=== design 1 ===
### Clock routing, design 1

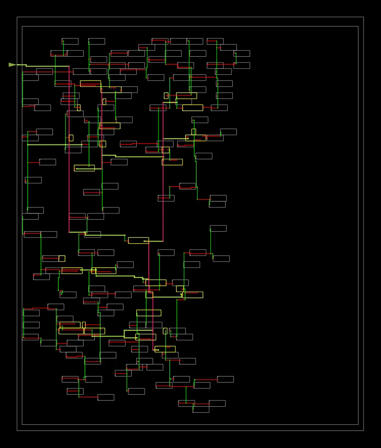

==> config.mk <==
export PLATFORM = sky130hd
export DESIGN_NAME = fcoe_crc_frame_ctrl_flat
export DESIGN_NICKNAME = d
export VERILOG_FILES = /design/src/rtl/fcoe_crc_pkg.sv /design/src/rtl/fcoe_crc_frame_ctrl_if.sv /design/src/rtl/fcoe_crc_byte_step.sv /design/src/rtl/fcoe_crc_frame_ctrl.sv /design/src/flat_wrapper.sv
export SDC_FILE = /design/constraint.sdc
export NUM_CORES = 1
export LEC_CHECK = 0
export CAP_MARGIN = 20
export CORE_ASPECT_RATIO = 1.2
export CORE_MARGIN = 2
export CORE_UTILIZATION = 40
export DETAILED_ROUTE_END_ITERATION = 10
export HOLD_SLACK_MARGIN = 0.12
export SETUP_SLACK_MARGIN = 0.02
export SYNTH_ARGS = -nofsm -noshare
export SYNTH_HDL_FRONTEND = slang
export SYNTH_SLANG_ARGS = --single-unit
==> constraint.sdc <==
create_clock -name clk -period 6.86 [get_ports clk]
set_input_delay 2.058 -clock clk [delete_from_list [all_inputs] [get_ports clk]]
set_output_delay 2.058 -clock clk [all_outputs]
set_load 0.02 [all_outputs]
==> src/rtl/fcoe_crc_pkg.sv <==
// fcoe_crc_pkg
//   Shared constants, FSM state type and the 32-bit CRC step for the FCoE CRC-32 frame
//   controller. The CRC is the reflected Ethernet/FC CRC-32: data enters LSB of byte0 first.
package fcoe_crc_pkg;

    localparam logic [31:0] CRC_POLY    = 32'h04C11DB7;
    // Reflected polynomial, as used by the LSB-first shift register.
    localparam logic [31:0] CRC_POLY_R  = {<<{CRC_POLY}};
    localparam logic [31:0] CRC_INIT    = 32'hFFFF_FFFF;
    localparam logic [31:0] CRC_XOROUT  = 32'hFFFF_FFFF;
    // Register contents after running a frame plus its own correct FCS through the CRC.
    localparam logic [31:0] CRC_RESIDUE = 32'hDEBB_20E3;

    typedef enum logic [1:0] {
        IDLE,
        FRAME,
        TAIL
    } crc_state_e;

    // Advance the CRC register by one full 32-bit word (byte0 in [7:0] first).
    // XORing the whole word up front is equivalent to feeding bit i in at step i.
    function automatic logic [31:0] crc32_step32(input logic [31:0] state,
                                                 input logic [31:0] data);
        logic [31:0] c;
        c = state ^ data;
        for (int i = 0; i < 32; i++) begin
            c = c[0] ? ((c >> 1) ^ CRC_POLY_R) : (c >> 1);
        end
        return c;
    endfunction

endpackage

==> src/rtl/fcoe_crc_frame_ctrl_if.sv <==
// fcoe_crc_frame_ctrl_if
//   MAC-side word stream into the CRC frame controller.
//   s_valid/s_ready : beat handshake, beat taken when both are high
//   s_data          : 4 frame bytes, byte0 (first on wire) in [7:0]
//   s_sof/s_eof     : first / last beat of a frame
//   s_nbytes        : valid low bytes on the eof beat, 0 means all 4
//   check_en        : frame mode, sampled on the sof beat (1 = check FCS, 0 = generate)
//   master drives the stream, slave (the controller) returns s_ready.
interface fcoe_crc_frame_ctrl_if;

    logic        s_valid;
    logic        s_ready;
    logic [31:0] s_data;
    logic        s_sof;
    logic        s_eof;
    logic [1:0]  s_nbytes;
    logic        check_en;

    modport master (
        output s_valid, s_data, s_sof, s_eof, s_nbytes, check_en,
        input  s_ready
    );

    modport slave (
        input  s_valid, s_data, s_sof, s_eof, s_nbytes, check_en,
        output s_ready
    );

endinterface

==> src/rtl/fcoe_crc_byte_step.sv <==
// fcoe_crc_byte_step
//   Combinational single-byte advance of the reflected CRC-32 register, used to drain the
//   1..3 trailing bytes of a frame.
//   state      in  32  current CRC register
//   data       in  8   next byte, bit0 enters first
//   next_state out 32  CRC register after the byte
module fcoe_crc_byte_step
    import fcoe_crc_pkg::*;
(
    input  logic [31:0] state,
    input  logic [7:0]  data,
    output logic [31:0] next_state
);

    always_comb begin
        next_state = state ^ {24'h0, data};
        for (int i = 0; i < 8; i++) begin
            next_state = next_state[0] ? ((next_state >> 1) ^ CRC_POLY_R) : (next_state >> 1);
        end
    end

endmodule

==> src/rtl/fcoe_crc_frame_ctrl.sv <==
// fcoe_crc_frame_ctrl
//   Runs the FCoE CRC-32 over a framed 32-bit word stream, one frame at a time. Whole words
//   step through the 32-bit equations; a partial last word is drained one byte per cycle
//   while s_ready is held low. At frame end it reports the FCS (generate mode) or whether
//   the stream carried a correct FCS (check mode).
//   clk, rst   single clock, synchronous active-high reset
//   strm       input word stream (slave side)
//   res_valid  one-cycle result strobe; res_crc/res_ok/res_len hold until the next one
//   res_crc    FCS value (~CRC register), FCS byte0 in [7:0]
//   res_ok     check mode only: final register equals the CRC residue
//   res_len    frame length in bytes, saturating at all-ones
//   res_abort  one-cycle strobe when a new sof abandons a frame in progress
module fcoe_crc_frame_ctrl
    import fcoe_crc_pkg::*;
#(
    parameter int unsigned LEN_W     = 16,
    parameter bit          CHECK_DEF = 1'b0
) (
    input  logic                 clk,
    input  logic                 rst,
    fcoe_crc_frame_ctrl_if.slave strm,
    output logic                 res_valid,
    output logic [31:0]          res_crc,
    output logic                 res_ok,
    output logic [LEN_W-1:0]     res_len,
    output logic                 res_abort
);

    crc_state_e       state_q;
    logic [31:0]      crc_q;
    logic [31:0]      tail_q;
    logic [1:0]       tail_cnt_q;
    logic [LEN_W-1:0] len_q;
    logic             mode_q;

    logic             accept;
    logic             take;
    logic             frame_mode;
    logic [31:0]      seed;
    logic [31:0]      word_crc;
    logic [31:0]      byte_crc;
    logic [2:0]       beat_bytes;
    logic [LEN_W-1:0] len_base;
    logic [LEN_W:0]   len_sum;
    logic [LEN_W-1:0] len_next;

    assign strm.s_ready = (state_q != TAIL);
    assign accept       = strm.s_valid & strm.s_ready;
    // Outside a frame only a sof beat means anything; other beats are swallowed.
    assign take         = accept & (strm.s_sof | (state_q == FRAME));
    assign seed         = (strm.s_sof | (state_q != FRAME)) ? CRC_INIT : crc_q;
    assign word_crc     = crc32_step32(seed, strm.s_data);
    assign frame_mode   = strm.s_sof ? strm.check_en : mode_q;

    // Bytes carried by this beat and the saturating running length.
    assign beat_bytes = (strm.s_eof && (strm.s_nbytes != 2'd0)) ? {1'b0, strm.s_nbytes} : 3'd4;
    assign len_base   = strm.s_sof ? '0 : len_q;
    assign len_sum    = {1'b0, len_base} + {{(LEN_W - 2){1'b0}}, beat_bytes};
    assign len_next   = len_sum[LEN_W] ? '1 : len_sum[LEN_W-1:0];

    fcoe_crc_byte_step u_byte_step (
        .state      (crc_q),
        .data       (tail_q[7:0]),
        .next_state (byte_crc)
    );

    always_ff @(posedge clk) begin
        if (rst) begin
            state_q    <= IDLE;
            crc_q      <= CRC_INIT;
            tail_q     <= '0;
            tail_cnt_q <= '0;
            len_q      <= '0;
            mode_q     <= CHECK_DEF;
            res_valid  <= 1'b0;
            res_crc    <= '0;
            res_ok     <= 1'b0;
            res_len    <= '0;
            res_abort  <= 1'b0;
        end else begin
            res_valid <= 1'b0;
            res_abort <= 1'b0;
            case (state_q)
                IDLE, FRAME: begin
                    if (take) begin
                        mode_q    <= frame_mode;
                        len_q     <= len_next;
                        res_abort <= strm.s_sof & (state_q == FRAME);
                        if (!strm.s_eof) begin
                            crc_q   <= word_crc;
                            state_q <= FRAME;
                        end else if (strm.s_nbytes == 2'd0) begin
                            crc_q     <= CRC_INIT;
                            state_q   <= IDLE;
                            res_valid <= 1'b1;
                            res_crc   <= word_crc ^ CRC_XOROUT;
                            res_ok    <= frame_mode & (word_crc == CRC_RESIDUE);
                            res_len   <= len_next;
                        end else begin
                            // Partial last word: park it and drain lowest byte first.
                            crc_q      <= seed;
                            tail_q     <= strm.s_data;
                            tail_cnt_q <= strm.s_nbytes;
                            state_q    <= TAIL;
                        end
                    end
                end
                TAIL: begin
                    crc_q      <= byte_crc;
                    tail_q     <= tail_q >> 8;
                    tail_cnt_q <= tail_cnt_q - 2'd1;
                    if (tail_cnt_q == 2'd1) begin
                        state_q   <= IDLE;
                        res_valid <= 1'b1;
                        res_crc   <= byte_crc ^ CRC_XOROUT;
                        res_ok    <= mode_q & (byte_crc == CRC_RESIDUE);
                        res_len   <= len_q;
                    end
                end
                default: state_q <= IDLE;
            endcase
        end
    end

endmodule

==> src/flat_wrapper.sv <==
// flat-port wrapper written by rule: the top's interface ports become plain ports
module fcoe_crc_frame_ctrl_flat import fcoe_crc_pkg::*;
#(
    parameter int unsigned LEN_W     = 16,
    parameter bit          CHECK_DEF = 1'b0
)
  (clk, rst, res_valid, res_crc, res_ok, res_len, res_abort, strm_s_valid, strm_s_data, strm_s_sof, strm_s_eof, strm_s_nbytes, strm_check_en, strm_s_ready);
  fcoe_crc_frame_ctrl_if strm_i ();
  input  logic clk;
  input  logic rst;
  output logic res_valid;
  output logic [31:0] res_crc;
  output logic res_ok;
  output logic [LEN_W-1:0] res_len;
  output logic res_abort;
  input wire logic [$bits(strm_i.s_valid)-1:0] strm_s_valid;
  input wire logic [$bits(strm_i.s_data)-1:0] strm_s_data;
  input wire logic [$bits(strm_i.s_sof)-1:0] strm_s_sof;
  input wire logic [$bits(strm_i.s_eof)-1:0] strm_s_eof;
  input wire logic [$bits(strm_i.s_nbytes)-1:0] strm_s_nbytes;
  input wire logic [$bits(strm_i.check_en)-1:0] strm_check_en;
  output wire logic [$bits(strm_i.s_ready)-1:0] strm_s_ready;
  assign strm_i.s_valid = strm_s_valid;
  assign strm_i.s_data = strm_s_data;
  assign strm_i.s_sof = strm_s_sof;
  assign strm_i.s_eof = strm_s_eof;
  assign strm_i.s_nbytes = strm_s_nbytes;
  assign strm_i.check_en = strm_check_en;
  assign strm_s_ready = strm_i.s_ready;
  fcoe_crc_frame_ctrl #(.LEN_W(LEN_W), .CHECK_DEF(CHECK_DEF)) u_core (.clk(clk), .rst(rst), .strm(strm_i), .res_valid(res_valid), .res_crc(res_crc), .res_ok(res_ok), .res_len(res_len), .res_abort(res_abort));
endmodule
=== design 2 ===
## src/rtl/btn_mmio_reader_pkg.sv

```systemverilog
// btn_mmio_pkg: register offsets and button count shared by the button port
package btn_mmio_pkg;
  localparam int NUM_BTN = 4;
  localparam logic [1:0] OFF_STATE  = 2'd0;
  localparam logic [1:0] OFF_EVENTS = 2'd1;
  localparam logic [1:0] OFF_COUNT  = 2'd2;
  localparam logic [1:0] OFF_CTRL   = 2'd3;
endpackage

```

## src/rtl/btn_mmio_reader_if.sv

```systemverilog
// btn_mmio_reader_if: MEM-stage load/store bus between the CPU and the button port
interface btn_mmio_reader_if;
  logic        req;
  logic        we;
  logic [31:0] addr;
  logic [31:0] wdata;
  logic        sel;
  logic        ack;
  logic [31:0] rdata;
  modport master (output req, we, addr, wdata, input sel, ack, rdata);
  modport slave  (input req, we, addr, wdata, output sel, ack, rdata);
endinterface

```

## src/rtl/btn_mmio_reader_debounce.sv

```systemverilog
// btn_debounce: two-flop synchronizer plus stable-count debouncer with a press pulse
module btn_debounce #(
  parameter int DEBOUNCE_CYCLES = 500000
) (
  input  logic clk,
  input  logic reset,
  input  logic btn,
  output logic stable,
  output logic rise
);
  logic [1:0]  sync;
  logic [23:0] cnt;
  logic        flip;
  // flip marks the edge on which stable toggles, so the press pulse lines up with it
  assign flip = (sync[1] != stable) && (cnt == 24'(DEBOUNCE_CYCLES - 1));
  assign rise = flip & ~stable;
  // synchronize the raw level and count consecutive cycles of disagreement
  always_ff @(posedge clk or negedge reset)
    if (!reset) begin
      sync   <= '0;
      cnt    <= '0;
      stable <= 1'b0;
    end else begin
      sync <= {sync[0], btn};
      cnt  <= (sync[1] == stable || flip) ? '0 : cnt + 24'd1;
      if (flip) stable <= ~stable;
    end
endmodule

```

## src/rtl/btn_mmio_reader.sv

```systemverilog
// btn_mmio_reader: memory-mapped push-button port with debounce, press events, counts and irq
module btn_mmio_reader
  import btn_mmio_pkg::*;
#(
  parameter logic [31:0] BASE_ADDR       = 32'h0000_2000,
  parameter int          DEBOUNCE_CYCLES = 500000
) (
  input  logic               clk,
  input  logic               reset,
  input  logic [NUM_BTN-1:0] btn,
  btn_mmio_reader_if.slave   bus,
  output logic               irq
);
  logic [NUM_BTN-1:0]      stable, rise, events, clr;
  logic [NUM_BTN-1:0][7:0] count;
  logic                    irq_en, hit, wr;
  logic [1:0]              off;
  logic [31:0]             rd_mux;
  logic                    unused_bits;
  for (genvar i = 0; i < NUM_BTN; i++) begin : g_btn
    btn_debounce #(.DEBOUNCE_CYCLES(DEBOUNCE_CYCLES)) u_db (
      .clk    (clk),
      .reset  (reset),
      .btn    (btn[i]),
      .stable (stable[i]),
      .rise   (rise[i])
    );
  end
  assign bus.sel     = bus.addr[31:4] == BASE_ADDR[31:4];
  assign off         = bus.addr[3:2];
  assign hit         = bus.req & bus.sel;
  assign wr          = hit & bus.we;
  assign clr         = (wr && off == OFF_EVENTS) ? bus.wdata[NUM_BTN-1:0] : '0;
  assign unused_bits = ^{bus.wdata[31:4], bus.addr[1:0]};
  assign rd_mux = off == OFF_STATE  ? {28'd0, stable} :
                  off == OFF_EVENTS ? {28'd0, events} :
                  off == OFF_COUNT  ? count :
                                      {31'd0, irq_en};
  // register file: a press sets its event bit even when a clear lands on the same edge
  always_ff @(posedge clk or negedge reset)
    if (!reset) begin
      events <= '0;
      count  <= '0;
      irq_en <= 1'b0;
      irq    <= 1'b0;
    end else begin
      events <= (events & ~clr) | rise;
      for (int n = 0; n < NUM_BTN; n++) count[n] <= count[n] + 8'(rise[n]);
      if (wr && off == OFF_CTRL) irq_en <= bus.wdata[0];
      irq <= irq_en & |events;
    end
  // bus response: one-cycle ack, load data sampled from pre-edge register contents
  always_ff @(posedge clk or negedge reset)
    if (!reset) begin
      bus.ack   <= 1'b0;
      bus.rdata <= '0;
    end else begin
      bus.ack   <= hit;
      bus.rdata <= (hit && !bus.we) ? rd_mux : '0;
    end
endmodule

```

## src/flat_wrapper.sv

```systemverilog
// flat-port wrapper written by rule: the top's interface ports become plain ports
module btn_mmio_reader_flat import btn_mmio_pkg::*;
#(
  parameter logic [31:0] BASE_ADDR       = 32'h0000_2000,
  parameter int          DEBOUNCE_CYCLES = 500000
)
  (clk, reset, btn, irq, bus_req, bus_we, bus_addr, bus_wdata, bus_sel, bus_ack, bus_rdata);
  btn_mmio_reader_if bus_i ();
  input  logic clk;
  input  logic reset;
  input  logic [NUM_BTN-1:0] btn;
  output logic irq;
  input wire logic [$bits(bus_i.req)-1:0] bus_req;
  input wire logic [$bits(bus_i.we)-1:0] bus_we;
  input wire logic [$bits(bus_i.addr)-1:0] bus_addr;
  input wire logic [$bits(bus_i.wdata)-1:0] bus_wdata;
  output wire logic [$bits(bus_i.sel)-1:0] bus_sel;
  output wire logic [$bits(bus_i.ack)-1:0] bus_ack;
  output wire logic [$bits(bus_i.rdata)-1:0] bus_rdata;
  assign bus_i.req = bus_req;
  assign bus_i.we = bus_we;
  assign bus_i.addr = bus_addr;
  assign bus_i.wdata = bus_wdata;
  assign bus_sel = bus_i.sel;
  assign bus_ack = bus_i.ack;
  assign bus_rdata = bus_i.rdata;
  btn_mmio_reader #(.BASE_ADDR(BASE_ADDR), .DEBOUNCE_CYCLES(DEBOUNCE_CYCLES)) u_core (.clk(clk), .reset(reset), .btn(btn), .bus(bus_i), .irq(irq));
endmodule
```

## config.mk

```make
export PLATFORM = sky130hd
export DESIGN_NAME = btn_mmio_reader_flat
export DESIGN_NICKNAME = d
export VERILOG_FILES = /design/src/rtl/btn_mmio_reader_pkg.sv /design/src/rtl/btn_mmio_reader_if.sv /design/src/rtl/btn_mmio_reader_debounce.sv /design/src/rtl/btn_mmio_reader.sv /design/src/flat_wrapper.sv
export SDC_FILE = /design/constraint.sdc
export NUM_CORES = 1
export LEC_CHECK = 0
export CORE_MARGIN = 5
export CORE_UTILIZATION = 45
export CTS_BUF_LIST = sky130_fd_sc_hd__clkbuf_4 sky130_fd_sc_hd__clkbuf_8
export DETAILED_ROUTE_END_ITERATION = 8
export PLACE_DENSITY = 0.67
export SYNTH_ARGS = -nofsm -noshare
export SYNTH_HDL_FRONTEND = slang
export SYNTH_SLANG_ARGS = --single-unit
```

## constraint.sdc

```tcl
create_clock -name clk -period 5.35 [get_ports clk]
set_input_delay 0.535 -clock clk [delete_from_list [all_inputs] [get_ports clk]]
set_output_delay 0.535 -clock clk [all_outputs]
set_load 0.05 [all_outputs]
```

### Placement by cell class, design 2

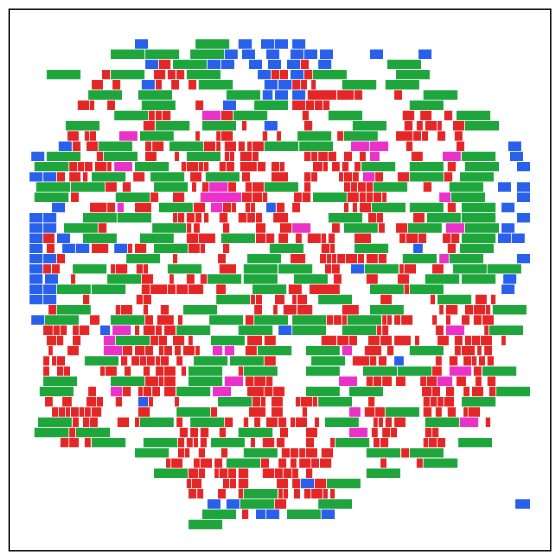
[magenta] clock drivers and dummy loads | cells: 32 | share of their area: 4.2%
[green] registers | cells: 179 | share of their area: 49%
[red] remaining logic cells | cells: 549 | share of their area: 38%
[blue] remaining buffers and delay cells | cells: 83 | share of their area: 8.9%
core area: 17400 µm²
fin util: 54.3%
Seq area share: 47.4%
# rows: 48

==> GITHUB_STEP_SUMMARY, design 2 <==
## PnR job results

| Metric | Value |
|---|---|
| Initial antenna violation count | 1 |
| Cts repair resizes | 0 |
| Placed cell count | 1036 |
| Peak per-stage delay on the critical path | about 0.85 ns |
| Multiplexer share | under 10% |
| Final TNS setup | 0 ns |
| WP depth | 5 |
| CTS Buffer Depth | 2 |
| Dpl ws | 1.88 ns |
| Hold Vio Cnt, Final | 0 |
| Avg WL per Cell | 15.4 µm |
| Placed cell areas | 9060 µm² |
| TritonCTS clock tree | built |
| Flop count | ~180 |
| R2r endpoint | u_core.count[23]$_DFF_PN0_ |
| XOR Share, Synth | approximately 8.5% |
| Critical Path End Type | primary output |
| Worst-margin pin slew | 0.809 ns |
| Synth cell count leaders | 179 x dfrtp_1, 61 x nor2_1, 44 x nand3_1 |
| Global route overflow | 0 |
| Syn Nets | around 840 |
| WL final | 16.4 mm |
| Top cells by area | dfrtp_1 56%, xnor2_1 4.6%, xor2_1 3.9% |
| Outcome | finished, final reports clean |
| FMAX | ~290 MHz |
[design 2: per-layer routing]
metal	share of wire (%)	GRT usage, %	wire length, µm	vias to the layer above
met5	0	0	0	-
met4	1.2	5.10	194	0
met3	4.1	4.93	678	15
met2	50	27.6	8220	109
met1	45	22.2	7330	2903
li1	-	-	-	2862
[design 2: sequential cells by signal, indices dropped and copies added (netlist names)]
signal	count
u_core.bus.ack	1
u_core.bus.rdata	32
u_core.count	32
u_core.events	4
u_core.g_btn.u_db.cnt	96
u_core.g_btn.u_db.stable	4
u_core.g_btn.u_db.sync	8
u_core.irq	1
u_core.irq_en	1
### Cells by drive strength, design 1

Scale bar: 50 µm.
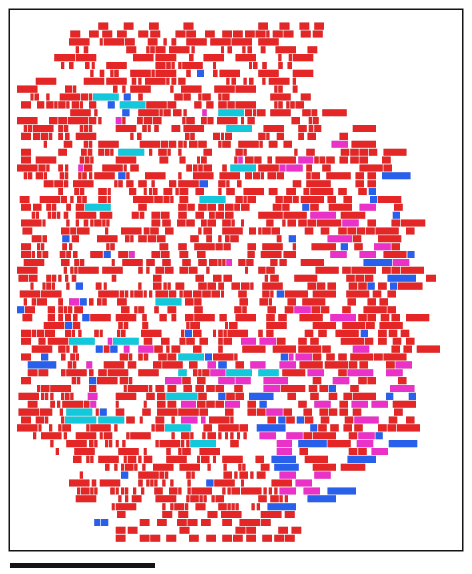
[cyan] x6 and larger | cells: 21 | most used: clkbuf_16
[red] x1 and smaller | cells: 1134 | most used: xnor2_1
[blue] x3 and x4 | cells: 60 | most used: buf_4
[magenta] x2 | cells: 68 | most used: xnor2_2
final instance area: 13000 µm²
Syn-to-layout area delta: 17.3%
setup ws final: 0.703 ns

About 'Clock routing' of design 1:
Worst Clk Skew: 0.00987 ns
flop count: 136
Num CTS Buffers: 17
worst skew pair latency: 0.43 ns

==> GITHUB_STEP_SUMMARY, design 1 <==
## PnR job results

| Metric | Value |
|---|---|
| Yosys cell count | roughly 1200 |
| # diodes | 0 |
| Post-synth regs | 136 |
| MI comb cells | 972 |
| Crit path DRT | 7.19 ns |
| WS Path Type | input pin to register |
| RSZ-0062 raised after global routing | false |
| Hold worst-path end | u_core.tail_q[26]$_SDFFE_PP0P_ |
| Largest net degree at the start of global routing | 92 |
| Signal buffers | 132 |
| Wl on met1 | 15.0 mm |
| Outcome | finished, final reports clean |
| CP max-delay cell | xnor3_1 |
| Final ANT Viol Nets | 0 |
| Post-synth top area cell | dfxtp_1 |
| Placed cell areas | 12500 µm² |
| Layout inverter count without the clock tree | 11 |
| Multiplexer share | 0.0902% |
| Combinational fraction of the cell area | approximately 62% |
| Drt pass-1 iters | 5 |
| Cell Chain, Critical Path | buf_2, buf_12, nor4b_2, xnor2_2, buf_4, xnor2_2, xor2_1, xnor3_1, xnor2_1, xnor2_1, ha_1, nor3b_1, o2111ai_1, nor3_1, nand4b_1, o41ai_2 |
| Startpoint types | input pin |
| Io pins | 92 |
[design 1: placed cells by master, fill, tap and decap left out, drive strengths merged, types with 6 or more instances in the layout]
master         synthesis  routed
a211oi                52      52
a21oi                 85      85
a311oi                32      32
and2                   6       6
buf                   14      43
clkbuf                66      20
clkdlybuf4s50          0      89
clkinv                 0       7
dfxtp                136     136
ha                     6       6
inv                   11      12
nand2                141     141
nand3                 18      18
nor2                 122     122
nor3                  16      16
nor4b                 33      33
o211ai                 8       8
o21ai                 14      14
o221ai                32      32
xnor2                208     208
xnor3                 47      47
xor2                  68      68
xor3                  16      16

=== design 3 ===
### Clock routing, design 3

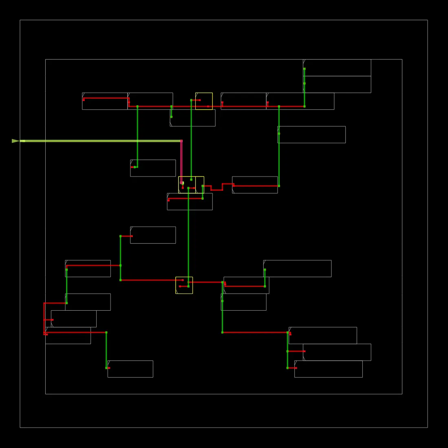

File: config.mk
export PLATFORM = sky130hd
export DESIGN_NAME = sorted_array_writer_flat
export DESIGN_NICKNAME = d
export VERILOG_FILES = /design/src/rtl/sorted_array_writer_pkg.sv /design/src/rtl/sorted_array_writer_if.sv /design/src/rtl/sorted_array_writer_datapath.sv /design/src/rtl/sorted_array_writer.sv /design/src/flat_wrapper.sv
export SDC_FILE = /design/constraint.sdc
export NUM_CORES = 1
export LEC_CHECK = 0
export ABC_AREA = 0
export CAP_MARGIN = 10
export CORE_MARGIN = 4
export CORE_UTILIZATION = 47
export CTS_CLUSTER_SIZE = 30
export DETAILED_ROUTE_END_ITERATION = 16
export GPL_ROUTABILITY_DRIVEN = 0
export PLACE_DENSITY = 0.87
export SLEW_MARGIN = 30
export SYNTH_ARGS = -nofsm -noshare
export SYNTH_HDL_FRONTEND = slang
export SYNTH_HIERARCHICAL = 1
export SYNTH_SLANG_ARGS = --single-unit
File: constraint.sdc
create_clock -name clk -period 6.6 [get_ports clk]
set_clock_uncertainty 0.05 [all_clocks]
set_input_delay 0.99 -clock clk [delete_from_list [all_inputs] [get_ports clk]]
set_output_delay 0.99 -clock clk [all_outputs]
set_load 0.02 [all_outputs]
File: src/rtl/sorted_array_writer_pkg.sv
// Shared sizes and FSM state encoding for the insertion-sort RAM writer.
package sorted_writer_pkg;
  localparam int DEPTH = 32;
  localparam int AW    = 5;
  localparam int DW    = 8;

  localparam logic [AW:0] FULL_CNT = (AW+1)'(DEPTH);
  localparam logic [AW:0] ONE_CNT  = (AW+1)'(1);

  typedef enum logic [2:0] {
    S_IDLE,
    S_READ,
    S_CMP,
    S_INS,
    S_DONE
  } state_t;
endpackage

File: src/rtl/sorted_array_writer_if.sv
// Request side and RAM port of the sorted array writer, bundled in one interface.
interface sorted_array_writer_if;
  import sorted_writer_pkg::*;

  // start is a level request; the value is taken once, in S_IDLE, and done
  // holds until start drops, so a held start never inserts twice.
  logic [DW-1:0] data_i;
  logic          start;
  logic          clear;
  logic          done;
  logic          full;
  logic [AW:0]   count;

  logic [AW-1:0] ram_rdaddr;
  logic [DW-1:0] ram_q;
  logic [AW-1:0] ram_wraddr;
  logic [DW-1:0] ram_wdata;
  logic          ram_wren;

  modport slave (
    input  data_i, start, clear, ram_q,
    output done, full, count, ram_rdaddr, ram_wraddr, ram_wdata, ram_wren
  );

  modport master (
    output data_i, start, clear, ram_q,
    input  done, full, count, ram_rdaddr, ram_wraddr, ram_wdata, ram_wren
  );
endinterface

File: src/rtl/sorted_array_writer_datapath.sv
// Holds the value being inserted, the current hole position and the entry count.
module sorted_array_writer_datapath
  import sorted_writer_pkg::*;
(
  input  logic          clk,
  input  logic          reset,
  input  logic          load_data,
  input  logic          shift,
  input  logic          insert,
  input  logic          clear_cnt,
  input  logic [DW-1:0] data_i,
  input  logic [DW-1:0] ram_q,
  output logic [AW:0]   pos_o,
  output logic [AW:0]   count_o,
  output logic [DW-1:0] data_ans_o,
  output logic          q_gt_o
);
  logic [DW-1:0] data_ans_q, data_ans_d;
  logic [AW:0]   pos_q, pos_d;
  logic [AW:0]   count_q, count_d;

  always_comb begin
    data_ans_d = data_ans_q;
    pos_d      = pos_q;
    count_d    = count_q;
    if (load_data) begin
      data_ans_d = data_i;
      pos_d      = count_q;
    end
    if (shift && pos_q != '0) pos_d = pos_q - ONE_CNT;
    if (insert && count_q != FULL_CNT) count_d = count_q + ONE_CNT;
    // clear wins over any concurrent count change
    if (clear_cnt) count_d = '0;
  end

  always_ff @(posedge clk) begin
    if (reset) begin
      pos_q   <= '0;
      count_q <= '0;
    end else begin
      pos_q   <= pos_d;
      count_q <= count_d;
    end
  end

  always_ff @(posedge clk) begin
    data_ans_q <= data_ans_d;
  end

  assign pos_o      = pos_q;
  assign count_o    = count_q;
  assign data_ans_o = data_ans_q;
  assign q_gt_o     = ram_q > data_ans_q;
endmodule

File: src/rtl/sorted_array_writer.sv
// Insertion-sort writer: shifts larger entries up one slot at a time, then drops
// the new value into the hole so RAM[0..count-1] stays ascending.
module sorted_array_writer
  import sorted_writer_pkg::*;
(
  input  logic                 clk,
  input  logic                 reset,
  sorted_array_writer_if.slave bus,
  output state_t               state_o
);
  state_t        state_q, state_d;
  logic          load_data, shift, insert, clear_cnt;
  logic [AW:0]   pos, count;
  logic [DW-1:0] data_ans;
  logic          q_gt;

  sorted_array_writer_datapath u_dp (
    .clk        (clk),
    .reset      (reset),
    .load_data  (load_data),
    .shift      (shift),
    .insert     (insert),
    .clear_cnt  (clear_cnt),
    .data_i     (bus.data_i),
    .ram_q      (bus.ram_q),
    .pos_o      (pos),
    .count_o    (count),
    .data_ans_o (data_ans),
    .q_gt_o     (q_gt)
  );

  always_ff @(posedge clk) begin
    if (reset) state_q <= S_IDLE;
    else       state_q <= state_d;
  end

  always_comb begin
    state_d        = state_q;
    load_data      = 1'b0;
    shift          = 1'b0;
    insert         = 1'b0;
    clear_cnt      = 1'b0;
    bus.ram_rdaddr = '0;
    bus.ram_wraddr = '0;
    bus.ram_wdata  = '0;
    bus.ram_wren   = 1'b0;
    bus.done       = 1'b0;
    unique case (state_q)
      S_IDLE: begin
        if (bus.clear) begin
          clear_cnt = 1'b1;
        end else if (bus.start && !bus.full) begin
          load_data = 1'b1;
          state_d   = (count != '0) ? S_READ : S_INS;
        end
      end
      S_READ: begin
        // pos is at least 1 here and at most DEPTH-1, so the low bits suffice
        bus.ram_rdaddr = pos[AW-1:0] - AW'(1);
        state_d        = S_CMP;
      end
      S_CMP: begin
        if (q_gt) begin
          bus.ram_wren   = 1'b1;
          bus.ram_wraddr = pos[AW-1:0];
          bus.ram_wdata  = bus.ram_q;
          shift          = 1'b1;
          state_d        = (pos == ONE_CNT) ? S_INS : S_READ;
        end else begin
          state_d = S_INS;
        end
      end
      S_INS: begin
        bus.ram_wren   = 1'b1;
        bus.ram_wraddr = pos[AW-1:0];
        bus.ram_wdata  = data_ans;
        insert         = 1'b1;
        state_d        = S_DONE;
      end
      S_DONE: begin
        bus.done = 1'b1;
        if (bus.clear) clear_cnt = 1'b1;
        if (!bus.start) state_d = S_IDLE;
      end
      default: state_d = S_IDLE;
    endcase
  end

  assign bus.count = count;
  assign bus.full  = (count == FULL_CNT);
  assign state_o   = state_q;
endmodule

File: src/flat_wrapper.sv
// flat-port wrapper written by rule: the top's interface ports become plain ports
module sorted_array_writer_flat import sorted_writer_pkg::*;
  (clk, reset, state_o, bus_data_i, bus_start, bus_clear, bus_ram_q, bus_done, bus_full, bus_count, bus_ram_rdaddr, bus_ram_wraddr, bus_ram_wdata, bus_ram_wren);
  sorted_array_writer_if bus_i ();
  input  logic clk;
  input  logic reset;
  output state_t state_o;
  input wire logic [$bits(bus_i.data_i)-1:0] bus_data_i;
  input wire logic [$bits(bus_i.start)-1:0] bus_start;
  input wire logic [$bits(bus_i.clear)-1:0] bus_clear;
  input wire logic [$bits(bus_i.ram_q)-1:0] bus_ram_q;
  output wire logic [$bits(bus_i.done)-1:0] bus_done;
  output wire logic [$bits(bus_i.full)-1:0] bus_full;
  output wire logic [$bits(bus_i.count)-1:0] bus_count;
  output wire logic [$bits(bus_i.ram_rdaddr)-1:0] bus_ram_rdaddr;
  output wire logic [$bits(bus_i.ram_wraddr)-1:0] bus_ram_wraddr;
  output wire logic [$bits(bus_i.ram_wdata)-1:0] bus_ram_wdata;
  output wire logic [$bits(bus_i.ram_wren)-1:0] bus_ram_wren;
  assign bus_i.data_i = bus_data_i;
  assign bus_i.start = bus_start;
  assign bus_i.clear = bus_clear;
  assign bus_i.ram_q = bus_ram_q;
  assign bus_done = bus_i.done;
  assign bus_full = bus_i.full;
  assign bus_count = bus_i.count;
  assign bus_ram_rdaddr = bus_i.ram_rdaddr;
  assign bus_ram_wraddr = bus_i.ram_wraddr;
  assign bus_ram_wdata = bus_i.ram_wdata;
  assign bus_ram_wren = bus_i.ram_wren;
  sorted_array_writer u_core (.clk(clk), .reset(reset), .bus(bus_i), .state_o(state_o));
endmodule
=== design 4 ===
`config.mk`:
```
export PLATFORM = sky130hd
export DESIGN_NAME = mesh_router_sync_flat
export DESIGN_NICKNAME = d
export VERILOG_FILES = /design/src/rtl/noc_pkg.sv /design/src/rtl/mesh_router_sync_if.sv /design/src/rtl/router_in_fifo.sv /design/src/rtl/mesh_router_sync.sv /design/src/flat_wrapper.sv
export SDC_FILE = /design/constraint.sdc
export NUM_CORES = 1
export LEC_CHECK = 0
export CAP_MARGIN = 40
export CORE_AREA = 3 3 177 179
export CTS_BUF_LIST = sky130_fd_sc_hd__clkbuf_16
export DETAILED_ROUTE_END_ITERATION = 8
export DIE_AREA = 0 0 180 182
export PLACE_DENSITY = 0.92
export SYNTH_ARGS = -nofsm -noshare
export SYNTH_HDL_FRONTEND = slang
export SYNTH_SLANG_ARGS = --single-unit
```
`constraint.sdc`:
```
create_clock -name clk -period 8.3 [get_ports clk]
set_clock_uncertainty 0.1 [all_clocks]
set_input_delay 1.66 -clock clk [delete_from_list [all_inputs] [get_ports clk]]
set_output_delay 1.66 -clock clk [all_outputs]
set_load 0.02 [all_outputs]
```
`src/rtl/noc_pkg.sv`:
```
// Shared port numbering, route encoding and XY routing rule for the mesh router node.
package noc_pkg;

    localparam int NPORT   = 5;
    localparam int PORT_PE = 0;
    localparam int PORT_N  = 1;
    localparam int PORT_S  = 2;
    localparam int PORT_E  = 3;
    localparam int PORT_W  = 4;

    // Route values R_PE..R_W share their numbering with the output port indices.
    typedef enum logic [2:0] {R_PE, R_N, R_S, R_E, R_W, R_DROP} route_e;

    // Columns are resolved before rows; anything outside the mesh is dropped.
    function automatic route_e xy_route(input int dc, input int dr,
                                        input int node_col, input int node_row,
                                        input int rows, input int cols);
        if (dc >= cols || dr >= rows) return R_DROP;
        if (dc > node_col)            return R_E;
        if (dc < node_col)            return R_W;
        if (dr > node_row)            return R_N;
        if (dr < node_row)            return R_S;
        return R_PE;
    endfunction

    function automatic int field_w(input int n);
        return (n > 1) ? $clog2(n) : 1;
    endfunction

endpackage

```
`src/rtl/mesh_router_sync_if.sv`:
```
// Five-port valid/ready bundle between a mesh router node and its surroundings.
interface mesh_router_sync_if #(parameter int WIDTH = 15);
    import noc_pkg::*;

    logic [NPORT-1:0]       in_valid;
    logic [NPORT*WIDTH-1:0] in_data;
    logic [NPORT-1:0]       in_ready;
    logic [NPORT-1:0]       out_valid;
    logic [NPORT*WIDTH-1:0] out_data;
    logic [NPORT-1:0]       out_ready;
    logic [7:0]             drop_cnt;

    modport slave  (input  in_valid, in_data, out_ready,
                    output in_ready, out_valid, out_data, drop_cnt);
    modport master (output in_valid, in_data, out_ready,
                    input  in_ready, out_valid, out_data, drop_cnt);
endinterface

```
`src/rtl/router_in_fifo.sv`:
```
// Circular-buffer input FIFO; full/empty come from the registered count only.
module router_in_fifo #(
    parameter int WIDTH = 15,
    parameter int DEPTH = 2
) (
    input  logic             clk,
    input  logic             rst_n,
    input  logic             push,
    input  logic [WIDTH-1:0] push_data,
    input  logic             pop,
    output logic [WIDTH-1:0] head,
    output logic             empty,
    output logic             full
);
    localparam int PW = (DEPTH > 1) ? $clog2(DEPTH) : 1;
    localparam int CW = $clog2(DEPTH + 1);

    logic [WIDTH-1:0] mem [DEPTH];
    logic [PW-1:0]    rd_ptr, wr_ptr;
    logic [CW-1:0]    count;
    logic             do_push, do_pop;

    assign full    = (count == CW'(DEPTH));
    assign empty   = (count == '0);
    assign do_push = push && !full;
    assign do_pop  = pop && !empty;
    assign head    = mem[rd_ptr];

    // NOTE: sequential state uses non-blocking assignments so every register samples pre-edge values.
    always_ff @(posedge clk or negedge rst_n) begin
        if (!rst_n) begin
            rd_ptr <= '0;
            wr_ptr <= '0;
            count  <= '0;
        end else begin
            if (do_push) wr_ptr <= (wr_ptr == PW'(DEPTH - 1)) ? '0 : wr_ptr + 1'b1;
            if (do_pop)  rd_ptr <= (rd_ptr == PW'(DEPTH - 1)) ? '0 : rd_ptr + 1'b1;
            case ({do_push, do_pop})
                2'b10:   count <= count + 1'b1;
                2'b01:   count <= count - 1'b1;
                default: count <= count;
            endcase
        end
    end

    // NOTE: storage has no reset; the pointers and count alone decide what is valid.
    always_ff @(posedge clk) begin
        if (do_push) mem[wr_ptr] <= push_data;
    end

endmodule

```
`src/rtl/mesh_router_sync.sv`:
```
// Five-port XY mesh router node: per-input FIFOs, per-output round-robin, registered output slots.
module mesh_router_sync
    import noc_pkg::*;
#(
    parameter int WIDTH     = 15,
    parameter int DEPTH     = 2,
    parameter int ROW       = 4,
    parameter int COL       = 4,
    parameter int NODE_ROW  = 0,
    parameter int NODE_COL  = 0,
    parameter int X_HOP_LOC = 4,
    parameter int Y_HOP_LOC = 7
) (
    input logic               clk,
    input logic               rst_n,
    mesh_router_sync_if.slave bus
);
    localparam int XW = field_w(COL);
    localparam int YW = field_w(ROW);

    logic [WIDTH-1:0]       head [NPORT];
    logic [NPORT-1:0]       empty, full, pop, load_en, grant_vld;
    logic [2:0]             grant_idx [NPORT];
    logic [2:0]             ptr [NPORT];
    route_e                 route [NPORT];
    logic [2:0]             n_drop;
    logic [8:0]             drop_sum;
    logic [NPORT-1:0]       out_valid_q;
    logic [NPORT*WIDTH-1:0] out_data_q;
    logic [7:0]             drop_cnt_q;

    for (genvar p = 0; p < NPORT; p++) begin : g_in
        router_in_fifo #(.WIDTH(WIDTH), .DEPTH(DEPTH)) u_fifo (
            .clk      (clk),
            .rst_n    (rst_n),
            .push     (bus.in_valid[p]),
            .push_data(bus.in_data[p*WIDTH +: WIDTH]),
            .pop      (pop[p]),
            .head     (head[p]),
            .empty    (empty[p]),
            .full     (full[p])
        );
    end

    assign bus.in_ready  = ~full;
    assign bus.out_valid = out_valid_q;
    assign bus.out_data  = out_data_q;
    assign bus.drop_cnt  = drop_cnt_q;
    assign load_en       = ~out_valid_q | bus.out_ready;
    assign drop_sum      = {1'b0, drop_cnt_q} + 9'(n_drop);

    always_comb begin
        for (int p = 0; p < NPORT; p++) begin
            route[p] = xy_route(int'(head[p][X_HOP_LOC +: XW]), int'(head[p][Y_HOP_LOC +: YW]),
                                NODE_COL, NODE_ROW, ROW, COL);
        end
    end

    // NOTE: every combinational output gets a default first, so no path leaves a latch behind.
    always_comb begin
        int idx;
        idx       = 0;
        pop       = '0;
        n_drop    = '0;
        grant_vld = '0;
        for (int o = 0; o < NPORT; o++) grant_idx[o] = '0;

        for (int p = 0; p < NPORT; p++) begin
            if (!empty[p] && route[p] == R_DROP) begin
                pop[p] = 1'b1;
                n_drop = n_drop + 3'd1;
            end
        end

        // A head has exactly one route, so no input can win two outputs in one cycle.
        for (int o = 0; o < NPORT; o++) begin
            if (load_en[o]) begin
                for (int k = 0; k < NPORT; k++) begin
                    idx = (int'(ptr[o]) + k) % NPORT;
                    if (!grant_vld[o] && !empty[idx] && int'(route[idx]) == o) begin
                        grant_vld[o] = 1'b1;
                        grant_idx[o] = 3'(idx);
                        pop[idx]     = 1'b1;
                    end
                end
            end
        end
    end

    always_ff @(posedge clk or negedge rst_n) begin
        if (!rst_n) begin
            out_valid_q <= '0;
            out_data_q  <= '0;
            drop_cnt_q  <= '0;
            for (int o = 0; o < NPORT; o++) ptr[o] <= '0;
        end else begin
            drop_cnt_q <= drop_sum[8] ? 8'hFF : drop_sum[7:0];
            for (int o = 0; o < NPORT; o++) begin
                if (load_en[o]) begin
                    out_valid_q[o] <= grant_vld[o];
                    if (grant_vld[o]) begin
                        out_data_q[o*WIDTH +: WIDTH] <= head[grant_idx[o]];
                        ptr[o] <= (grant_idx[o] == 3'(NPORT - 1)) ? 3'd0 : grant_idx[o] + 3'd1;
                    end
                end
            end
        end
    end

endmodule

```
`src/flat_wrapper.sv`:
```
// flat-port wrapper written by rule: the top's interface ports become plain ports
module mesh_router_sync_flat import noc_pkg::*;
#(
    parameter int WIDTH     = 15,
    parameter int DEPTH     = 2,
    parameter int ROW       = 4,
    parameter int COL       = 4,
    parameter int NODE_ROW  = 0,
    parameter int NODE_COL  = 0,
    parameter int X_HOP_LOC = 4,
    parameter int Y_HOP_LOC = 7
)
  (clk, rst_n, bus_in_valid, bus_in_data, bus_out_ready, bus_in_ready, bus_out_valid, bus_out_data, bus_drop_cnt);
  mesh_router_sync_if #(.WIDTH(WIDTH)) bus_i ();
  input logic clk;
  input logic rst_n;
  input wire logic [$bits(bus_i.in_valid)-1:0] bus_in_valid;
  input wire logic [$bits(bus_i.in_data)-1:0] bus_in_data;
  input wire logic [$bits(bus_i.out_ready)-1:0] bus_out_ready;
  output wire logic [$bits(bus_i.in_ready)-1:0] bus_in_ready;
  output wire logic [$bits(bus_i.out_valid)-1:0] bus_out_valid;
  output wire logic [$bits(bus_i.out_data)-1:0] bus_out_data;
  output wire logic [$bits(bus_i.drop_cnt)-1:0] bus_drop_cnt;
  assign bus_i.in_valid = bus_in_valid;
  assign bus_i.in_data = bus_in_data;
  assign bus_i.out_ready = bus_out_ready;
  assign bus_in_ready = bus_i.in_ready;
  assign bus_out_valid = bus_i.out_valid;
  assign bus_out_data = bus_i.out_data;
  assign bus_drop_cnt = bus_i.drop_cnt;
  mesh_router_sync #(.WIDTH(WIDTH), .DEPTH(DEPTH), .ROW(ROW), .COL(COL), .NODE_ROW(NODE_ROW), .NODE_COL(NODE_COL), .X_HOP_LOC(X_HOP_LOC), .Y_HOP_LOC(Y_HOP_LOC)) u_core (.clk(clk), .rst_n(rst_n), .bus(bus_i));
endmodule
```
=== design 5 ===
$ cat src/rtl/display_pkg.sv
// Shared definitions for the multiplexed 7-segment scan path:
// the BCD nybble width, the scan state encoding and the digit index width helper.
package display_pkg;

  localparam int unsigned BCD_W = 4;

  typedef enum logic [1:0] {
    IDLE,
    DEAD,
    ON,
    OFF
  } scan_state_e;

  // Index width for a count of n items; never narrower than one bit.
  function automatic int unsigned idx_width(input int unsigned n);
    return (n > 1) ? $clog2(n) : 1;
  endfunction

endpackage

$ cat src/rtl/scan_timer.sv
// Slot timer: counts 0..DWELL_CYCLES-1 and wraps, with a terminal-count flag
// and an equality compare against a caller-supplied phase value.
module scan_timer #(
  parameter int unsigned DWELL_CYCLES = 100000,
  parameter int unsigned CNT_W        = $clog2(DWELL_CYCLES)
) (
  input  logic             clk,
  input  logic             rst_n,
  input  logic             clr,
  input  logic             run,
  input  logic [CNT_W-1:0] phase,
  output logic [CNT_W-1:0] count,
  output logic             tc,
  output logic             phase_hit
);

  logic [CNT_W-1:0] count_q, count_d;

  assign count     = count_q;
  assign tc        = (count_q == CNT_W'(DWELL_CYCLES - 1));
  assign phase_hit = (count_q == phase);

  // Next count: synchronous clear wins, otherwise advance and wrap at terminal count.
  always_comb begin
    count_d = count_q;
    if (clr) begin
      count_d = '0;
    end else if (run) begin
      count_d = tc ? '0 : count_q + CNT_W'(1);
    end
  end

  // Count register.
  always_ff @(posedge clk or negedge rst_n) begin
    if (!rst_n) begin
      count_q <= '0;
    end else begin
      count_q <= count_d;
    end
  end

endmodule

$ cat src/rtl/display_scan_controller.sv
// Timed scan scheduler for a multiplexed 7-segment display: per-digit dwell,
// dead-time blanking, PWM brightness and a double-buffered number load that
// only swaps at frame boundaries.
// Optional: define DISPLAY_LEADING_ZERO_BLANK_EN to blank leading zero digits.
module display_scan_controller
  import display_pkg::*;
#(
  parameter int unsigned NUMBER_OF_DIGITS = 4,
  parameter int unsigned DWELL_CYCLES     = 100000,
  parameter int unsigned DEAD_CYCLES      = 1000,
  parameter int unsigned BRIGHT_W         = 4
) (
  input  logic                                clk,
  input  logic                                rst_n,
  input  logic                                enable,
  input  logic [BRIGHT_W-1:0]                 brightness,
  input  logic [NUMBER_OF_DIGITS*BCD_W-1:0]   number_in,
  input  logic                                load_valid,
  output logic                                load_ready,
  output logic [idx_width(NUMBER_OF_DIGITS)-1:0] digit_idx,
  output logic [BCD_W-1:0]                    nybble_out,
  output logic [NUMBER_OF_DIGITS-1:0]         io_sel,
  output logic                                seg_en,
  output logic                                frame_start
);

  localparam int unsigned DW   = NUMBER_OF_DIGITS * BCD_W;
  localparam int unsigned IW   = idx_width(NUMBER_OF_DIGITS);
  localparam int unsigned TW   = $clog2(DWELL_CYCLES);
  localparam int unsigned STEP = (DWELL_CYCLES - DEAD_CYCLES) / (2 ** BRIGHT_W);

  scan_state_e         state_q, state_d;
  logic [IW-1:0]       digit_q, digit_d;
  logic [TW-1:0]       on_q, on_d;
  logic [DW-1:0]       disp_q, disp_d, pend_q, pend_d;
  logic                ready_q, ready_d;
  logic [BCD_W-1:0]    nybble_q, nybble_d;
  logic [NUMBER_OF_DIGITS-1:0] sel_q, sel_d;
  logic                seg_q, seg_d, fs_q, fs_d;

  logic [TW-1:0]       t, phase;
  logic                tc, phase_hit, dead_entry, first_dead, blank;

  // DEAD ends at DEAD_CYCLES-1; ON ends on_q cycles later.
  assign phase = (state_q == DEAD) ? TW'(DEAD_CYCLES - 1) : TW'(DEAD_CYCLES - 1) + on_q;

  scan_timer #(
    .DWELL_CYCLES (DWELL_CYCLES),
    .CNT_W        (TW)
  ) u_timer (
    .clk       (clk),
    .rst_n     (rst_n),
    .clr       (!enable || (state_q == IDLE)),
    .run       (1'b1),
    .phase     (phase),
    .count     (t),
    .tc        (tc),
    .phase_hit (phase_hit)
  );

  // Scan sequencing: slot phases, digit advance and forced idle on disable.
  always_comb begin
    state_d = state_q;
    digit_d = digit_q;
    unique case (state_q)
      IDLE: begin
        if (enable) begin
          state_d = DEAD;
          digit_d = '0;
        end
      end
      DEAD: if (phase_hit) state_d = (on_q != '0) ? ON : OFF;
      ON:   if (phase_hit) state_d = OFF;
      OFF: begin
        if (tc) begin
          state_d = DEAD;
          digit_d = (digit_q == IW'(NUMBER_OF_DIGITS - 1)) ? '0 : digit_q + IW'(1);
        end
      end
      default: state_d = IDLE;
    endcase
    if (!enable) begin
      state_d = IDLE;
      digit_d = '0;
    end
  end

  assign dead_entry = (state_d == DEAD) && (state_q != DEAD);
  assign first_dead = (state_q == DEAD) && (t == '0);

  // Buffers, handshake, latched duty and registered output values.
  always_comb begin
    on_d     = dead_entry ? TW'(brightness * STEP) : on_q;
    disp_d   = disp_q;
    pend_d   = pend_q;
    ready_d  = ready_q;
    // The swap happens in the first DEAD cycle of digit 0; a load accepted in that
    // same cycle sees an empty pending buffer and waits for the next frame.
    if (first_dead && (digit_q == '0) && !ready_q) begin
      disp_d  = pend_q;
      ready_d = 1'b1;
    end
    if (load_valid && ready_q) begin
      pend_d  = number_in;
      ready_d = 1'b0;
    end
    nybble_d = first_dead ? disp_d[digit_q*BCD_W +: BCD_W] : nybble_q;
`ifdef DISPLAY_LEADING_ZERO_BLANK_EN
    blank = (digit_d != '0) && ((disp_d >> (digit_d * BCD_W)) == '0);
`else
    blank = 1'b0;
`endif
    seg_d = (state_d == ON) && !blank;
    sel_d = (state_d == ON) ? ~(NUMBER_OF_DIGITS'(1) << digit_d) : '1;
    fs_d  = dead_entry && (digit_d == '0);
  end

  // State and output registers.
  always_ff @(posedge clk or negedge rst_n) begin
    if (!rst_n) begin
      state_q  <= IDLE;
      digit_q  <= '0;
      on_q     <= '0;
      disp_q   <= '0;
      pend_q   <= '0;
      ready_q  <= 1'b1;
      nybble_q <= '0;
      sel_q    <= '1;
      seg_q    <= 1'b0;
      fs_q     <= 1'b0;
    end else begin
      state_q  <= state_d;
      digit_q  <= digit_d;
      on_q     <= on_d;
      disp_q   <= disp_d;
      pend_q   <= pend_d;
      ready_q  <= ready_d;
      nybble_q <= nybble_d;
      sel_q    <= sel_d;
      seg_q    <= seg_d;
      fs_q     <= fs_d;
    end
  end

  assign load_ready  = ready_q;
  assign digit_idx   = digit_q;
  assign nybble_out  = nybble_q;
  assign io_sel      = sel_q;
  assign seg_en      = seg_q;
  assign frame_start = fs_q;

endmodule

$ cat config.mk
export PLATFORM = sky130hd
export DESIGN_NAME = display_scan_controller
export DESIGN_NICKNAME = d
export VERILOG_FILES = /design/src/rtl/display_pkg.sv /design/src/rtl/scan_timer.sv /design/src/rtl/display_scan_controller.sv
export SDC_FILE = /design/constraint.sdc
export NUM_CORES = 1
export LEC_CHECK = 0
export ABC_CLOCK_PERIOD_IN_PS = 5600
export CAP_MARGIN = 20
export CORE_ASPECT_RATIO = 1.2
export CORE_MARGIN = 2
export CORE_UTILIZATION = 50
export CTS_BUF_LIST = sky130_fd_sc_hd__clkbuf_4 sky130_fd_sc_hd__clkbuf_8
export DETAILED_ROUTE_END_ITERATION = 8
export PLACE_DENSITY = 0.79
export SYNTH_ARGS = -nofsm -noshare
export SYNTH_HDL_FRONTEND = slang
export SYNTH_HIERARCHICAL = 1
export SYNTH_SLANG_ARGS = --single-unit
$ cat constraint.sdc
create_clock -name clk -period 5.6 [get_ports clk]
set_input_delay 0.84 -clock clk [delete_from_list [all_inputs] [get_ports clk]]
set_output_delay 0.84 -clock clk [all_outputs]
set_load 0.02 [all_outputs]
=== design 6 ===
--- src/rtl/ro_pkg.sv ---
// Shared definitions for the readout-bus capture path: default geometry,
// FSM state encoding and the slot counter width helper.
package ro_pkg;

  localparam int RO_NSLOT = 16;
  localparam int RO_BUSW  = 2;

  localparam logic [1:0] ST_IDLE_ENC    = 2'd0;
  localparam logic [1:0] ST_WAIT_ENC    = 2'd1;
  localparam logic [1:0] ST_CAPTURE_ENC = 2'd2;
  localparam logic [1:0] ST_DONE_ENC    = 2'd3;

  typedef enum logic [1:0] {
    ST_IDLE    = ST_IDLE_ENC,
    ST_WAIT    = ST_WAIT_ENC,
    ST_CAPTURE = ST_CAPTURE_ENC,
    ST_DONE    = ST_DONE_ENC
  } ro_state_e;

  // Slot counter must be able to hold NSLOT itself (the "not capturing" value).
  function automatic int ro_cnt_w(input int nslot);
    return $clog2(nslot + 1);
  endfunction

endpackage

--- src/rtl/ro_out_skid.sv ---
// One-entry valid/ready holding register for completed frames. A new frame
// is taken when the register is empty or being drained in the same cycle;
// otherwise the new frame is dropped and overrun pulses for one cycle.
module ro_out_skid #(
  parameter int W = 32
) (
  input  logic         clk,
  input  logic         rstb,
  input  logic         load,
  input  logic [W-1:0] load_data,
  input  logic         out_ready,
  output logic         out_valid,
  output logic [W-1:0] out_data,
  output logic         overrun
);

  logic take;

  assign take = load & (~out_valid | out_ready);

  // Holding register: load wins over accept so a simultaneous accept+load keeps valid high.
  always_ff @(posedge clk or negedge rstb) begin
    if (!rstb) begin
      out_valid <= 1'b0;
      out_data  <= '0;
      overrun   <= 1'b0;
    end else begin
      overrun <= load & out_valid & ~out_ready;
      if (take) begin
        out_valid <= 1'b1;
        out_data  <= load_data;
      end else if (out_valid && out_ready) begin
        out_valid <= 1'b0;
      end
    end
  end

endmodule

--- src/rtl/ro_bus_capture.sv ---
// Receive end of the shared readout bus. A rising edge of frame_sync starts a
// frame; after SKEW cycles one BUSW-bit slot is sampled per clk into a shift
// register, and the packed frame is handed to the output holding register.
module ro_bus_capture
  import ro_pkg::*;
#(
  parameter int NSLOT = RO_NSLOT,
  parameter int BUSW  = RO_BUSW,
  parameter int SKEW  = 1
) (
  input  logic                       clk,
  input  logic                       rstb,
  input  logic                       frame_sync,
  input  logic [BUSW-1:0]            bus_in,
  input  logic                       out_ready,
  output logic                       out_valid,
  output logic [NSLOT*BUSW-1:0]      out_data,
  output logic [$clog2(NSLOT+1)-1:0] slot_idx,
  output logic                       overrun,
  output logic                       sync_err
);

  localparam int SW = ro_cnt_w(NSLOT);
  localparam int FW = NSLOT * BUSW;
  localparam logic [SW-1:0] SLOT_LAST = SW'(NSLOT - 1);
  localparam logic [SW-1:0] SLOT_NONE = SW'(NSLOT);
  localparam logic [2:0]    SKEW_LAST = 3'((SKEW > 0) ? (SKEW - 1) : 0);
  // With no skew the first slot is sampled right after the detected rise.
  localparam ro_state_e     ST_START  = (SKEW > 0) ? ST_WAIT : ST_CAPTURE;

  ro_state_e      state;
  ro_state_e      state_nxt;
  logic           sync_q;
  logic           armed;
  logic           rise;
  logic [2:0]     skew_cnt;
  logic [SW-1:0]  slot_cnt;
  logic [FW-1:0]  shreg;
  logic           start;
  logic           sample;
  logic           skew_inc;
  logic           load;
  logic           err_nxt;

  // armed stays low for the first cycle after reset so a frame_sync that is
  // already high at reset release is not mistaken for a rising edge.
  assign rise     = frame_sync & ~sync_q & armed;
  assign slot_idx = (state == ST_CAPTURE) ? slot_cnt : SLOT_NONE;

  // FSM state register.
  always_ff @(posedge clk or negedge rstb) begin
    if (!rstb) begin
      state <= ST_IDLE;
    end else begin
      state <= state_nxt;
    end
  end

  // Next-state and control decode; any rise restarts the frame from scratch.
  always_comb begin
    state_nxt = state;
    start     = 1'b0;
    sample    = 1'b0;
    skew_inc  = 1'b0;
    load      = 1'b0;
    err_nxt   = 1'b0;
    unique case (state)
      ST_IDLE: begin
        if (rise) begin
          state_nxt = ST_START;
          start     = 1'b1;
        end
      end
      ST_WAIT: begin
        if (rise) begin
          start   = 1'b1;
          err_nxt = 1'b1;
        end else if (skew_cnt == SKEW_LAST) begin
          state_nxt = ST_CAPTURE;
        end else begin
          skew_inc = 1'b1;
        end
      end
      ST_CAPTURE: begin
        if (rise) begin
          state_nxt = ST_START;
          start     = 1'b1;
          err_nxt   = 1'b1;
        end else begin
          sample = 1'b1;
          if (slot_cnt == SLOT_LAST) begin
            state_nxt = ST_DONE;
          end
        end
      end
      ST_DONE: begin
        load = 1'b1;
        if (rise) begin
          state_nxt = ST_START;
          start     = 1'b1;
        end else begin
          state_nxt = ST_IDLE;
        end
      end
      default: state_nxt = ST_IDLE;
    endcase
  end

  // Edge detect, counters and slot shift register.
  always_ff @(posedge clk or negedge rstb) begin
    if (!rstb) begin
      sync_q   <= 1'b0;
      armed    <= 1'b0;
      sync_err <= 1'b0;
      skew_cnt <= '0;
      slot_cnt <= '0;
      shreg    <= '0;
    end else begin
      sync_q   <= frame_sync;
      armed    <= 1'b1;
      sync_err <= err_nxt;
      if (start) begin
        skew_cnt <= '0;
        slot_cnt <= '0;
        shreg    <= '0;
      end else begin
        if (skew_inc) begin
          skew_cnt <= skew_cnt + 3'd1;
        end
        if (sample) begin
          slot_cnt <= slot_cnt + 1'b1;
          for (int k = 0; k < NSLOT; k++) begin
            if (slot_cnt == SW'(k)) begin
              shreg[k*BUSW +: BUSW] <= bus_in;
            end
          end
        end
      end
    end
  end

  ro_out_skid #(
    .W(FW)
  ) u_skid (
    .clk       (clk),
    .rstb      (rstb),
    .load      (load),
    .load_data (shreg),
    .out_ready (out_ready),
    .out_valid (out_valid),
    .out_data  (out_data),
    .overrun   (overrun)
  );

endmodule

--- config.mk ---
export PLATFORM = sky130hd
export DESIGN_NAME = ro_bus_capture
export DESIGN_NICKNAME = d
export VERILOG_FILES = /design/src/rtl/ro_pkg.sv /design/src/rtl/ro_out_skid.sv /design/src/rtl/ro_bus_capture.sv
export SDC_FILE = /design/constraint.sdc
export NUM_CORES = 1
export LEC_CHECK = 0
export ABC_AREA = 1
export CORE_MARGIN = 4
export CORE_UTILIZATION = 43
export CTS_CLUSTER_SIZE = 24
export DETAILED_ROUTE_END_ITERATION = 12
export DONT_BUFFER_PORTS = 1
export RECOVER_POWER = 100
export SLEW_MARGIN = 20
export SYNTH_ARGS = -nofsm -noshare
export SYNTH_HDL_FRONTEND = slang
export SYNTH_SLANG_ARGS = --single-unit
--- constraint.sdc ---
create_clock -name clk -period 3.2 [get_ports clk]
set_clock_uncertainty 0.15 [all_clocks]
set_input_delay 0.48 -clock clk [delete_from_list [all_inputs] [get_ports clk]]
set_output_delay 0.48 -clock clk [all_outputs]
set_load 0.1 [all_outputs]
### Cells by drive strength, design 4

Scale bar: 50 µm.
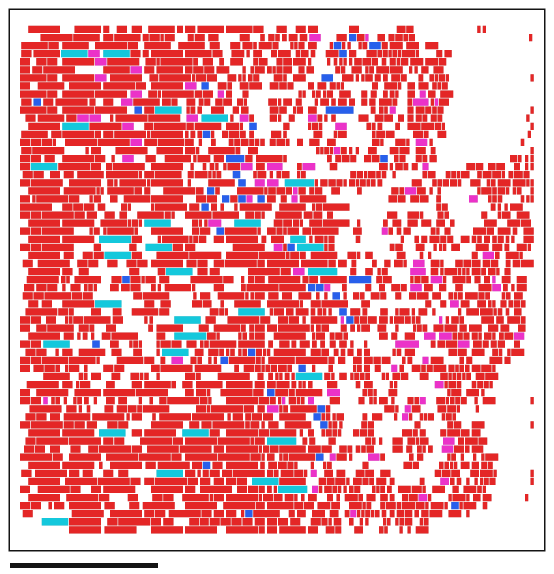
[red] x1 and smaller | cells: 1818 | most used: mux2i_1
[cyan] x6 and larger | cells: 30 | most used: clkbuf_16
[magenta] x2 | cells: 77 | most used: mux2_2
[blue] x3 and x4 | cells: 41 | most used: buf_4
Signal buffers: 192
final instance area: 20100 µm²
setup ws final: 0.843 ns

==> GITHUB_STEP_SUMMARY, design 4 <==
## PnR job results

| Metric | Value |
|---|---|
| Top cells by area | edfxtp_1 26%, dfrtp_1 13%, mux2i_1 9.7% |
| GR peak layer | met2 |
| Area of the chip | 32800 µm² |
| Io pins | around 180 |
| Placed cell areas | roughly 19000 µm² |
| Reg2reg start | u_core.ptr[10]$_DFFE_PN0P_ |
| Relative slew margins | 36.8% |
| Outcome | finished, final reports clean |
| Die Y-Extent | 182 µm |
| GRT met2 Usage | 55.2% |
| Initial drt markers | between 1500 and 2000 |
| Combinational fraction of the cell area | 49.5% |
| Data buffer area share | under 10% |
| Cell Chain, Critical Path | inv_2, ha_1, inv_1, ha_1, inv_1, ha_1, nor3_1, o21ai_0, nand2_1, ha_1, nor3_1, a22oi_1, mux2_2, nor2_1, a221oi_2, nand4b_1, o221ai_1, nand2_1, nand2_1, o22ai_1, o31ai_1 |
| Layout cells sized above 1 | under 10% |
| Layout inverter count without the clock tree | 58 |
| CP bufs+invs | 3 |
| Post-synth regs | 243 |
| Ys async rst share | a little under two fifths |
| WL final | 54.5 mm |
| Post-CTS setup buffers | 0 |
| Wl on met1 | 21.5 mm |
[design 4: cell families after synthesis]
family | Yosys count | synth area share [%]
multiplexers | 197 | 11.5
flip-flops | 243 | 39.0
other | 1 | 0.0214
AND-OR/OR-AND | 474 | 18.9
buffers and inverters | 183 | 4.71
AND/OR/NAND/NOR | 596 | 17.0
XOR/XNOR | 57 | 2.85
adder cells (fa/ha/maj) | 84 | 6.00
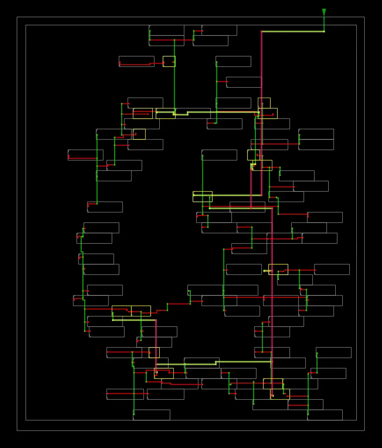
*Clock routing, design 5*
# clk buffers: 11
flop count: 77
CTS sink count: 77

### Placement by cell class, design 5

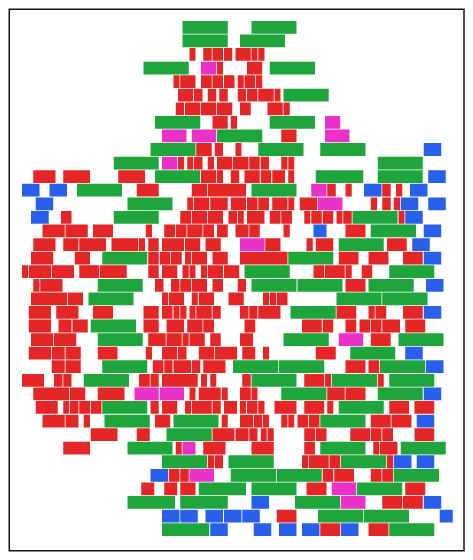
[green] registers | cells: 77 | share of their area: 39%
[magenta] clock drivers and dummy loads | cells: 16 | share of their area: 3.9%
[blue] remaining buffers and delay cells | cells: 37 | share of their area: 7.3%
[red] remaining logic cells | cells: 324 | share of their area: 50%
Seq area share: 37.7%
# rows: 38
core area: 8940 µm²

==> GITHUB_STEP_SUMMARY, design 5 <==
## PnR job results

| Metric | Value |
|---|---|
| Outcome | finished, final reports clean |
| Synth cell count leaders | 72 x dfrtp_1, 32 x nor2_1, 27 x ha_1 |
| Worst hold margin | around 0.49 ns |
| WL final | 8.81 mm |
| Max-slew violation count | 0 |
| Vias in the first global route | 3272 |
| Startpoint types | register |
| Num CTS Buffers | 9 |
| Peak per-stage delay on the critical path | 0.69 ns |
| Initial antenna violation count | 0 |
| Initial drt markers | 229 |
| Synth top cell by count | dfrtp_1 |
| DR top layer | met4 |
| EDFF count, synth | 0 |
| # diodes | 0 |
| Yosys aoi share | 9.05% |
| Most used logic cell in the final layout | dfrtp_1 |
| Layout Nets | 502 |
| Cts repair resizes | 0 |
| Final TNS setup | 0 ns |
| Top cells by area | dfrtp_1 40%, ha_1 7.5%, mux2_2 5.0% |
| CP max-delay cell | and4_1 |
design 5: through the flow:
stage | instances | worst slack, ns
floorplan | 421 | 2.02
global placement | 558 | 1.52
detailed placement | 558 | 1.29
CTS | 574 | 1.25
global route | 574 | 0.888
finish | 574 | 1.27
design 5: flip-flops by register name, indices dropped and copies added (netlist names), 2 cells and up:
name / count
on_q: 13
disp_q: 16
io_sel: 4
state_q: 2
pend_q: 16
u_timer/count: 17
nybble_out: 4
digit_idx: 2
### Cells by drive strength, design 6

Scale bar: 20 µm.
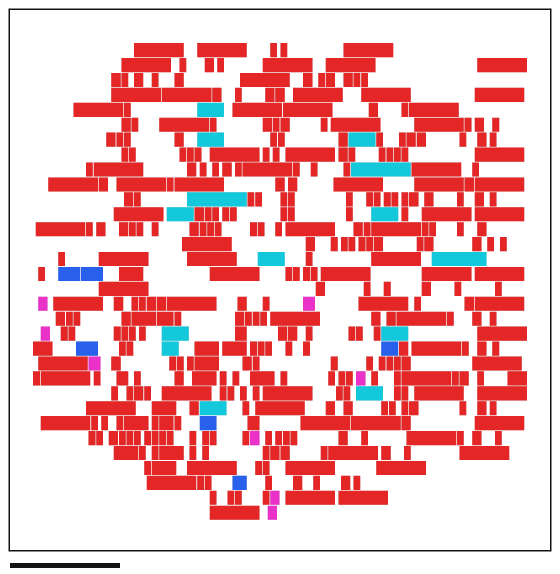
[red] x1 and smaller | cells: 392 | most used: nand2_1
[blue] x3 and x4 | cells: 6 | most used: nor2_4
[cyan] x6 and larger | cells: 14 | most used: clkbuf_8
[magenta] x2 | cells: 8 | most used: clkbuf_2
Syn-to-layout area delta: 9.39%
setup ws final: 0.492 ns

### Sequential cells colored by netlist name, design 6

Scale bar: 20 µm. Other sequential cells in the stronger gray, the rest of the logic in the fainter gray.
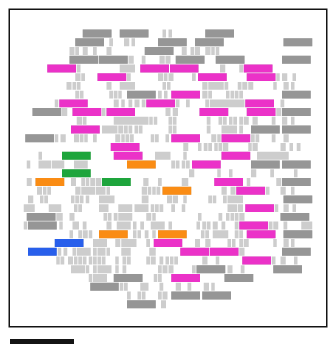
[blue] state | placed flops: 2
[magenta] shreg | placed flops: 32
[orange] slot_cnt | placed flops: 5
[green] skew_cnt | placed flops: 3
Flop area: 1980 µm²
Seq area share: 51.4%
fin util: 49.0%

==> GITHUB_STEP_SUMMARY, design 6 <==
## PnR job results

| Metric | Value |
|---|---|
| Max-slew violation count | roughly 65 |
| GRT met2 Usage | between 20% and 30% |
| Cts repair resizes | 0 |
| Area reported by Yosys stat | 3520 µm² |
| Mapped cell area | about 3500 µm² |
| FMAX | 369 MHz |
| Ys async rst share | 100% |
| CTS sink count | 79 |
| # Taps | 102 |
| Placed cell count | 503 |
| Ys Warns | 0 |
| Die Y-Extent | 98.4 µm |
| Final Setup Violations | 0 |
| Maxcap violations | 1 |
| # rows | 32 |
| Outcome | complete, but fails checks |
| Fin crit period | 2.71 ns |
| Non-filler cells, final | roughly 520 |
| DP HPWL | 4.39 mm |
| Failing checks | capacitance limit, slew limit |
| Most frequent cells in the layout | 128 x nand2_1, 79 x dfrtp_1, 71 x inv_1 |
| Wl on met1 | 3.17 mm |
| Top cell category | registers |
[design 6: logic make-up (layout without fill, tap and decap cells)]
family / Yosys count / after routing / share of synthesized area, %
XOR/XNOR: 1 / 1 / 0.249
other: 1 / 1 / 0.107
adder cells (fa/ha/maj): 12 / 12 / 4.27
AND/OR/NAND/NOR: 154 / 154 / 18.6
flip-flops: 79 / 79 / 56.2
AND-OR/OR-AND: 73 / 73 / 10.4
buffers and inverters: 86 / 100 / 10.2
[design 6: critical path: stages, from the launching register on]
cell      delay (ns)
dfrtp_1         0.44
inv_1           0.14
ha_1            0.51
nand2_1         0.12
inv_1           0.08
clkbuf_2        0.45
### Clock wires, drivers and flops, design 3

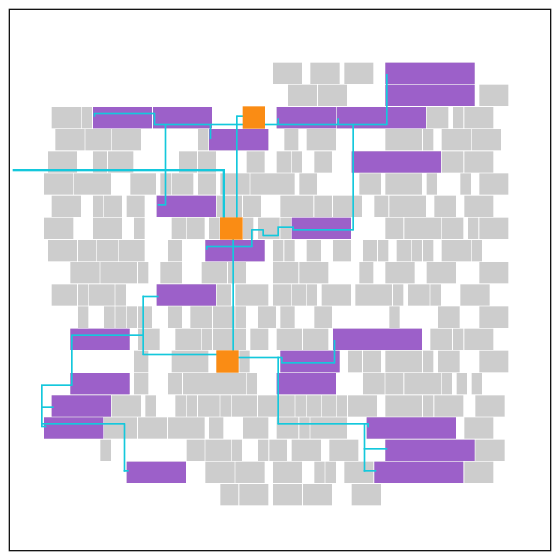
[purple] flip-flops | count: 23
[cyan] clock wires | length: 265 µm
[orange] clock-net drivers | count: 3
routed clock nets: 4
flops lie: spread over the die
worst skew pair latency: 0.31 ns

About 'Clock routing' of design 3:
flop count: 23
CTS sink count: 23
# clk buffers: 4
Num CTS Buffers: 3

==> GITHUB_STEP_SUMMARY, design 3 <==
## PnR job results

| Metric | Value |
|---|---|
| Dominant comb cell | simple AND/OR/NAND/NOR gates |
| Outcome | finished, final reports clean |
| Combinational fraction of the cell area | 45.1% |
| Signal buffers | 50 |
| Critical path arrival | 3.74 ns |
| Layout inverter count without the clock tree | 16 |
| Mapped cell area | between 1500 and 2000 µm² |
| Startpoint types | input pin |
| Fillers | 270 |
| XOR Share, Synth | 3.85% |
| Adder share | between 10% and 20% |
| FMAX | 209 MHz |
| CP max-delay cell | clkdlybuf4s50_1 |
| Crit path DRT | between 5 and 6 ns |
| Fin util | approximately 70% |
| Final ANT Viol Nets | 0 |
| Initial antenna violation count | 0 |
## design 3: worst max path at each step
stage                        endpoint  depth (start not counted)  slack [ns]         start
finish               bus_ram_wdata[4]                         10        1.82  bus_ram_q[5]
global route         bus_ram_wdata[2]                         10        1.57  bus_ram_q[5]
CTS                  bus_ram_wdata[4]                         10        1.78  bus_ram_q[5]
detailed placement   bus_ram_wdata[4]                         10        1.79  bus_ram_q[5]
global placement     bus_ram_wdata[2]                         10        1.93  bus_ram_q[5]
floorplan           bus_ram_wraddr[2]                          8        3.04  bus_ram_q[5]

=== design 7 ===
### config.mk
export PLATFORM = sky130hd
export DESIGN_NAME = fuel_pump_unlock
export DESIGN_NICKNAME = d
export VERILOG_FILES = /design/src/rtl/fuel_pump_unlock.sv
export SDC_FILE = /design/constraint.sdc
export NUM_CORES = 1
export LEC_CHECK = 0
export CELL_PAD_IN_SITES_DETAIL_PLACEMENT = 1
export CELL_PAD_IN_SITES_GLOBAL_PLACEMENT = 2
export CORE_MARGIN = 5
export CORE_UTILIZATION = 35
export DETAILED_ROUTE_END_ITERATION = 10
export GPL_TIMING_DRIVEN = 0
export PLACE_DENSITY_LB_ADDON = 0.1
export RECOVER_POWER = 100
export SLEW_MARGIN = 20
export SYNTH_ARGS = -nofsm -noshare
export SYNTH_HDL_FRONTEND = slang
export SYNTH_SLANG_ARGS = --single-unit
### constraint.sdc
create_clock -name clock -period 3.4 [get_ports clock]
set_input_delay 0.51 -clock clock [delete_from_list [all_inputs] [get_ports clock]]
set_output_delay 0.51 -clock clock [all_outputs]
set_load 0.02 [all_outputs]
### src/rtl/fuel_pump_unlock.sv
// Hidden-switch fuel-pump immobiliser: synchronised, debounced inputs drive an unlock FSM.
// Raw inputs reach the FSM 2 + DEBOUNCE_CYCLES cycles after a clean step; outputs are decoded from registers.
module fuel_pump_unlock #(
  parameter int unsigned DEBOUNCE_CYCLES = 4,
  parameter int unsigned TIMEOUT_CYCLES  = 16,
  parameter int unsigned PRESS_COUNT     = 3,
  parameter int unsigned LOCKOUT_CYCLES  = 64,
  parameter int unsigned MAX_FAILS       = 3
) (
  input  logic       clock,
  input  logic       reset,
  input  logic       ignition,
  input  logic       hidden_sw_raw,
  input  logic       brake_raw,
  output logic       switch,
  output logic       brake,
  output logic       lockout,
  output logic [1:0] fail_count
);

  typedef enum logic [1:0] {ST_LOCKED, ST_COUNTING, ST_UNLOCKED, ST_LOCKOUT} state_t;

  localparam logic [3:0]  DB_LAST      = 4'(DEBOUNCE_CYCLES - 1);
  localparam logic [7:0]  TIMER_LAST   = 8'(TIMEOUT_CYCLES - 1);
  localparam logic [2:0]  PRESS_TARGET = 3'(PRESS_COUNT);
  localparam logic [15:0] LOCKOUT_LAST = 16'(LOCKOUT_CYCLES - 1);
  localparam logic [1:0]  FAIL_LIMIT   = 2'(MAX_FAILS);

  // Bit 0 carries the hidden switch, bit 1 the brake pedal.
  logic [1:0]      sync1_q, sync1_d, sync2_q, sync2_d, db_q, db_d;
  logic [1:0][3:0] db_cnt_q, db_cnt_d;
  logic            hidden_prev_q, hidden_prev_d;
  state_t          state_q, state_d;
  logic [2:0]      press_cnt_q, press_cnt_d;
  logic [7:0]      timer_q, timer_d;
  logic [15:0]     lo_timer_q, lo_timer_d;
  logic [1:0]      fail_q, fail_d;

  logic       press, brake_db, fail_attempt;
  logic [2:0] press_inc;
  logic [7:0] timer_inc;
  logic [1:0] fail_inc;

  always_comb begin
    sync1_d       = {brake_raw, hidden_sw_raw};
    sync2_d       = sync1_q;
    db_d          = db_q;
    db_cnt_d      = '0;
    hidden_prev_d = db_q[0];
    // The count only runs while the synchronised level disagrees with the debounced one.
    for (int i = 0; i < 2; i++) begin
      if (sync2_q[i] != db_q[i]) begin
        if (db_cnt_q[i] == DB_LAST) begin
          db_d[i] = sync2_q[i];
        end else begin
          db_cnt_d[i] = db_cnt_q[i] + 4'd1;
        end
      end
    end
  end

  assign press     = db_q[0] & ~hidden_prev_q;
  assign brake_db  = db_q[1];
  assign press_inc = (press_cnt_q == 3'd7) ? press_cnt_q : press_cnt_q + 3'd1;
  assign timer_inc = (timer_q == TIMER_LAST) ? timer_q : timer_q + 8'd1;
  assign fail_inc  = (fail_q >= FAIL_LIMIT) ? FAIL_LIMIT : fail_q + 2'd1;

  always_comb begin
    state_d      = state_q;
    press_cnt_d  = press_cnt_q;
    timer_d      = timer_q;
    lo_timer_d   = lo_timer_q;
    fail_d       = fail_q;
    fail_attempt = 1'b0;
    case (state_q)
      ST_LOCKED: begin
        if (press && ignition && brake_db) begin
          press_cnt_d = 3'd1;
          timer_d     = '0;
          if (PRESS_TARGET == 3'd1) begin
            state_d = ST_UNLOCKED;
            fail_d  = '0;
          end else begin
            state_d = ST_COUNTING;
          end
        end
      end
      ST_COUNTING: begin
        // Losing brake or ignition outranks a press landing in the same cycle.
        if (!ignition || !brake_db) begin
          fail_attempt = 1'b1;
        end else if (press) begin
          press_cnt_d = press_inc;
          timer_d     = '0;
          if (press_inc == PRESS_TARGET) begin
            state_d = ST_UNLOCKED;
            fail_d  = '0;
          end
        end else begin
          timer_d = timer_inc;
          if (timer_inc == TIMER_LAST) fail_attempt = 1'b1;
        end
      end
      ST_UNLOCKED: begin
        if (!ignition) state_d = ST_LOCKED;
      end
      ST_LOCKOUT: begin
        if (lo_timer_q >= LOCKOUT_LAST) begin
          state_d    = ST_LOCKED;
          fail_d     = '0;
          lo_timer_d = '0;
        end else begin
          lo_timer_d = lo_timer_q + 16'd1;
        end
      end
      default: state_d = ST_LOCKED;
    endcase
    if (fail_attempt) begin
      fail_d = fail_inc;
      if (fail_inc == FAIL_LIMIT) begin
        state_d    = ST_LOCKOUT;
        lo_timer_d = '0;
      end else begin
        state_d = ST_LOCKED;
      end
    end
  end

  always_ff @(posedge clock or posedge reset) begin
    if (reset) begin
      sync1_q       <= '0;
      sync2_q       <= '0;
      db_q          <= '0;
      db_cnt_q      <= '0;
      hidden_prev_q <= 1'b0;
      state_q       <= ST_LOCKED;
      press_cnt_q   <= '0;
      timer_q       <= '0;
      lo_timer_q    <= '0;
      fail_q        <= '0;
    end else begin
      sync1_q       <= sync1_d;
      sync2_q       <= sync2_d;
      db_q          <= db_d;
      db_cnt_q      <= db_cnt_d;
      hidden_prev_q <= hidden_prev_d;
      state_q       <= state_d;
      press_cnt_q   <= press_cnt_d;
      timer_q       <= timer_d;
      lo_timer_q    <= lo_timer_d;
      fail_q        <= fail_d;
    end
  end

  assign switch     = (state_q == ST_UNLOCKED);
  assign lockout    = (state_q == ST_LOCKOUT);
  assign brake      = db_q[1];
  assign fail_count = fail_q;

endmodule

=== design 8 ===
--- config.mk ---
export PLATFORM = sky130hd
export DESIGN_NAME = axi_stream_rr_arbiter_flat
export DESIGN_NICKNAME = d
export VERILOG_FILES = /design/src/rtl/axi_stream_rr_arbiter_if.sv /design/src/rtl/axi_stream_rr_arbiter.sv /design/src/flat_wrapper.sv
export SDC_FILE = /design/constraint.sdc
export NUM_CORES = 1
export LEC_CHECK = 0
export CAP_MARGIN = 20
export CORE_MARGIN = 5
export CORE_UTILIZATION = 26
export DETAILED_ROUTE_END_ITERATION = 16
export PLACE_DENSITY_LB_ADDON = 0.05
export RECOVER_POWER = 100
export SYNTH_ARGS = -nofsm -noshare
export SYNTH_HDL_FRONTEND = slang
export SYNTH_SLANG_ARGS = --single-unit
--- constraint.sdc ---
create_clock -name clk -period 2.4 [get_ports clk]
set_clock_uncertainty 0.05 [all_clocks]
set_input_delay 0.48 -clock clk [delete_from_list [all_inputs] [get_ports clk]]
set_output_delay 0.48 -clock clk [all_outputs]
set_load 0.1 [all_outputs]
--- src/rtl/axi_stream_rr_arbiter_if.sv ---
// AXI-Stream bundle shared by the arbiter's slave and master sides.
// A single instance can carry NumPorts streams packed side by side: stream i
// occupies slice i of every vector. The master side uses NumPorts = 1.
//   tvalid/tready/tlast : one bit per stream
//   tdata               : 8*byte_width bits per stream
//   tstrb/tkeep         : byte_width bits per stream
//   tuser               : user_width bits per stream
//   tid                 : source index, only meaningful on the master side
interface axi_stream_rr_arbiter_if #(
  parameter int unsigned NumPorts   = 1,
  parameter int unsigned byte_width = 4,
  parameter int unsigned user_width = 1,
  parameter int unsigned IdWidth    = 1
);
  logic [NumPorts-1:0]              tvalid;
  logic [NumPorts-1:0]              tready;
  logic [NumPorts*8*byte_width-1:0] tdata;
  logic [NumPorts*byte_width-1:0]   tstrb;
  logic [NumPorts*byte_width-1:0]   tkeep;
  logic [NumPorts-1:0]              tlast;
  logic [NumPorts*user_width-1:0]   tuser;
  logic [IdWidth-1:0]               tid;

  modport master (
    output tvalid, tdata, tstrb, tkeep, tlast, tuser, tid,
    input  tready
  );

  modport slave (
    input  tvalid, tdata, tstrb, tkeep, tlast, tuser,
    output tready
  );
endinterface

--- src/rtl/axi_stream_rr_arbiter.sv ---
// Packet-level round-robin arbiter: NUM_INPUTS AXI-Stream inputs share one output.
// A port is granted in an IDLE arbitration cycle and stays granted until its TLAST
// beat handshakes, so packets are never interleaved. Each packet costs one bubble.
// Ports:
//   clk, resetn : clock, asynchronous active-low reset
//   s           : slave side, NUM_INPUTS packed streams (arbiter accepts data here)
//   m           : master side, one stream; m.tid carries the granted port index
//   busy        : high while a port holds the grant
module axi_stream_rr_arbiter #(
  parameter int unsigned NUM_INPUTS = 4,
  parameter int unsigned byte_width = 4,
  parameter int unsigned user_width = 1
) (
  input  logic                    clk,
  input  logic                    resetn,
  axi_stream_rr_arbiter_if.slave  s,
  axi_stream_rr_arbiter_if.master m,
  output logic                    busy
);

  localparam int unsigned IDX_W = (NUM_INPUTS > 1) ? $clog2(NUM_INPUTS) : 1;
  localparam int unsigned DataW = 8 * byte_width;
  localparam int unsigned StrbW = byte_width;
  localparam int unsigned UserW = user_width;

  typedef enum logic {
    StIdle,
    StLocked
  } state_e;

  state_e           state_q, state_d;
  logic [IDX_W-1:0] grant_q, grant_d;
  logic [IDX_W-1:0] last_grant_q, last_grant_d;

  logic             req_found;
  logic [IDX_W-1:0] winner;
  logic [IDX_W-1:0] scan_idx;
  int unsigned      scan_pos;

  // Rotating priority: scan last_grant+1, last_grant+2, ... modulo NUM_INPUTS.
  // The modulo keeps every candidate in range for non power-of-two port counts.
  always_comb begin
    req_found = 1'b0;
    winner    = '0;
    scan_pos  = 0;
    scan_idx  = '0;
    for (int unsigned off = 1; off <= NUM_INPUTS; off++) begin
      scan_pos = (32'(last_grant_q) + off) % NUM_INPUTS;
      scan_idx = IDX_W'(scan_pos);
      if (!req_found && s.tvalid[scan_idx]) begin
        req_found = 1'b1;
        winner    = scan_idx;
      end
    end
  end

  // Next state and outputs. Outside LOCKED every output is forced to zero, so
  // the grant can only move while m.tvalid is low.
  always_comb begin
    state_d      = state_q;
    grant_d      = grant_q;
    last_grant_d = last_grant_q;
    busy         = 1'b0;
    s.tready     = '0;
    m.tvalid     = '0;
    m.tdata      = '0;
    m.tstrb      = '0;
    m.tkeep      = '0;
    m.tlast      = '0;
    m.tuser      = '0;
    m.tid        = '0;

    unique case (state_q)
      StIdle: begin
        if (req_found) begin
          grant_d = winner;
          state_d = StLocked;
        end
      end
      StLocked: begin
        busy              = 1'b1;
        m.tvalid          = s.tvalid[grant_q];
        s.tready[grant_q] = m.tready[0];
        m.tdata           = s.tdata[32'(grant_q) * DataW +: DataW];
        m.tstrb           = s.tstrb[32'(grant_q) * StrbW +: StrbW];
        m.tkeep           = s.tkeep[32'(grant_q) * StrbW +: StrbW];
        m.tlast           = s.tlast[grant_q];
        m.tuser           = s.tuser[32'(grant_q) * UserW +: UserW];
        m.tid             = grant_q;
        // Release only on the TLAST handshake; a tvalid gap keeps the lock.
        if (s.tvalid[grant_q] && m.tready[0] && s.tlast[grant_q]) begin
          last_grant_d = grant_q;
          state_d      = StIdle;
        end
      end
      default: state_d = StIdle;
    endcase
  end

  // last_grant resets to the top index so the first scan starts at port 0.
  always_ff @(posedge clk or negedge resetn) begin
    if (!resetn) begin
      state_q      <= StIdle;
      grant_q      <= '0;
      last_grant_q <= IDX_W'(NUM_INPUTS - 1);
    end else begin
      state_q      <= state_d;
      grant_q      <= grant_d;
      last_grant_q <= last_grant_d;
    end
  end

endmodule

--- src/flat_wrapper.sv ---
// flat-port wrapper written by rule: the top's interface ports become plain ports
module axi_stream_rr_arbiter_flat 
#(
  parameter int unsigned NUM_INPUTS = 4,
  parameter int unsigned byte_width = 4,
  parameter int unsigned user_width = 1
)
  (clk, resetn, busy, s_tvalid, s_tdata, s_tstrb, s_tkeep, s_tlast, s_tuser, s_tready, m_tvalid, m_tdata, m_tstrb, m_tkeep, m_tlast, m_tuser, m_tid, m_tready);
  axi_stream_rr_arbiter_if #(.NumPorts((4)), .byte_width(byte_width), .user_width(user_width), .IdWidth(1)) s_i ();
  axi_stream_rr_arbiter_if #(.NumPorts(1), .byte_width(byte_width), .user_width(user_width), .IdWidth((2))) m_i ();
  input  logic clk;
  input  logic resetn;
  output logic busy;
  input wire logic [$bits(s_i.tvalid)-1:0] s_tvalid;
  input wire logic [$bits(s_i.tdata)-1:0] s_tdata;
  input wire logic [$bits(s_i.tstrb)-1:0] s_tstrb;
  input wire logic [$bits(s_i.tkeep)-1:0] s_tkeep;
  input wire logic [$bits(s_i.tlast)-1:0] s_tlast;
  input wire logic [$bits(s_i.tuser)-1:0] s_tuser;
  output wire logic [$bits(s_i.tready)-1:0] s_tready;
  output wire logic [$bits(m_i.tvalid)-1:0] m_tvalid;
  output wire logic [$bits(m_i.tdata)-1:0] m_tdata;
  output wire logic [$bits(m_i.tstrb)-1:0] m_tstrb;
  output wire logic [$bits(m_i.tkeep)-1:0] m_tkeep;
  output wire logic [$bits(m_i.tlast)-1:0] m_tlast;
  output wire logic [$bits(m_i.tuser)-1:0] m_tuser;
  output wire logic [$bits(m_i.tid)-1:0] m_tid;
  input wire logic [$bits(m_i.tready)-1:0] m_tready;
  assign s_i.tvalid = s_tvalid;
  assign s_i.tdata = s_tdata;
  assign s_i.tstrb = s_tstrb;
  assign s_i.tkeep = s_tkeep;
  assign s_i.tlast = s_tlast;
  assign s_i.tuser = s_tuser;
  assign s_tready = s_i.tready;
  assign m_tvalid = m_i.tvalid;
  assign m_tdata = m_i.tdata;
  assign m_tstrb = m_i.tstrb;
  assign m_tkeep = m_i.tkeep;
  assign m_tlast = m_i.tlast;
  assign m_tuser = m_i.tuser;
  assign m_tid = m_i.tid;
  assign m_i.tready = m_tready;
  axi_stream_rr_arbiter #(.NUM_INPUTS(NUM_INPUTS), .byte_width(byte_width), .user_width(user_width)) u_core (.clk(clk), .resetn(resetn), .s(s_i), .m(m_i), .busy(busy));
endmodule
### Clock wires, drivers and flops, design 7

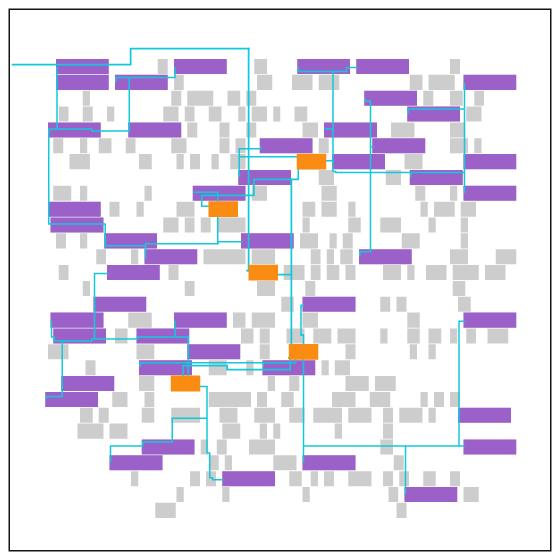
[orange] clock-net drivers | count: 5
[cyan] clock wires | length: 653 µm
[purple] flip-flops | count: 46
flops lie: spread over the die
routed clock nets: 6
worst skew pair latency: 0.30 ns
Worst Clk Skew: 0.00732 ns

==> GITHUB_STEP_SUMMARY, design 7 <==
## PnR job results

| Metric | Value |
|---|---|
| Yosys aoi share | 18.7% |
| RSZ-0062 raised after global routing | false |
| Adder share | just over 3% |
| Global route overflow | 0 |
| Logic area | 1080 µm² |
| Seq area share | 43.3% |
| EDFF count, synth | 0 |
| Fin util | around two fifths |
| CP bufs+invs | 2 |
| DP HPWL | between 3 and 4 mm |
| Hold worst-path end | sync2_q[1]$_DFF_PP0_ |
| Post-synth top area cell | dfrtp_1 |
| Area reported by Yosys stat | roughly 2400 µm² |
| Outcome | finished, final reports clean |
| Layout inverter count without the clock tree | 7 |
| Flop area | 1150 µm² |
| Worst-margin pin slew | 0.705 ns |
| And+or+nand+nor area frac | between 20% and 30% |
| Most frequent cells in the layout | 46 x dfrtp_1, 22 x a21oi_1, 20 x nand2_1, 20 x o21ai_0, 14 x nor2_1 |
| Wl on met1 | 2.66 mm |
| H-tree Lvls | 2 |
| CP max-delay cell | dlygate4sd3_1 |
| CP endpoint | lo_timer_q[6]$_DFF_PP0_ |
design 7: routing by layer:
metal / vias to the layer above / track usage (%)
met5: - / 0
met4: 0 / 4.03
met3: 5 / 2.44
met2: 17 / 20.8
met1: 916 / 17.8
li1: 885 / -
design 7: flip-flops by register name, summed over array words and instances, names as in the netlist:
signal and cells:
db_cnt_q 8, db_q 2, fail_count 2, hidden_prev_q 1, lo_timer_q 16, press_cnt_q 3, state_q 2, sync1_q 2
sync2_q 2, timer_q 8
### Cells by drive strength, design 8

Scale bar: 20 µm.
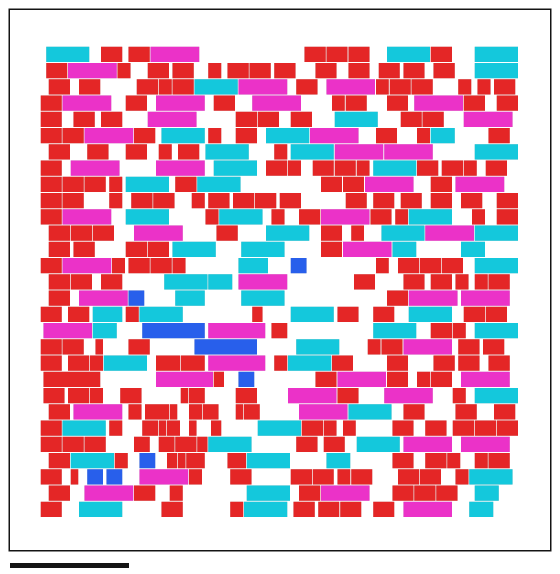
[blue] x3 and x4 | cells: 8 | most used: buf_4
[red] x1 and smaller | cells: 250 | most used: clkdlybuf4s50_1
[magenta] x2 | cells: 45 | most used: mux4_2
[cyan] x6 and larger | cells: 57 | most used: buf_12
Syn-to-layout area delta: 169%
setup ws final: 0.0767 ns
Signal buffers: 235

==> GITHUB_STEP_SUMMARY, design 8 <==
## PnR job results

| Metric | Value |
|---|---|
| # diodes | 0 |
| TritonCTS clock tree | built |
| Multiplexer share | 59.8% |
| Cells after Synth | 138 |
| Fin crit period | between 2 and 2.5 ns |
| Outcome | finished, final reports clean |
| Tool warnings | 26 |
| Post-DR vias/cell | 4.95 |
| # clk buffers | 4 |
| Max-area cell share | between 50% and 60% |
| Initial Util | 26.6% |
| CP bufs+invs | 2 |
| Synth top cell by count | and2_1 |
| H-tree Lvls | 1 |
| Yosys aoi share | 2.90% |
| Global routing met3 resource utilization | 5.83% |
| # rows | 29 |
| GR peak layer | met2 |
| Syn Area/Cell | 12.2 µm² |
| Ys Warns | 0 |
| WL final | 8.62 mm |
| Data buffer area share | around 62% |
| Grt met1 use | 22.1% |
| MI comb cells | 115 |
| Relative slew margins | 75.3% |
## design 8: through the flow
stage / worst slack, ns / hold WS [ns] / std cells
2_1_floorplan: 0.00682 / 0.134 / 138
3_3_place_gp: 0.129 / 0.617 / 433
3_5_place_dp: 0.105 / 0.611 / 433
4_1_cts: 0.0241 / 0.430 / 437
5_1_grt: 0.00596 / 0.509 / 437
6_report: 0.0767 / 0.502 / 437
## design 8: flip-flops by register name (all words and copies together) (netlist names)
signal               flops
u_core.last_grant_q      2
u_core.state_q           1
u_core.grant_q           2

=== design 9 ===
### Sequential cells colored by netlist name, design 9

Scale bar: 50 µm. Other sequential cells in the stronger gray, the rest of the logic in the fainter gray.
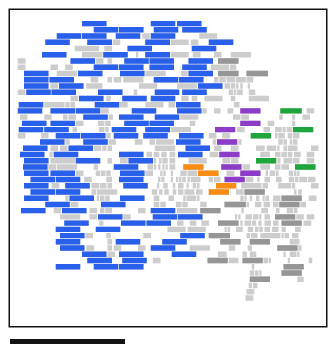

[config.mk]
export PLATFORM = sky130hd
export DESIGN_NAME = uart_tx_fifo
export DESIGN_NICKNAME = d
export VERILOG_FILES = /design/src/rtl/uart_pkg.sv /design/src/rtl/sync_fifo.sv /design/src/rtl/uart_tx_fifo.sv
export SDC_FILE = /design/constraint.sdc
export NUM_CORES = 1
export LEC_CHECK = 0
export CAP_MARGIN = 20
export CORE_MARGIN = 3
export CORE_UTILIZATION = 40
export DETAILED_ROUTE_END_ITERATION = 10
export PLACE_DENSITY = 0.64
export SLEW_MARGIN = 10
export SYNTH_ARGS = -nofsm -noshare
export SYNTH_HDL_FRONTEND = slang
export SYNTH_SLANG_ARGS = --single-unit
[constraint.sdc]
create_clock -name clk -period 2.87 [get_ports clk]
set_input_delay 0.4305 -clock clk [delete_from_list [all_inputs] [get_ports clk]]
set_output_delay 0.4305 -clock clk [all_outputs]
set_load 0.02 [all_outputs]
[src/rtl/uart_pkg.sv]
// Shared types and helpers for the FIFO-fed UART transmitter.
package uart_pkg;

  typedef enum logic [1:0] {
    PAR_NONE = 2'd0,
    PAR_EVEN = 2'd1,
    PAR_ODD  = 2'd2
  } parity_e;

  typedef enum logic [2:0] {
    ST_IDLE,
    ST_START,
    ST_DATA,
    ST_PARITY,
    ST_STOP
  } tx_state_e;

  // Frame format captured when a character is popped.
  typedef struct packed {
    logic [1:0] bits;
    parity_e    parity;
    logic       stop2;
  } frame_cfg_t;

  localparam int MIN_CLKS_PER_BIT = 4;

  function automatic int clks_per_bit(input int clk_freq, input int baud);
    return clk_freq / baud;
  endfunction

endpackage

[src/rtl/sync_fifo.sv]
// Single-clock FIFO with explicit occupancy counter; push when full is dropped.
module sync_fifo #(
  parameter int WIDTH = 8,
  parameter int DEPTH = 16,
  localparam int AW    = $clog2(DEPTH),
  localparam int LVL_W = AW + 1
) (
  input  logic             clk,
  input  logic             rst_n,
  input  logic             push,
  input  logic [WIDTH-1:0] wdata,
  input  logic             pop,
  output logic [WIDTH-1:0] rdata,
  output logic [LVL_W-1:0] level,
  output logic             full,
  output logic             empty
);

  generate
    if (DEPTH < 2 || (DEPTH & (DEPTH - 1)) != 0) begin : g_bad_depth
      $error("sync_fifo: DEPTH must be a power of two >= 2");
    end
  endgenerate

  logic [WIDTH-1:0] mem [DEPTH];
  logic [AW-1:0]    wr_ptr, rd_ptr;
  logic             do_push, do_pop;

  assign full    = (level == LVL_W'(DEPTH));
  assign empty   = (level == '0);
  assign do_push = push & ~full;
  assign do_pop  = pop & ~empty;
  assign rdata   = mem[rd_ptr];

  always_ff @(posedge clk) begin
    if (do_push) mem[wr_ptr] <= wdata;
  end

  // Pointers are exactly AW bits wide, so they wrap modulo DEPTH for free.
  always_ff @(posedge clk or negedge rst_n) begin
    if (!rst_n) begin
      wr_ptr <= '0;
      rd_ptr <= '0;
      level  <= '0;
    end else begin
      if (do_push) wr_ptr <= wr_ptr + AW'(1);
      if (do_pop)  rd_ptr <= rd_ptr + AW'(1);
      case ({do_push, do_pop})
        2'b10:   level <= level + LVL_W'(1);
        2'b01:   level <= level - LVL_W'(1);
        default: level <= level;
      endcase
    end
  end

endmodule

[src/rtl/uart_tx_fifo.sv]
// UART transmitter fed by a FIFO; frame format (5-8 bits, parity, 1/2 stop) latched per character.
module uart_tx_fifo
  import uart_pkg::*;
#(
  parameter int CLK_FREQ = 12000000,
  parameter int BAUD     = 1000000,
  parameter int DEPTH    = 16,
  localparam int LVL_W   = $clog2(DEPTH) + 1
) (
  input  logic             clk,
  input  logic             rst_n,
  input  logic [1:0]       cfg_bits,
  input  logic [1:0]       cfg_parity,
  input  logic             cfg_stop2,
  input  logic [7:0]       in_data,
  input  logic             in_valid,
  output logic             in_ready,
  output logic             tx,
  output logic             busy,
  output logic [LVL_W-1:0] level
);

  localparam int CPB   = clks_per_bit(CLK_FREQ, BAUD);
  localparam int CNT_W = $clog2(CPB);

  generate
    if (CPB < MIN_CLKS_PER_BIT || (CLK_FREQ % BAUD) != 0) begin : g_bad_baud
      $error("uart_tx_fifo: CLK_FREQ/BAUD must be an integer >= 4");
    end
  endgenerate

  tx_state_e        state, nxt_state;
  frame_cfg_t       cfg_q, cfg_in;
  logic [7:0]       shift;
  logic             par_acc;
  logic [2:0]       idx;
  logic [CNT_W-1:0] baud_cnt;
  logic             bit_tick, last_data, last_stop, frame_load;
  logic [7:0]       fifo_rdata;
  logic             fifo_full, fifo_empty;

  sync_fifo #(.WIDTH(8), .DEPTH(DEPTH)) u_fifo (
    .clk   (clk),
    .rst_n (rst_n),
    .push  (in_valid),
    .wdata (in_data),
    .pop   (frame_load),
    .rdata (fifo_rdata),
    .level (level),
    .full  (fifo_full),
    .empty (fifo_empty)
  );

  assign in_ready  = ~fifo_full;
  assign busy      = (state != ST_IDLE) | ~fifo_empty;
  assign bit_tick  = (baud_cnt == CNT_W'(CPB - 1));
  assign last_data = (idx == 3'(cfg_q.bits) + 3'd4);
  assign last_stop = (idx == {2'b00, cfg_q.stop2});

  // Reserved parity code behaves as no parity.
  always_comb begin
    cfg_in.bits  = cfg_bits;
    cfg_in.stop2 = cfg_stop2;
    case (cfg_parity)
      2'd1:    cfg_in.parity = PAR_EVEN;
      2'd2:    cfg_in.parity = PAR_ODD;
      default: cfg_in.parity = PAR_NONE;
    endcase
  end

  always_ff @(posedge clk or negedge rst_n) begin
    if (!rst_n) state <= ST_IDLE;
    else        state <= nxt_state;
  end

  always_comb begin
    nxt_state = state;
    case (state)
      ST_IDLE:   if (!fifo_empty) nxt_state = ST_START;
      ST_START:  if (bit_tick) nxt_state = ST_DATA;
      ST_DATA:   if (bit_tick && last_data)
                   nxt_state = (cfg_q.parity != PAR_NONE) ? ST_PARITY : ST_STOP;
      ST_PARITY: if (bit_tick) nxt_state = ST_STOP;
      ST_STOP:   if (bit_tick && last_stop) nxt_state = ST_IDLE;
      default:   nxt_state = ST_IDLE;
    endcase
  end

  always_comb begin
    tx         = 1'b1;
    frame_load = 1'b0;
    case (state)
      ST_IDLE:   frame_load = ~fifo_empty;
      ST_START:  tx = 1'b0;
      ST_DATA:   tx = shift[0];
      ST_PARITY: tx = (cfg_q.parity == PAR_ODD) ? ~par_acc : par_acc;
      default:   tx = 1'b1;
    endcase
  end

  // idx counts data bits, then is reused to count stop bits.
  always_ff @(posedge clk or negedge rst_n) begin
    if (!rst_n) begin
      baud_cnt <= '0;
      cfg_q    <= '{bits: 2'd3, parity: PAR_NONE, stop2: 1'b0};
      shift    <= '0;
      par_acc  <= 1'b0;
      idx      <= '0;
    end else begin
      if (state == ST_IDLE || bit_tick) baud_cnt <= '0;
      else                              baud_cnt <= baud_cnt + CNT_W'(1);

      if (frame_load) begin
        shift   <= fifo_rdata;
        cfg_q   <= cfg_in;
        par_acc <= 1'b0;
        idx     <= '0;
      end else if (bit_tick) begin
        case (state)
          ST_DATA: begin
            shift   <= {1'b0, shift[7:1]};
            par_acc <= par_acc ^ shift[0];
            idx     <= last_data ? 3'd0 : idx + 3'd1;
          end
          ST_STOP: idx <= idx + 3'd1;
          default: idx <= idx;
        endcase
      end
    end
  end

endmodule
=== design 10 ===
===== config.mk =====
export PLATFORM = sky130hd
export DESIGN_NAME = c2h_assembler
export DESIGN_NICKNAME = d
export VERILOG_FILES = /design/src/rtl/c2h_pkg.sv /design/src/rtl/axis_skid_buf.sv /design/src/rtl/c2h_assembler.sv
export SDC_FILE = /design/constraint.sdc
export NUM_CORES = 1
export LEC_CHECK = 0
export CORE_MARGIN = 4
export CORE_UTILIZATION = 51
export CTS_BUF_LIST = sky130_fd_sc_hd__clkbuf_8
export DETAILED_ROUTE_END_ITERATION = 12
export PLACE_DENSITY = 0.76
export SLEW_MARGIN = 10
export SYNTH_ARGS = -nofsm -noshare
export SYNTH_HDL_FRONTEND = slang
export SYNTH_HIERARCHICAL = 1
export SYNTH_SLANG_ARGS = --single-unit

===== constraint.sdc =====
create_clock -name user_clk -period 2.7 [get_ports user_clk]
set_input_delay 0.81 -clock user_clk [delete_from_list [all_inputs] [get_ports user_clk]]
set_output_delay 0.81 -clock user_clk [all_outputs]
set_load 0.05 [all_outputs]

===== src/rtl/c2h_pkg.sv =====
// Shared definitions for the card-to-host packet assembler: FSM states,
// descriptor field layout and the byte-enable helper for the final beat.
package c2h_pkg;

  typedef enum logic [1:0] {IDLE, HDR, DATA, DONE} c2h_state_e;

  localparam int LEN_LSB    = 0;
  localparam int LEN_W      = 16;
  localparam int TAG_LSB    = 16;
  localparam int TAG_W      = 16;
  // Header beat carries {tag, len} in its low bits, zero-filled above.
  localparam int HDR_W      = LEN_W + TAG_W;
  localparam int BEATS_W    = 13;
  localparam int MAX_KEEP_W = 128;

  // Byte mask for the final data beat: the residual byte count, or a full beat.
  function automatic logic [MAX_KEEP_W-1:0] keep_from_len(input logic [LEN_W-1:0] len,
                                                          input int keep_w);
    int rem;
    logic [MAX_KEEP_W-1:0] mask;
    rem = int'(len) % keep_w;
    if (rem == 0) rem = keep_w;
    mask = '0;
    for (int i = 0; i < MAX_KEEP_W; i++) mask[i] = (i < rem);
    return mask;
  endfunction

endpackage


===== src/rtl/axis_skid_buf.sv =====
// Two-entry AXI-Stream skid buffer: registered outputs, full throughput,
// and an input ready that depends only on local state.
module axis_skid_buf #(
  parameter int DATA_WIDTH = 128,
  parameter int KEEP_WIDTH = DATA_WIDTH/8
) (
  input  logic                  clk,
  input  logic                  rst_n,
  input  logic                  in_valid,
  output logic                  in_ready,
  input  logic [DATA_WIDTH-1:0] in_data,
  input  logic [KEEP_WIDTH-1:0] in_keep,
  input  logic                  in_last,
  output logic                  out_valid,
  input  logic                  out_ready,
  output logic [DATA_WIDTH-1:0] out_data,
  output logic [KEEP_WIDTH-1:0] out_keep,
  output logic                  out_last,
  output logic                  empty
);

  localparam int PW = DATA_WIDTH + KEEP_WIDTH + 1;

  logic [PW-1:0] in_pay;
  logic [PW-1:0] skid_p0;
  logic [PW-1:0] pay_p1;
  logic          vld_p0;
  logic          vld_p1;

  assign in_pay   = {in_data, in_keep, in_last};
  assign in_ready = !vld_p0;
  assign empty    = !vld_p0 && !vld_p1;

  // p0: overflow entry, filled only while the output beat is stalled
  // p1: output register driving the stream
  always_ff @(posedge clk or negedge rst_n) begin
    if (!rst_n) begin
      vld_p0  <= 1'b0;
      vld_p1  <= 1'b0;
      skid_p0 <= '0;
      pay_p1  <= '0;
    end else if (out_ready || !vld_p1) begin
      if (vld_p0) begin
        pay_p1 <= skid_p0;
        vld_p1 <= 1'b1;
        vld_p0 <= 1'b0;
      end else begin
        vld_p1 <= in_valid;
        if (in_valid) pay_p1 <= in_pay;
      end
    end else if (in_valid && !vld_p0) begin
      skid_p0 <= in_pay;
      vld_p0  <= 1'b1;
    end
  end

  assign out_valid = vld_p1;
  assign out_data  = pay_p1[PW-1 -: DATA_WIDTH];
  assign out_keep  = pay_p1[KEEP_WIDTH:1];
  assign out_last  = pay_p1[0];

endmodule


===== src/rtl/c2h_assembler.sv =====
// Card-to-host assembler: turns descriptor + payload FIFOs into XDMA C2H
// AXI-Stream packets (one header beat, then payload beats).
module c2h_assembler
  import c2h_pkg::*;
#(
  parameter int DATA_WIDTH = 128,
  parameter int KEEP_WIDTH = DATA_WIDTH/8,
  parameter int INFO_WIDTH = 32
) (
  input  logic                  user_clk,
  input  logic                  user_rst,
  output logic [DATA_WIDTH-1:0] m_axis_c2h_tdata,
  output logic                  m_axis_c2h_tlast,
  output logic                  m_axis_c2h_tvalid,
  input  logic                  m_axis_c2h_tready,
  output logic [KEEP_WIDTH-1:0] m_axis_c2h_tkeep,
  input  logic [INFO_WIDTH-1:0] info_fifo_dout,
  output logic                  info_fifo_rd_en,
  input  logic                  info_fifo_empty,
  input  logic [DATA_WIDTH-1:0] data_fifo_dout,
  output logic                  data_fifo_rd_en,
  input  logic                  data_fifo_empty,
  input  logic                  process_done,
  output logic                  assembly_done,
  output logic [15:0]           pkt_count
);

  c2h_state_e          state, state_nxt;
  logic [BEATS_W-1:0]  beats_left;
  logic [KEEP_WIDTH-1:0] last_keep;

  logic [LEN_W-1:0]      info_len;
  logic [BEATS_W-1:0]    hdr_beats;
  logic [KEEP_WIDTH-1:0] hdr_keep;

  logic                  in_valid;
  logic                  in_ready;
  logic [DATA_WIDTH-1:0] in_data;
  logic [KEEP_WIDTH-1:0] in_keep;
  logic                  in_last;
  logic                  buf_empty;

  assign info_len  = info_fifo_dout[LEN_LSB +: LEN_W];
  assign hdr_beats = BEATS_W'((32'(info_len) + KEEP_WIDTH - 1) / KEEP_WIDTH);
  assign hdr_keep  = KEEP_WIDTH'(keep_from_len(info_len, KEEP_WIDTH));

  always_comb begin
    state_nxt       = state;
    in_valid        = 1'b0;
    in_data         = '0;
    in_keep         = '1;
    in_last         = 1'b0;
    info_fifo_rd_en = 1'b0;
    data_fifo_rd_en = 1'b0;
    case (state)
      IDLE: begin
        if (!info_fifo_empty)               state_nxt = HDR;
        else if (process_done && buf_empty) state_nxt = DONE;
      end
      HDR: begin
        in_valid = !info_fifo_empty;
        in_data  = DATA_WIDTH'(info_fifo_dout[HDR_W-1:0]);
        in_last  = (info_len == '0);
        if (in_valid && in_ready) begin
          info_fifo_rd_en = 1'b1;
          state_nxt       = (info_len == '0) ? IDLE : DATA;
        end
      end
      DATA: begin
        in_valid = !data_fifo_empty;
        in_data  = data_fifo_dout;
        in_last  = (beats_left == BEATS_W'(1));
        if (in_last) in_keep = last_keep;
        if (in_valid && in_ready) begin
          data_fifo_rd_en = 1'b1;
          if (in_last) state_nxt = IDLE;
        end
      end
      DONE:    state_nxt = DONE;
      default: state_nxt = IDLE;
    endcase
  end

  always_ff @(posedge user_clk or negedge user_rst) begin
    if (!user_rst) begin
      state      <= IDLE;
      beats_left <= '0;
      last_keep  <= '0;
      pkt_count  <= '0;
    end else begin
      state <= state_nxt;
      if (info_fifo_rd_en) begin
        beats_left <= hdr_beats;
        last_keep  <= hdr_keep;
        if (info_len == '0) pkt_count <= pkt_count + 16'd1;
      end
      if (data_fifo_rd_en) begin
        beats_left <= beats_left - BEATS_W'(1);
        if (beats_left == BEATS_W'(1)) pkt_count <= pkt_count + 16'd1;
      end
    end
  end

  // DONE is only entered once the output buffer has drained.
  assign assembly_done = (state == DONE);

  axis_skid_buf #(
    .DATA_WIDTH(DATA_WIDTH),
    .KEEP_WIDTH(KEEP_WIDTH)
  ) u_skid (
    .clk      (user_clk),
    .rst_n    (user_rst),
    .in_valid (in_valid),
    .in_ready (in_ready),
    .in_data  (in_data),
    .in_keep  (in_keep),
    .in_last  (in_last),
    .out_valid(m_axis_c2h_tvalid),
    .out_ready(m_axis_c2h_tready),
    .out_data (m_axis_c2h_tdata),
    .out_keep (m_axis_c2h_tkeep),
    .out_last (m_axis_c2h_tlast),
    .empty    (buf_empty)
  );

endmodule


=== design 11 ===
### config.mk
export PLATFORM = sky130hd
export DESIGN_NAME = apb_rd_sequencer
export DESIGN_NICKNAME = d
export VERILOG_FILES = /design/src/rtl/apb_rd_sequencer.sv
export SDC_FILE = /design/constraint.sdc
export NUM_CORES = 1
export LEC_CHECK = 0
export CAP_MARGIN = 20
export CELL_PAD_IN_SITES_DETAIL_PLACEMENT = 1
export CELL_PAD_IN_SITES_GLOBAL_PLACEMENT = 2
export CORE_AREA = 2 2 134 136
export CTS_CLUSTER_DIAMETER = 120
export DETAILED_ROUTE_END_ITERATION = 10
export DIE_AREA = 0 0 136 138
export GPL_ROUTABILITY_DRIVEN = 1
export PLACE_DENSITY_LB_ADDON = 0.1
export SLEW_MARGIN = 15
export SYNTH_ARGS = -nofsm -noshare
export SYNTH_HDL_FRONTEND = slang
export SYNTH_SLANG_ARGS = --single-unit
### constraint.sdc
create_clock -name pclk -period 14.7 [get_ports pclk]
set_input_delay 2.94 -clock pclk [delete_from_list [all_inputs] [get_ports pclk]]
set_output_delay 2.94 -clock pclk [all_outputs]
set_load 0.02 [all_outputs]
### src/rtl/apb_rd_sequencer.sv
// APB3 read master: on start, reads P_NUM_WORDS consecutive words from P_BASE
// into a local result buffer, reporting slave errors and ready timeouts.
module apb_rd_sequencer #(
  parameter logic [31:0] P_BASE      = 32'h7000_0000,
  parameter int          P_NUM_WORDS = 4,
  parameter int          P_TIMEOUT   = 16
) (
  input  logic        pclk,
  input  logic        preset,
  input  logic        start,
  output logic        busy,
  output logic        done,
  output logic        err,
  output logic        timeout,
  output logic        psel,
  output logic        penable,
  output logic [31:0] paddr,
  input  logic [31:0] prdata,
  input  logic        pready,
  input  logic        pslverr,
  input  logic [3:0]  rd_idx,
  output logic [31:0] rd_data
);

  localparam int         CW       = $clog2(P_TIMEOUT + 1);
  localparam logic [3:0] LAST_IDX = 4'(P_NUM_WORDS - 1);

  typedef enum logic [1:0] {S_IDLE, S_SETUP, S_ACCESS, S_FIN} state_t;

  state_t          state_reg, state_next;
  logic [3:0]      idx_reg, idx_next;
  logic [CW-1:0]   tmo_cnt_reg, tmo_cnt_next;
  logic            err_reg, err_next;
  logic            timeout_reg, timeout_next;
  logic [31:0]     paddr_reg, paddr_next;
  logic            capture;

  logic [31:0]     buf_reg [P_NUM_WORDS];
  logic [31:0]     rd_view [16];

  always_ff @(posedge pclk or posedge preset) begin
    if (preset) begin
      state_reg   <= S_IDLE;
      idx_reg     <= '0;
      tmo_cnt_reg <= '0;
      err_reg     <= 1'b0;
      timeout_reg <= 1'b0;
      paddr_reg   <= '0;
    end else begin
      state_reg   <= state_next;
      idx_reg     <= idx_next;
      tmo_cnt_reg <= tmo_cnt_next;
      err_reg     <= err_next;
      timeout_reg <= timeout_next;
      paddr_reg   <= paddr_next;
    end
  end

  always_comb begin
    state_next   = state_reg;
    idx_next     = idx_reg;
    tmo_cnt_next = tmo_cnt_reg;
    err_next     = err_reg;
    timeout_next = timeout_reg;
    paddr_next   = paddr_reg;
    capture      = 1'b0;
    psel         = 1'b0;
    penable      = 1'b0;
    busy         = 1'b0;
    done         = 1'b0;
    case (state_reg)
      S_IDLE: begin
        if (start) begin
          state_next   = S_SETUP;
          err_next     = 1'b0;
          timeout_next = 1'b0;
          idx_next     = '0;
          paddr_next   = P_BASE;
        end
      end
      S_SETUP: begin
        psel         = 1'b1;
        busy         = 1'b1;
        tmo_cnt_next = '0;
        state_next   = S_ACCESS;
      end
      S_ACCESS: begin
        psel    = 1'b1;
        penable = 1'b1;
        busy    = 1'b1;
        if (pready) begin
          capture = 1'b1;
          if (pslverr) err_next = 1'b1;
          if (idx_reg == LAST_IDX) begin
            state_next = S_FIN;
          end else begin
            // Address for the next word is registered here so it is valid throughout SETUP.
            idx_next   = idx_reg + 4'd1;
            paddr_next = P_BASE + 32'(idx_reg) + 32'd1;
            state_next = S_SETUP;
          end
        end else if (tmo_cnt_reg == CW'(P_TIMEOUT - 1)) begin
          err_next     = 1'b1;
          timeout_next = 1'b1;
          state_next   = S_FIN;
        end else begin
          tmo_cnt_next = tmo_cnt_reg + 1'b1;
        end
      end
      S_FIN: begin
        done       = 1'b1;
        state_next = S_IDLE;
      end
      default: state_next = S_IDLE;
    endcase
  end

  genvar gi;
  generate
    for (gi = 0; gi < P_NUM_WORDS; gi++) begin : g_buf
      always_ff @(posedge pclk or posedge preset) begin
        if (preset)
          buf_reg[gi] <= '0;
        else if (capture && idx_reg == 4'(gi))
          buf_reg[gi] <= prdata;
      end
    end
    // Indices beyond the configured run length read back as zero.
    for (gi = 0; gi < 16; gi++) begin : g_view
      if (gi < P_NUM_WORDS) begin : g_used
        assign rd_view[gi] = buf_reg[gi];
      end else begin : g_unused
        assign rd_view[gi] = '0;
      end
    end
  endgenerate

  assign rd_data = rd_view[rd_idx];
  assign paddr   = paddr_reg;
  assign err     = err_reg;
  assign timeout = timeout_reg;

endmodule

### Cells by drive strength, design 10

Scale bar: 50 µm.
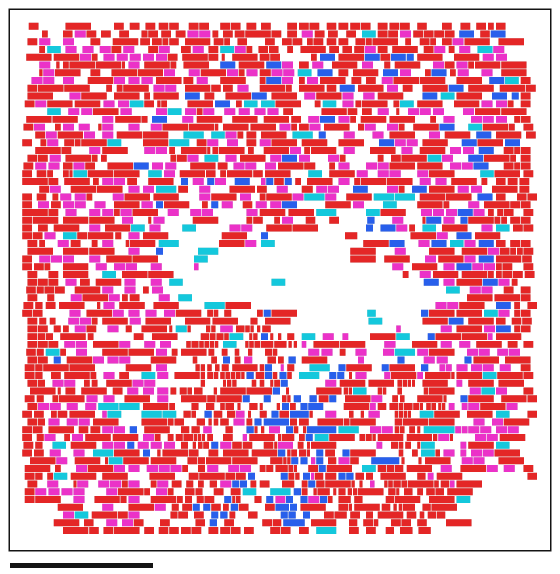
[blue] x3 and x4 | cells: 140 | most used: buf_4
[red] x1 and smaller | cells: 1079 | most used: dfrtp_1
[cyan] x6 and larger | cells: 88 | most used: clkbuf_8
[magenta] x2 | cells: 418 | most used: mux2_2
setup ws final: 0.0626 ns
Signal buffers: 430
final instance area: 22200 µm²

### Clock routing, design 10

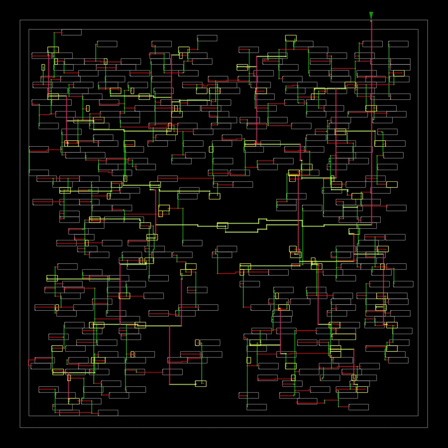
Clk. pwr: 0.00425 W
Num CTS Buffers: 56
Worst Clk Skew: 0.0177 ns

==> GITHUB_STEP_SUMMARY, design 10 <==
## PnR job results

| Metric | Value |
|---|---|
| Outcome | finished, final reports clean |
| Sw Pwr | 0.00222 W |
| Post-synth regs | 339 |
| Layout Nets | 1860 |
| CP top delay family | buffers and inverters |
| Area of the chip | 35800 µm² |
| Synth top cell by count | mux2_2 |
| Largest net degree at the start of global routing | ~89 |
| EDFF count, synth | 0 |
| # clk buffers | 63 |
| Final TNS setup | 0 ns |
| Avg WL per Cell | about 19 µm |
| Post-DR vias/cell | 5.32 |
| # rows | 66 |
| Wl on met1 | 17.2 mm |
| Combinational share of power | 4.7% |
| Fin util | between 60% and 70% |
| Cells after Synth | 1281 |
| Non-filler cells, final | between 2000 and 2500 |
| R2r endpoint | u_skid/pay_p1[6]$_DFFE_PN0P_ |
| Worst hold path class | input pin to async pin |
design 10: cell families (layout without fill, tap and decap cells):
logic type | after synthesis | count (layout)
DFF | 339 | 339
AOI/OAI and AO/OA | 111 | 111
buffers and inverters | 95 | 539
muxes | 438 | 438
adders and majority gates | 8 | 8
other | 0 | 1
xor gates and xnor gates | 26 | 26
and+or+nand+nor | 264 | 264
design 10: state kept, by name, indices dropped and copies added (netlist names):
name and cells:
beats_left 13, pkt_count 16, state 2, u_skid/skid_p0 145, u_skid/out_valid 1, u_skid/pay_p1 145, last_keep 16, u_skid/vld_p0 1
### Placement by cell class, design 11

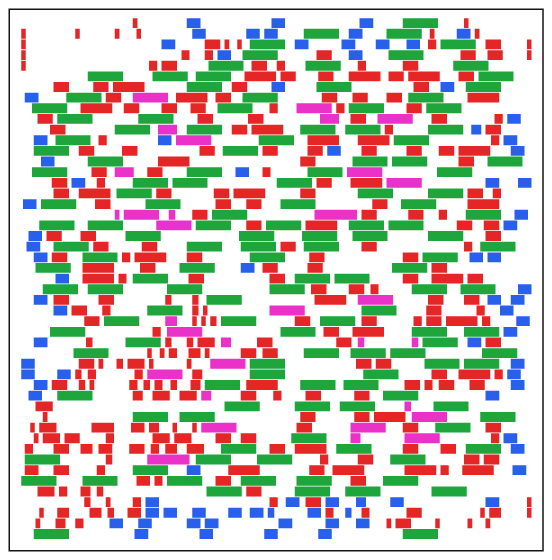
[blue] remaining buffers and delay cells | cells: 88 | share of their area: 11%
[red] remaining logic cells | cells: 298 | share of their area: 38%
[green] registers | cells: 143 | share of their area: 44%
[magenta] clock drivers and dummy loads | cells: 31 | share of their area: 7.2%
fin util: 47.7%
# rows: 49

==> GITHUB_STEP_SUMMARY, design 11 <==
## PnR job results

| Metric | Value |
|---|---|
| Hold-fix buffers, CTS | 0 |
| EDFF count, synth | 0 |
| Num CTS Buffers | 17 |
| # Taps | 229 |
| Vias in the first global route | 4553 |
| Synth cell count leaders | 143 x dfrtp_1, 112 x mux2_2, 33 x nor2b_1 |
| Wl on met1 | 6.71 mm |
| Logic area | 3000 µm² |
| Outcome | finished, final reports clean |
| Clk cell area share | 6.95% |
| Critical path arrival | 4.92 ns |
| Worst skew pair latency | 0.41 ns |
| Final Setup Violations | 0 |
| # diodes | 1 |
| Worst Setup SP | rd_idx[0] |
| Ys Warns | 0 |
| Die Y-Extent | 138 µm |
| Power density cells | around 170 nW/µm² |
| Synth top cell by count | dfrtp_1 |
| Post-route DRC | 0 |
| Cells after Synth | 470 |
| Post-synth top area cell | dfrtp_1 |
design 11: worst max-delay path, delay by kind of cell:
family | cells | cell delay, ns
buffers and inverters | 3 | 1.19
AND/OR/NAND/NOR | 1 | 0.15
multiplexers | 1 | 0.61
design 11: kinds of logic (layout without fill, tap and decap cells):
family	Yosys count	count (layout)	share of synthesized area (%)
multiplexers	164	164	31.8
flip-flops	143	143	51.5
buffers and inverters	65	132	6.47
AND/OR/NAND/NOR	58	58	5.48
AND-OR/OR-AND	28	28	2.72
adder cells (fa/ha/maj)	11	11	1.98
other	1	25	0.0540
### Placement by cell class, design 9

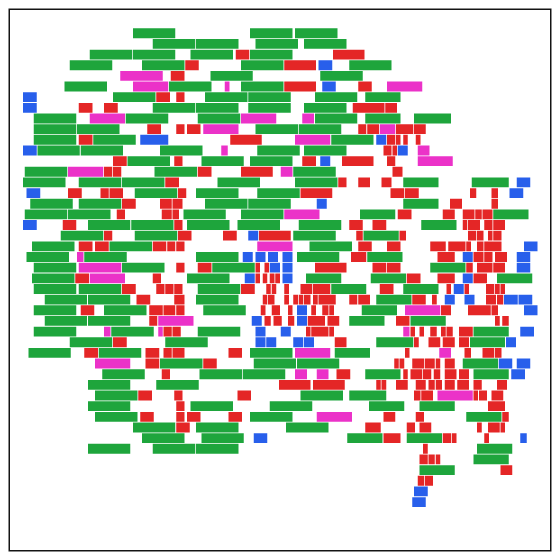
[red] remaining logic cells | cells: 261 | share of their area: 26%
[blue] remaining buffers and delay cells | cells: 52 | share of their area: 5.8%
[magenta] clock drivers and dummy loads | cells: 32 | share of their area: 7.3%
[green] registers | cells: 165 | share of their area: 61%
final instance area: 8160 µm²
core area: 16800 µm²
Seq area share: 58.5%
# rows: 47
fin util: 48.5%

### Clock wires, drivers and flops, design 9

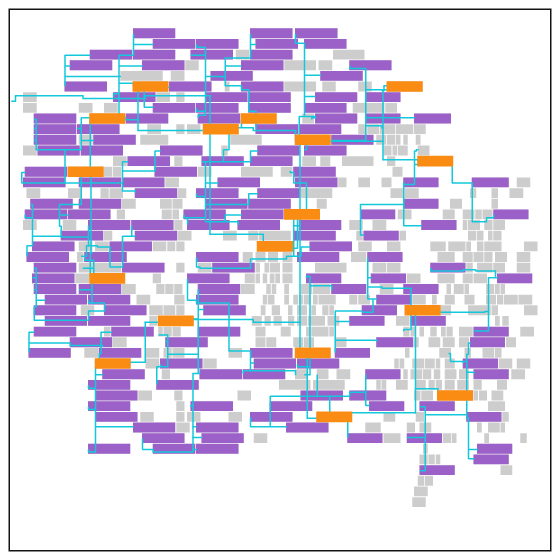
[orange] clock-net drivers | count: 17
[cyan] clock wires | length: 1850 µm
[purple] flip-flops | count: 165
flops lie: spread over the die
routed clock nets: 18
worst skew pair latency: 0.43 ns
Clk. pwr: 0.00223 W
Worst Clk Skew: 0.00971 ns

About 'Sequential cells colored by netlist name' of design 9:
[blue] u_fifo.mem | placed flops: 128
[purple] shift | placed flops: 8
[orange] u_fifo.wr_ptr | placed flops: 4
[green] u_fifo.level | placed flops: 5 | where: right middle
not colored: 20
Seq group: 0.00299 W
Flop area: 4770 µm²

==> GITHUB_STEP_SUMMARY, design 9 <==
## PnR job results

| Metric | Value |
|---|---|
| Post-CTS setup buffers | 0 |
| Num CTS Buffers | 17 |
| Clk slew on worst S/H paths | roughly 0.070 ns |
| Synth Seq Share | 68.6% |
| CP max-delay cell | or4_4 |
| Drt pass-1 iters | 5 |
| # Taps | 220 |
| Flop count | 165 |
| Switching share of total power | 25.4% |
| Setup ws final | 0.267 ns |
| Yosys cell count | 448 |
| Gr usage total | 15.7% |
| GR peak layer | met2 |
| WP depth | 10 |
| Critical Path End Type | register |
| Synth top cell by count | edfxtp_1 |
| Outcome | finished, final reports clean |
| Hold-fix buffers, CTS | 0 |
| Worst Setup SP | u_fifo.level[2]$_DFFE_PN0P_ |
| Initial antenna violation count | 0 |
| CP bufs+invs | 2 |
| Max-slew violation count | 0 |
| Final TNS setup | 0 ns |
| Via Count | 3953 |
design 9: sequential cells by signal (all words and copies together) (netlist names), 3 cells and up:
signal and cells:
baud_cnt 4, cfg_q 5, idx 3, shift 8
state 3, u_fifo.level 5, u_fifo.mem 128, u_fifo.rd_ptr 4
u_fifo.wr_ptr 4
design 9: cells by family (layout without fill, tap and decap cells):
family,Yosys count,in the layout,synth area share (%)
AOI/OAI and AO/OA,55,55,5.27
xor gates and xnor gates,18,18,2.27
adders and majority gates,11,11,1.98
buffers and inverters,29,91,1.84
DFF,165,165,68.6
muxes,71,71,12.4
and+or+nand+nor,99,99,7.59


==> screenshots <==
Clock routing.
picture 1
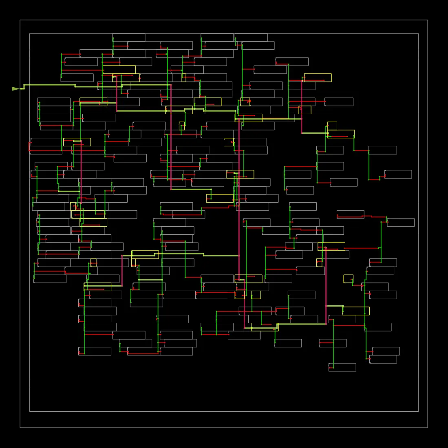
picture 2
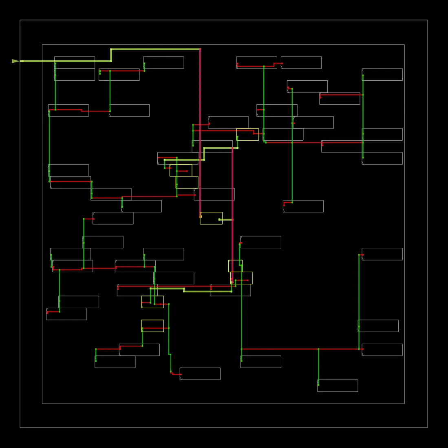
picture 3
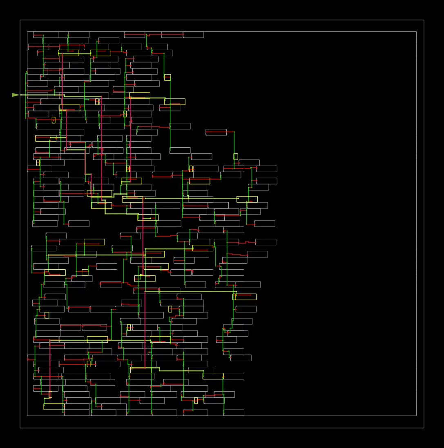
picture 4
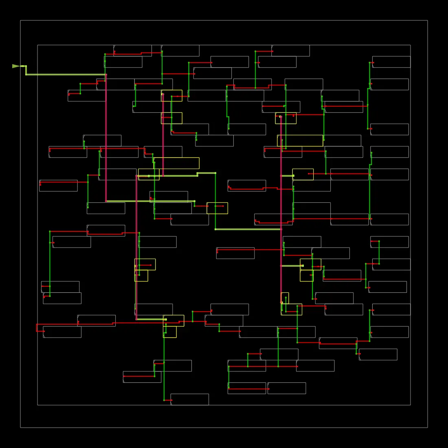
picture 5
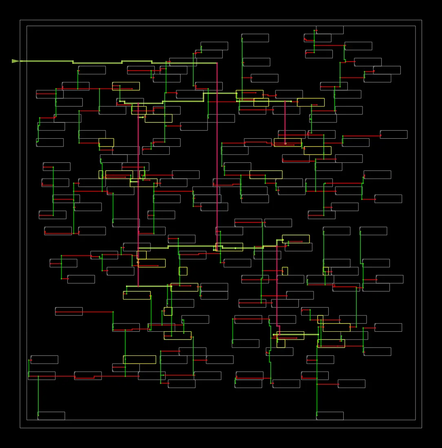
picture 6
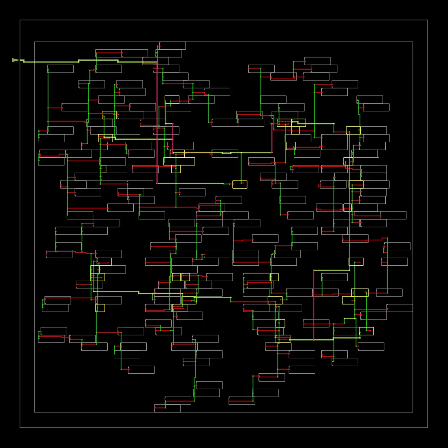
Of these, most sequential cells: picture 3
Of these, fewest sequential cells: picture 2
Picture 5 is design 11.
Picture 4 is design 6.
Picture 1 is design 9.
Picture 3 is design 4.
Picture 6 is design 2.
Picture 2 is design 7.


==> layout pictures side by side <==
Placement by cell class.
(a)
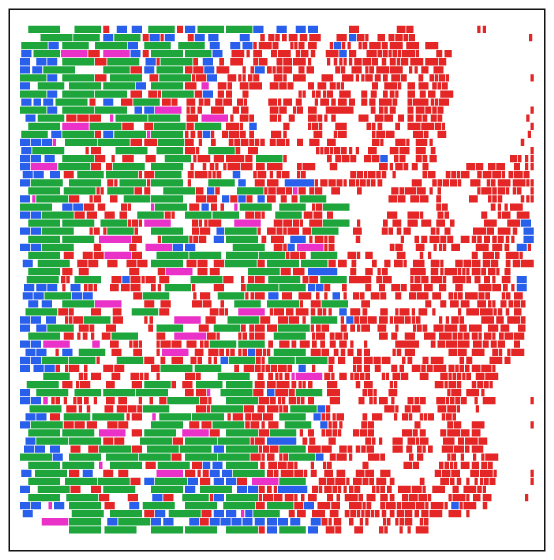
(b)
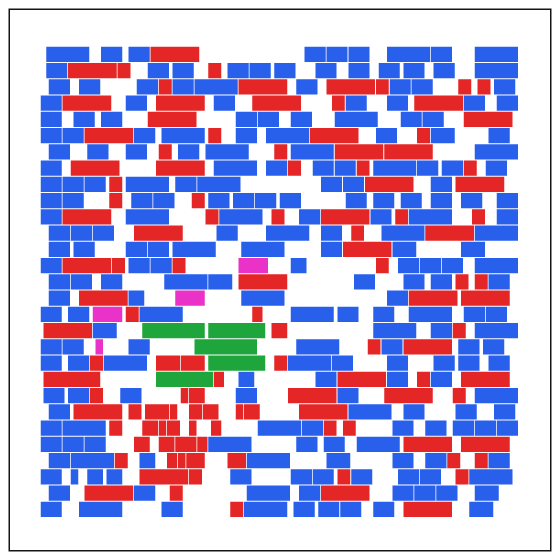
(c)
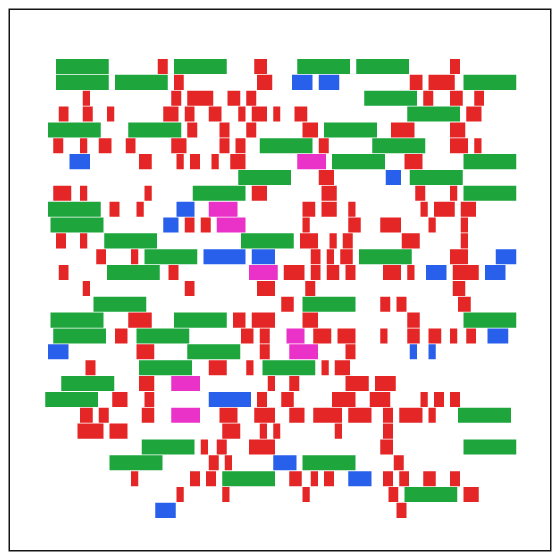
(d)
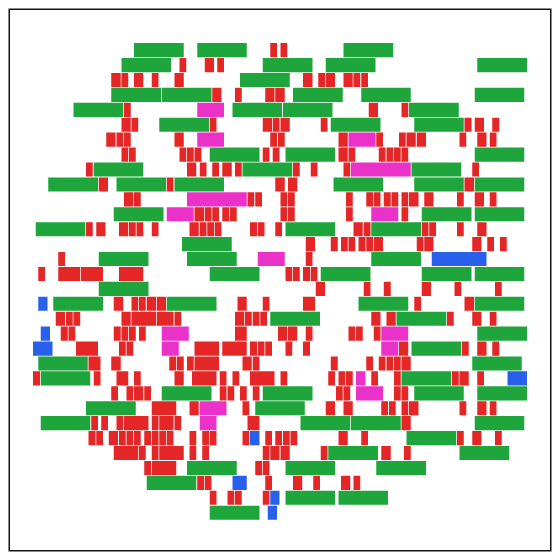
(e)
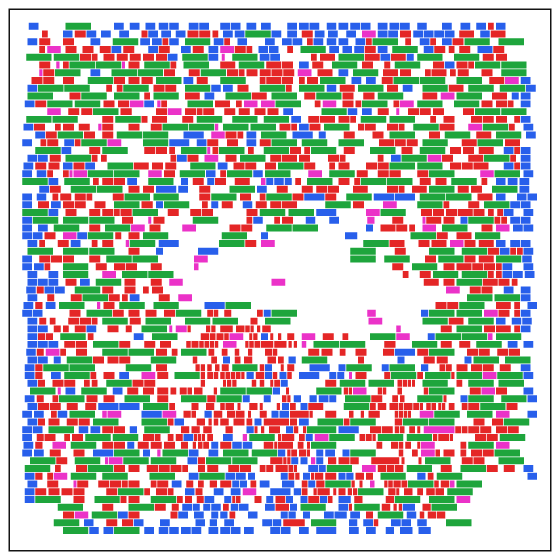
(f)
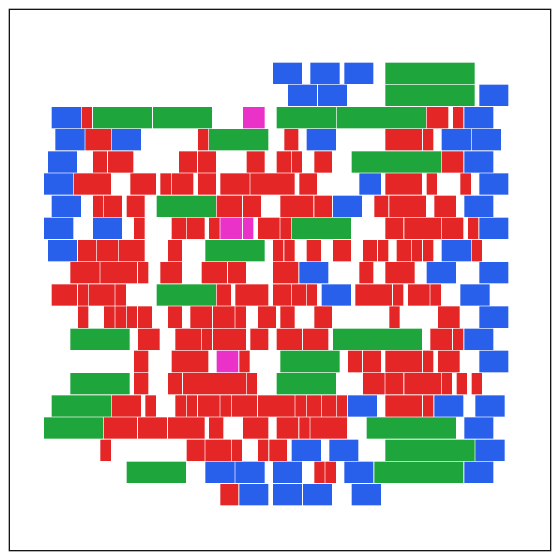
- fewest cells: (f)
(c) is design 7.
(a) is design 4.
(d) is design 6.
(b) is design 8.
(e) is design 10.
(f) is design 3.

Key to (d):
[magenta] clock drivers and dummy loads | cells: 16 | share of their area: 6.2%
[blue] remaining buffers and delay cells | cells: 9 | share of their area: 2.2%
[red] remaining logic cells | cells: 316 | share of their area: 39%
[green] registers | cells: 79 | share of their area: 53%

No activity file was given, so power comes from the tool's default toggle rates.
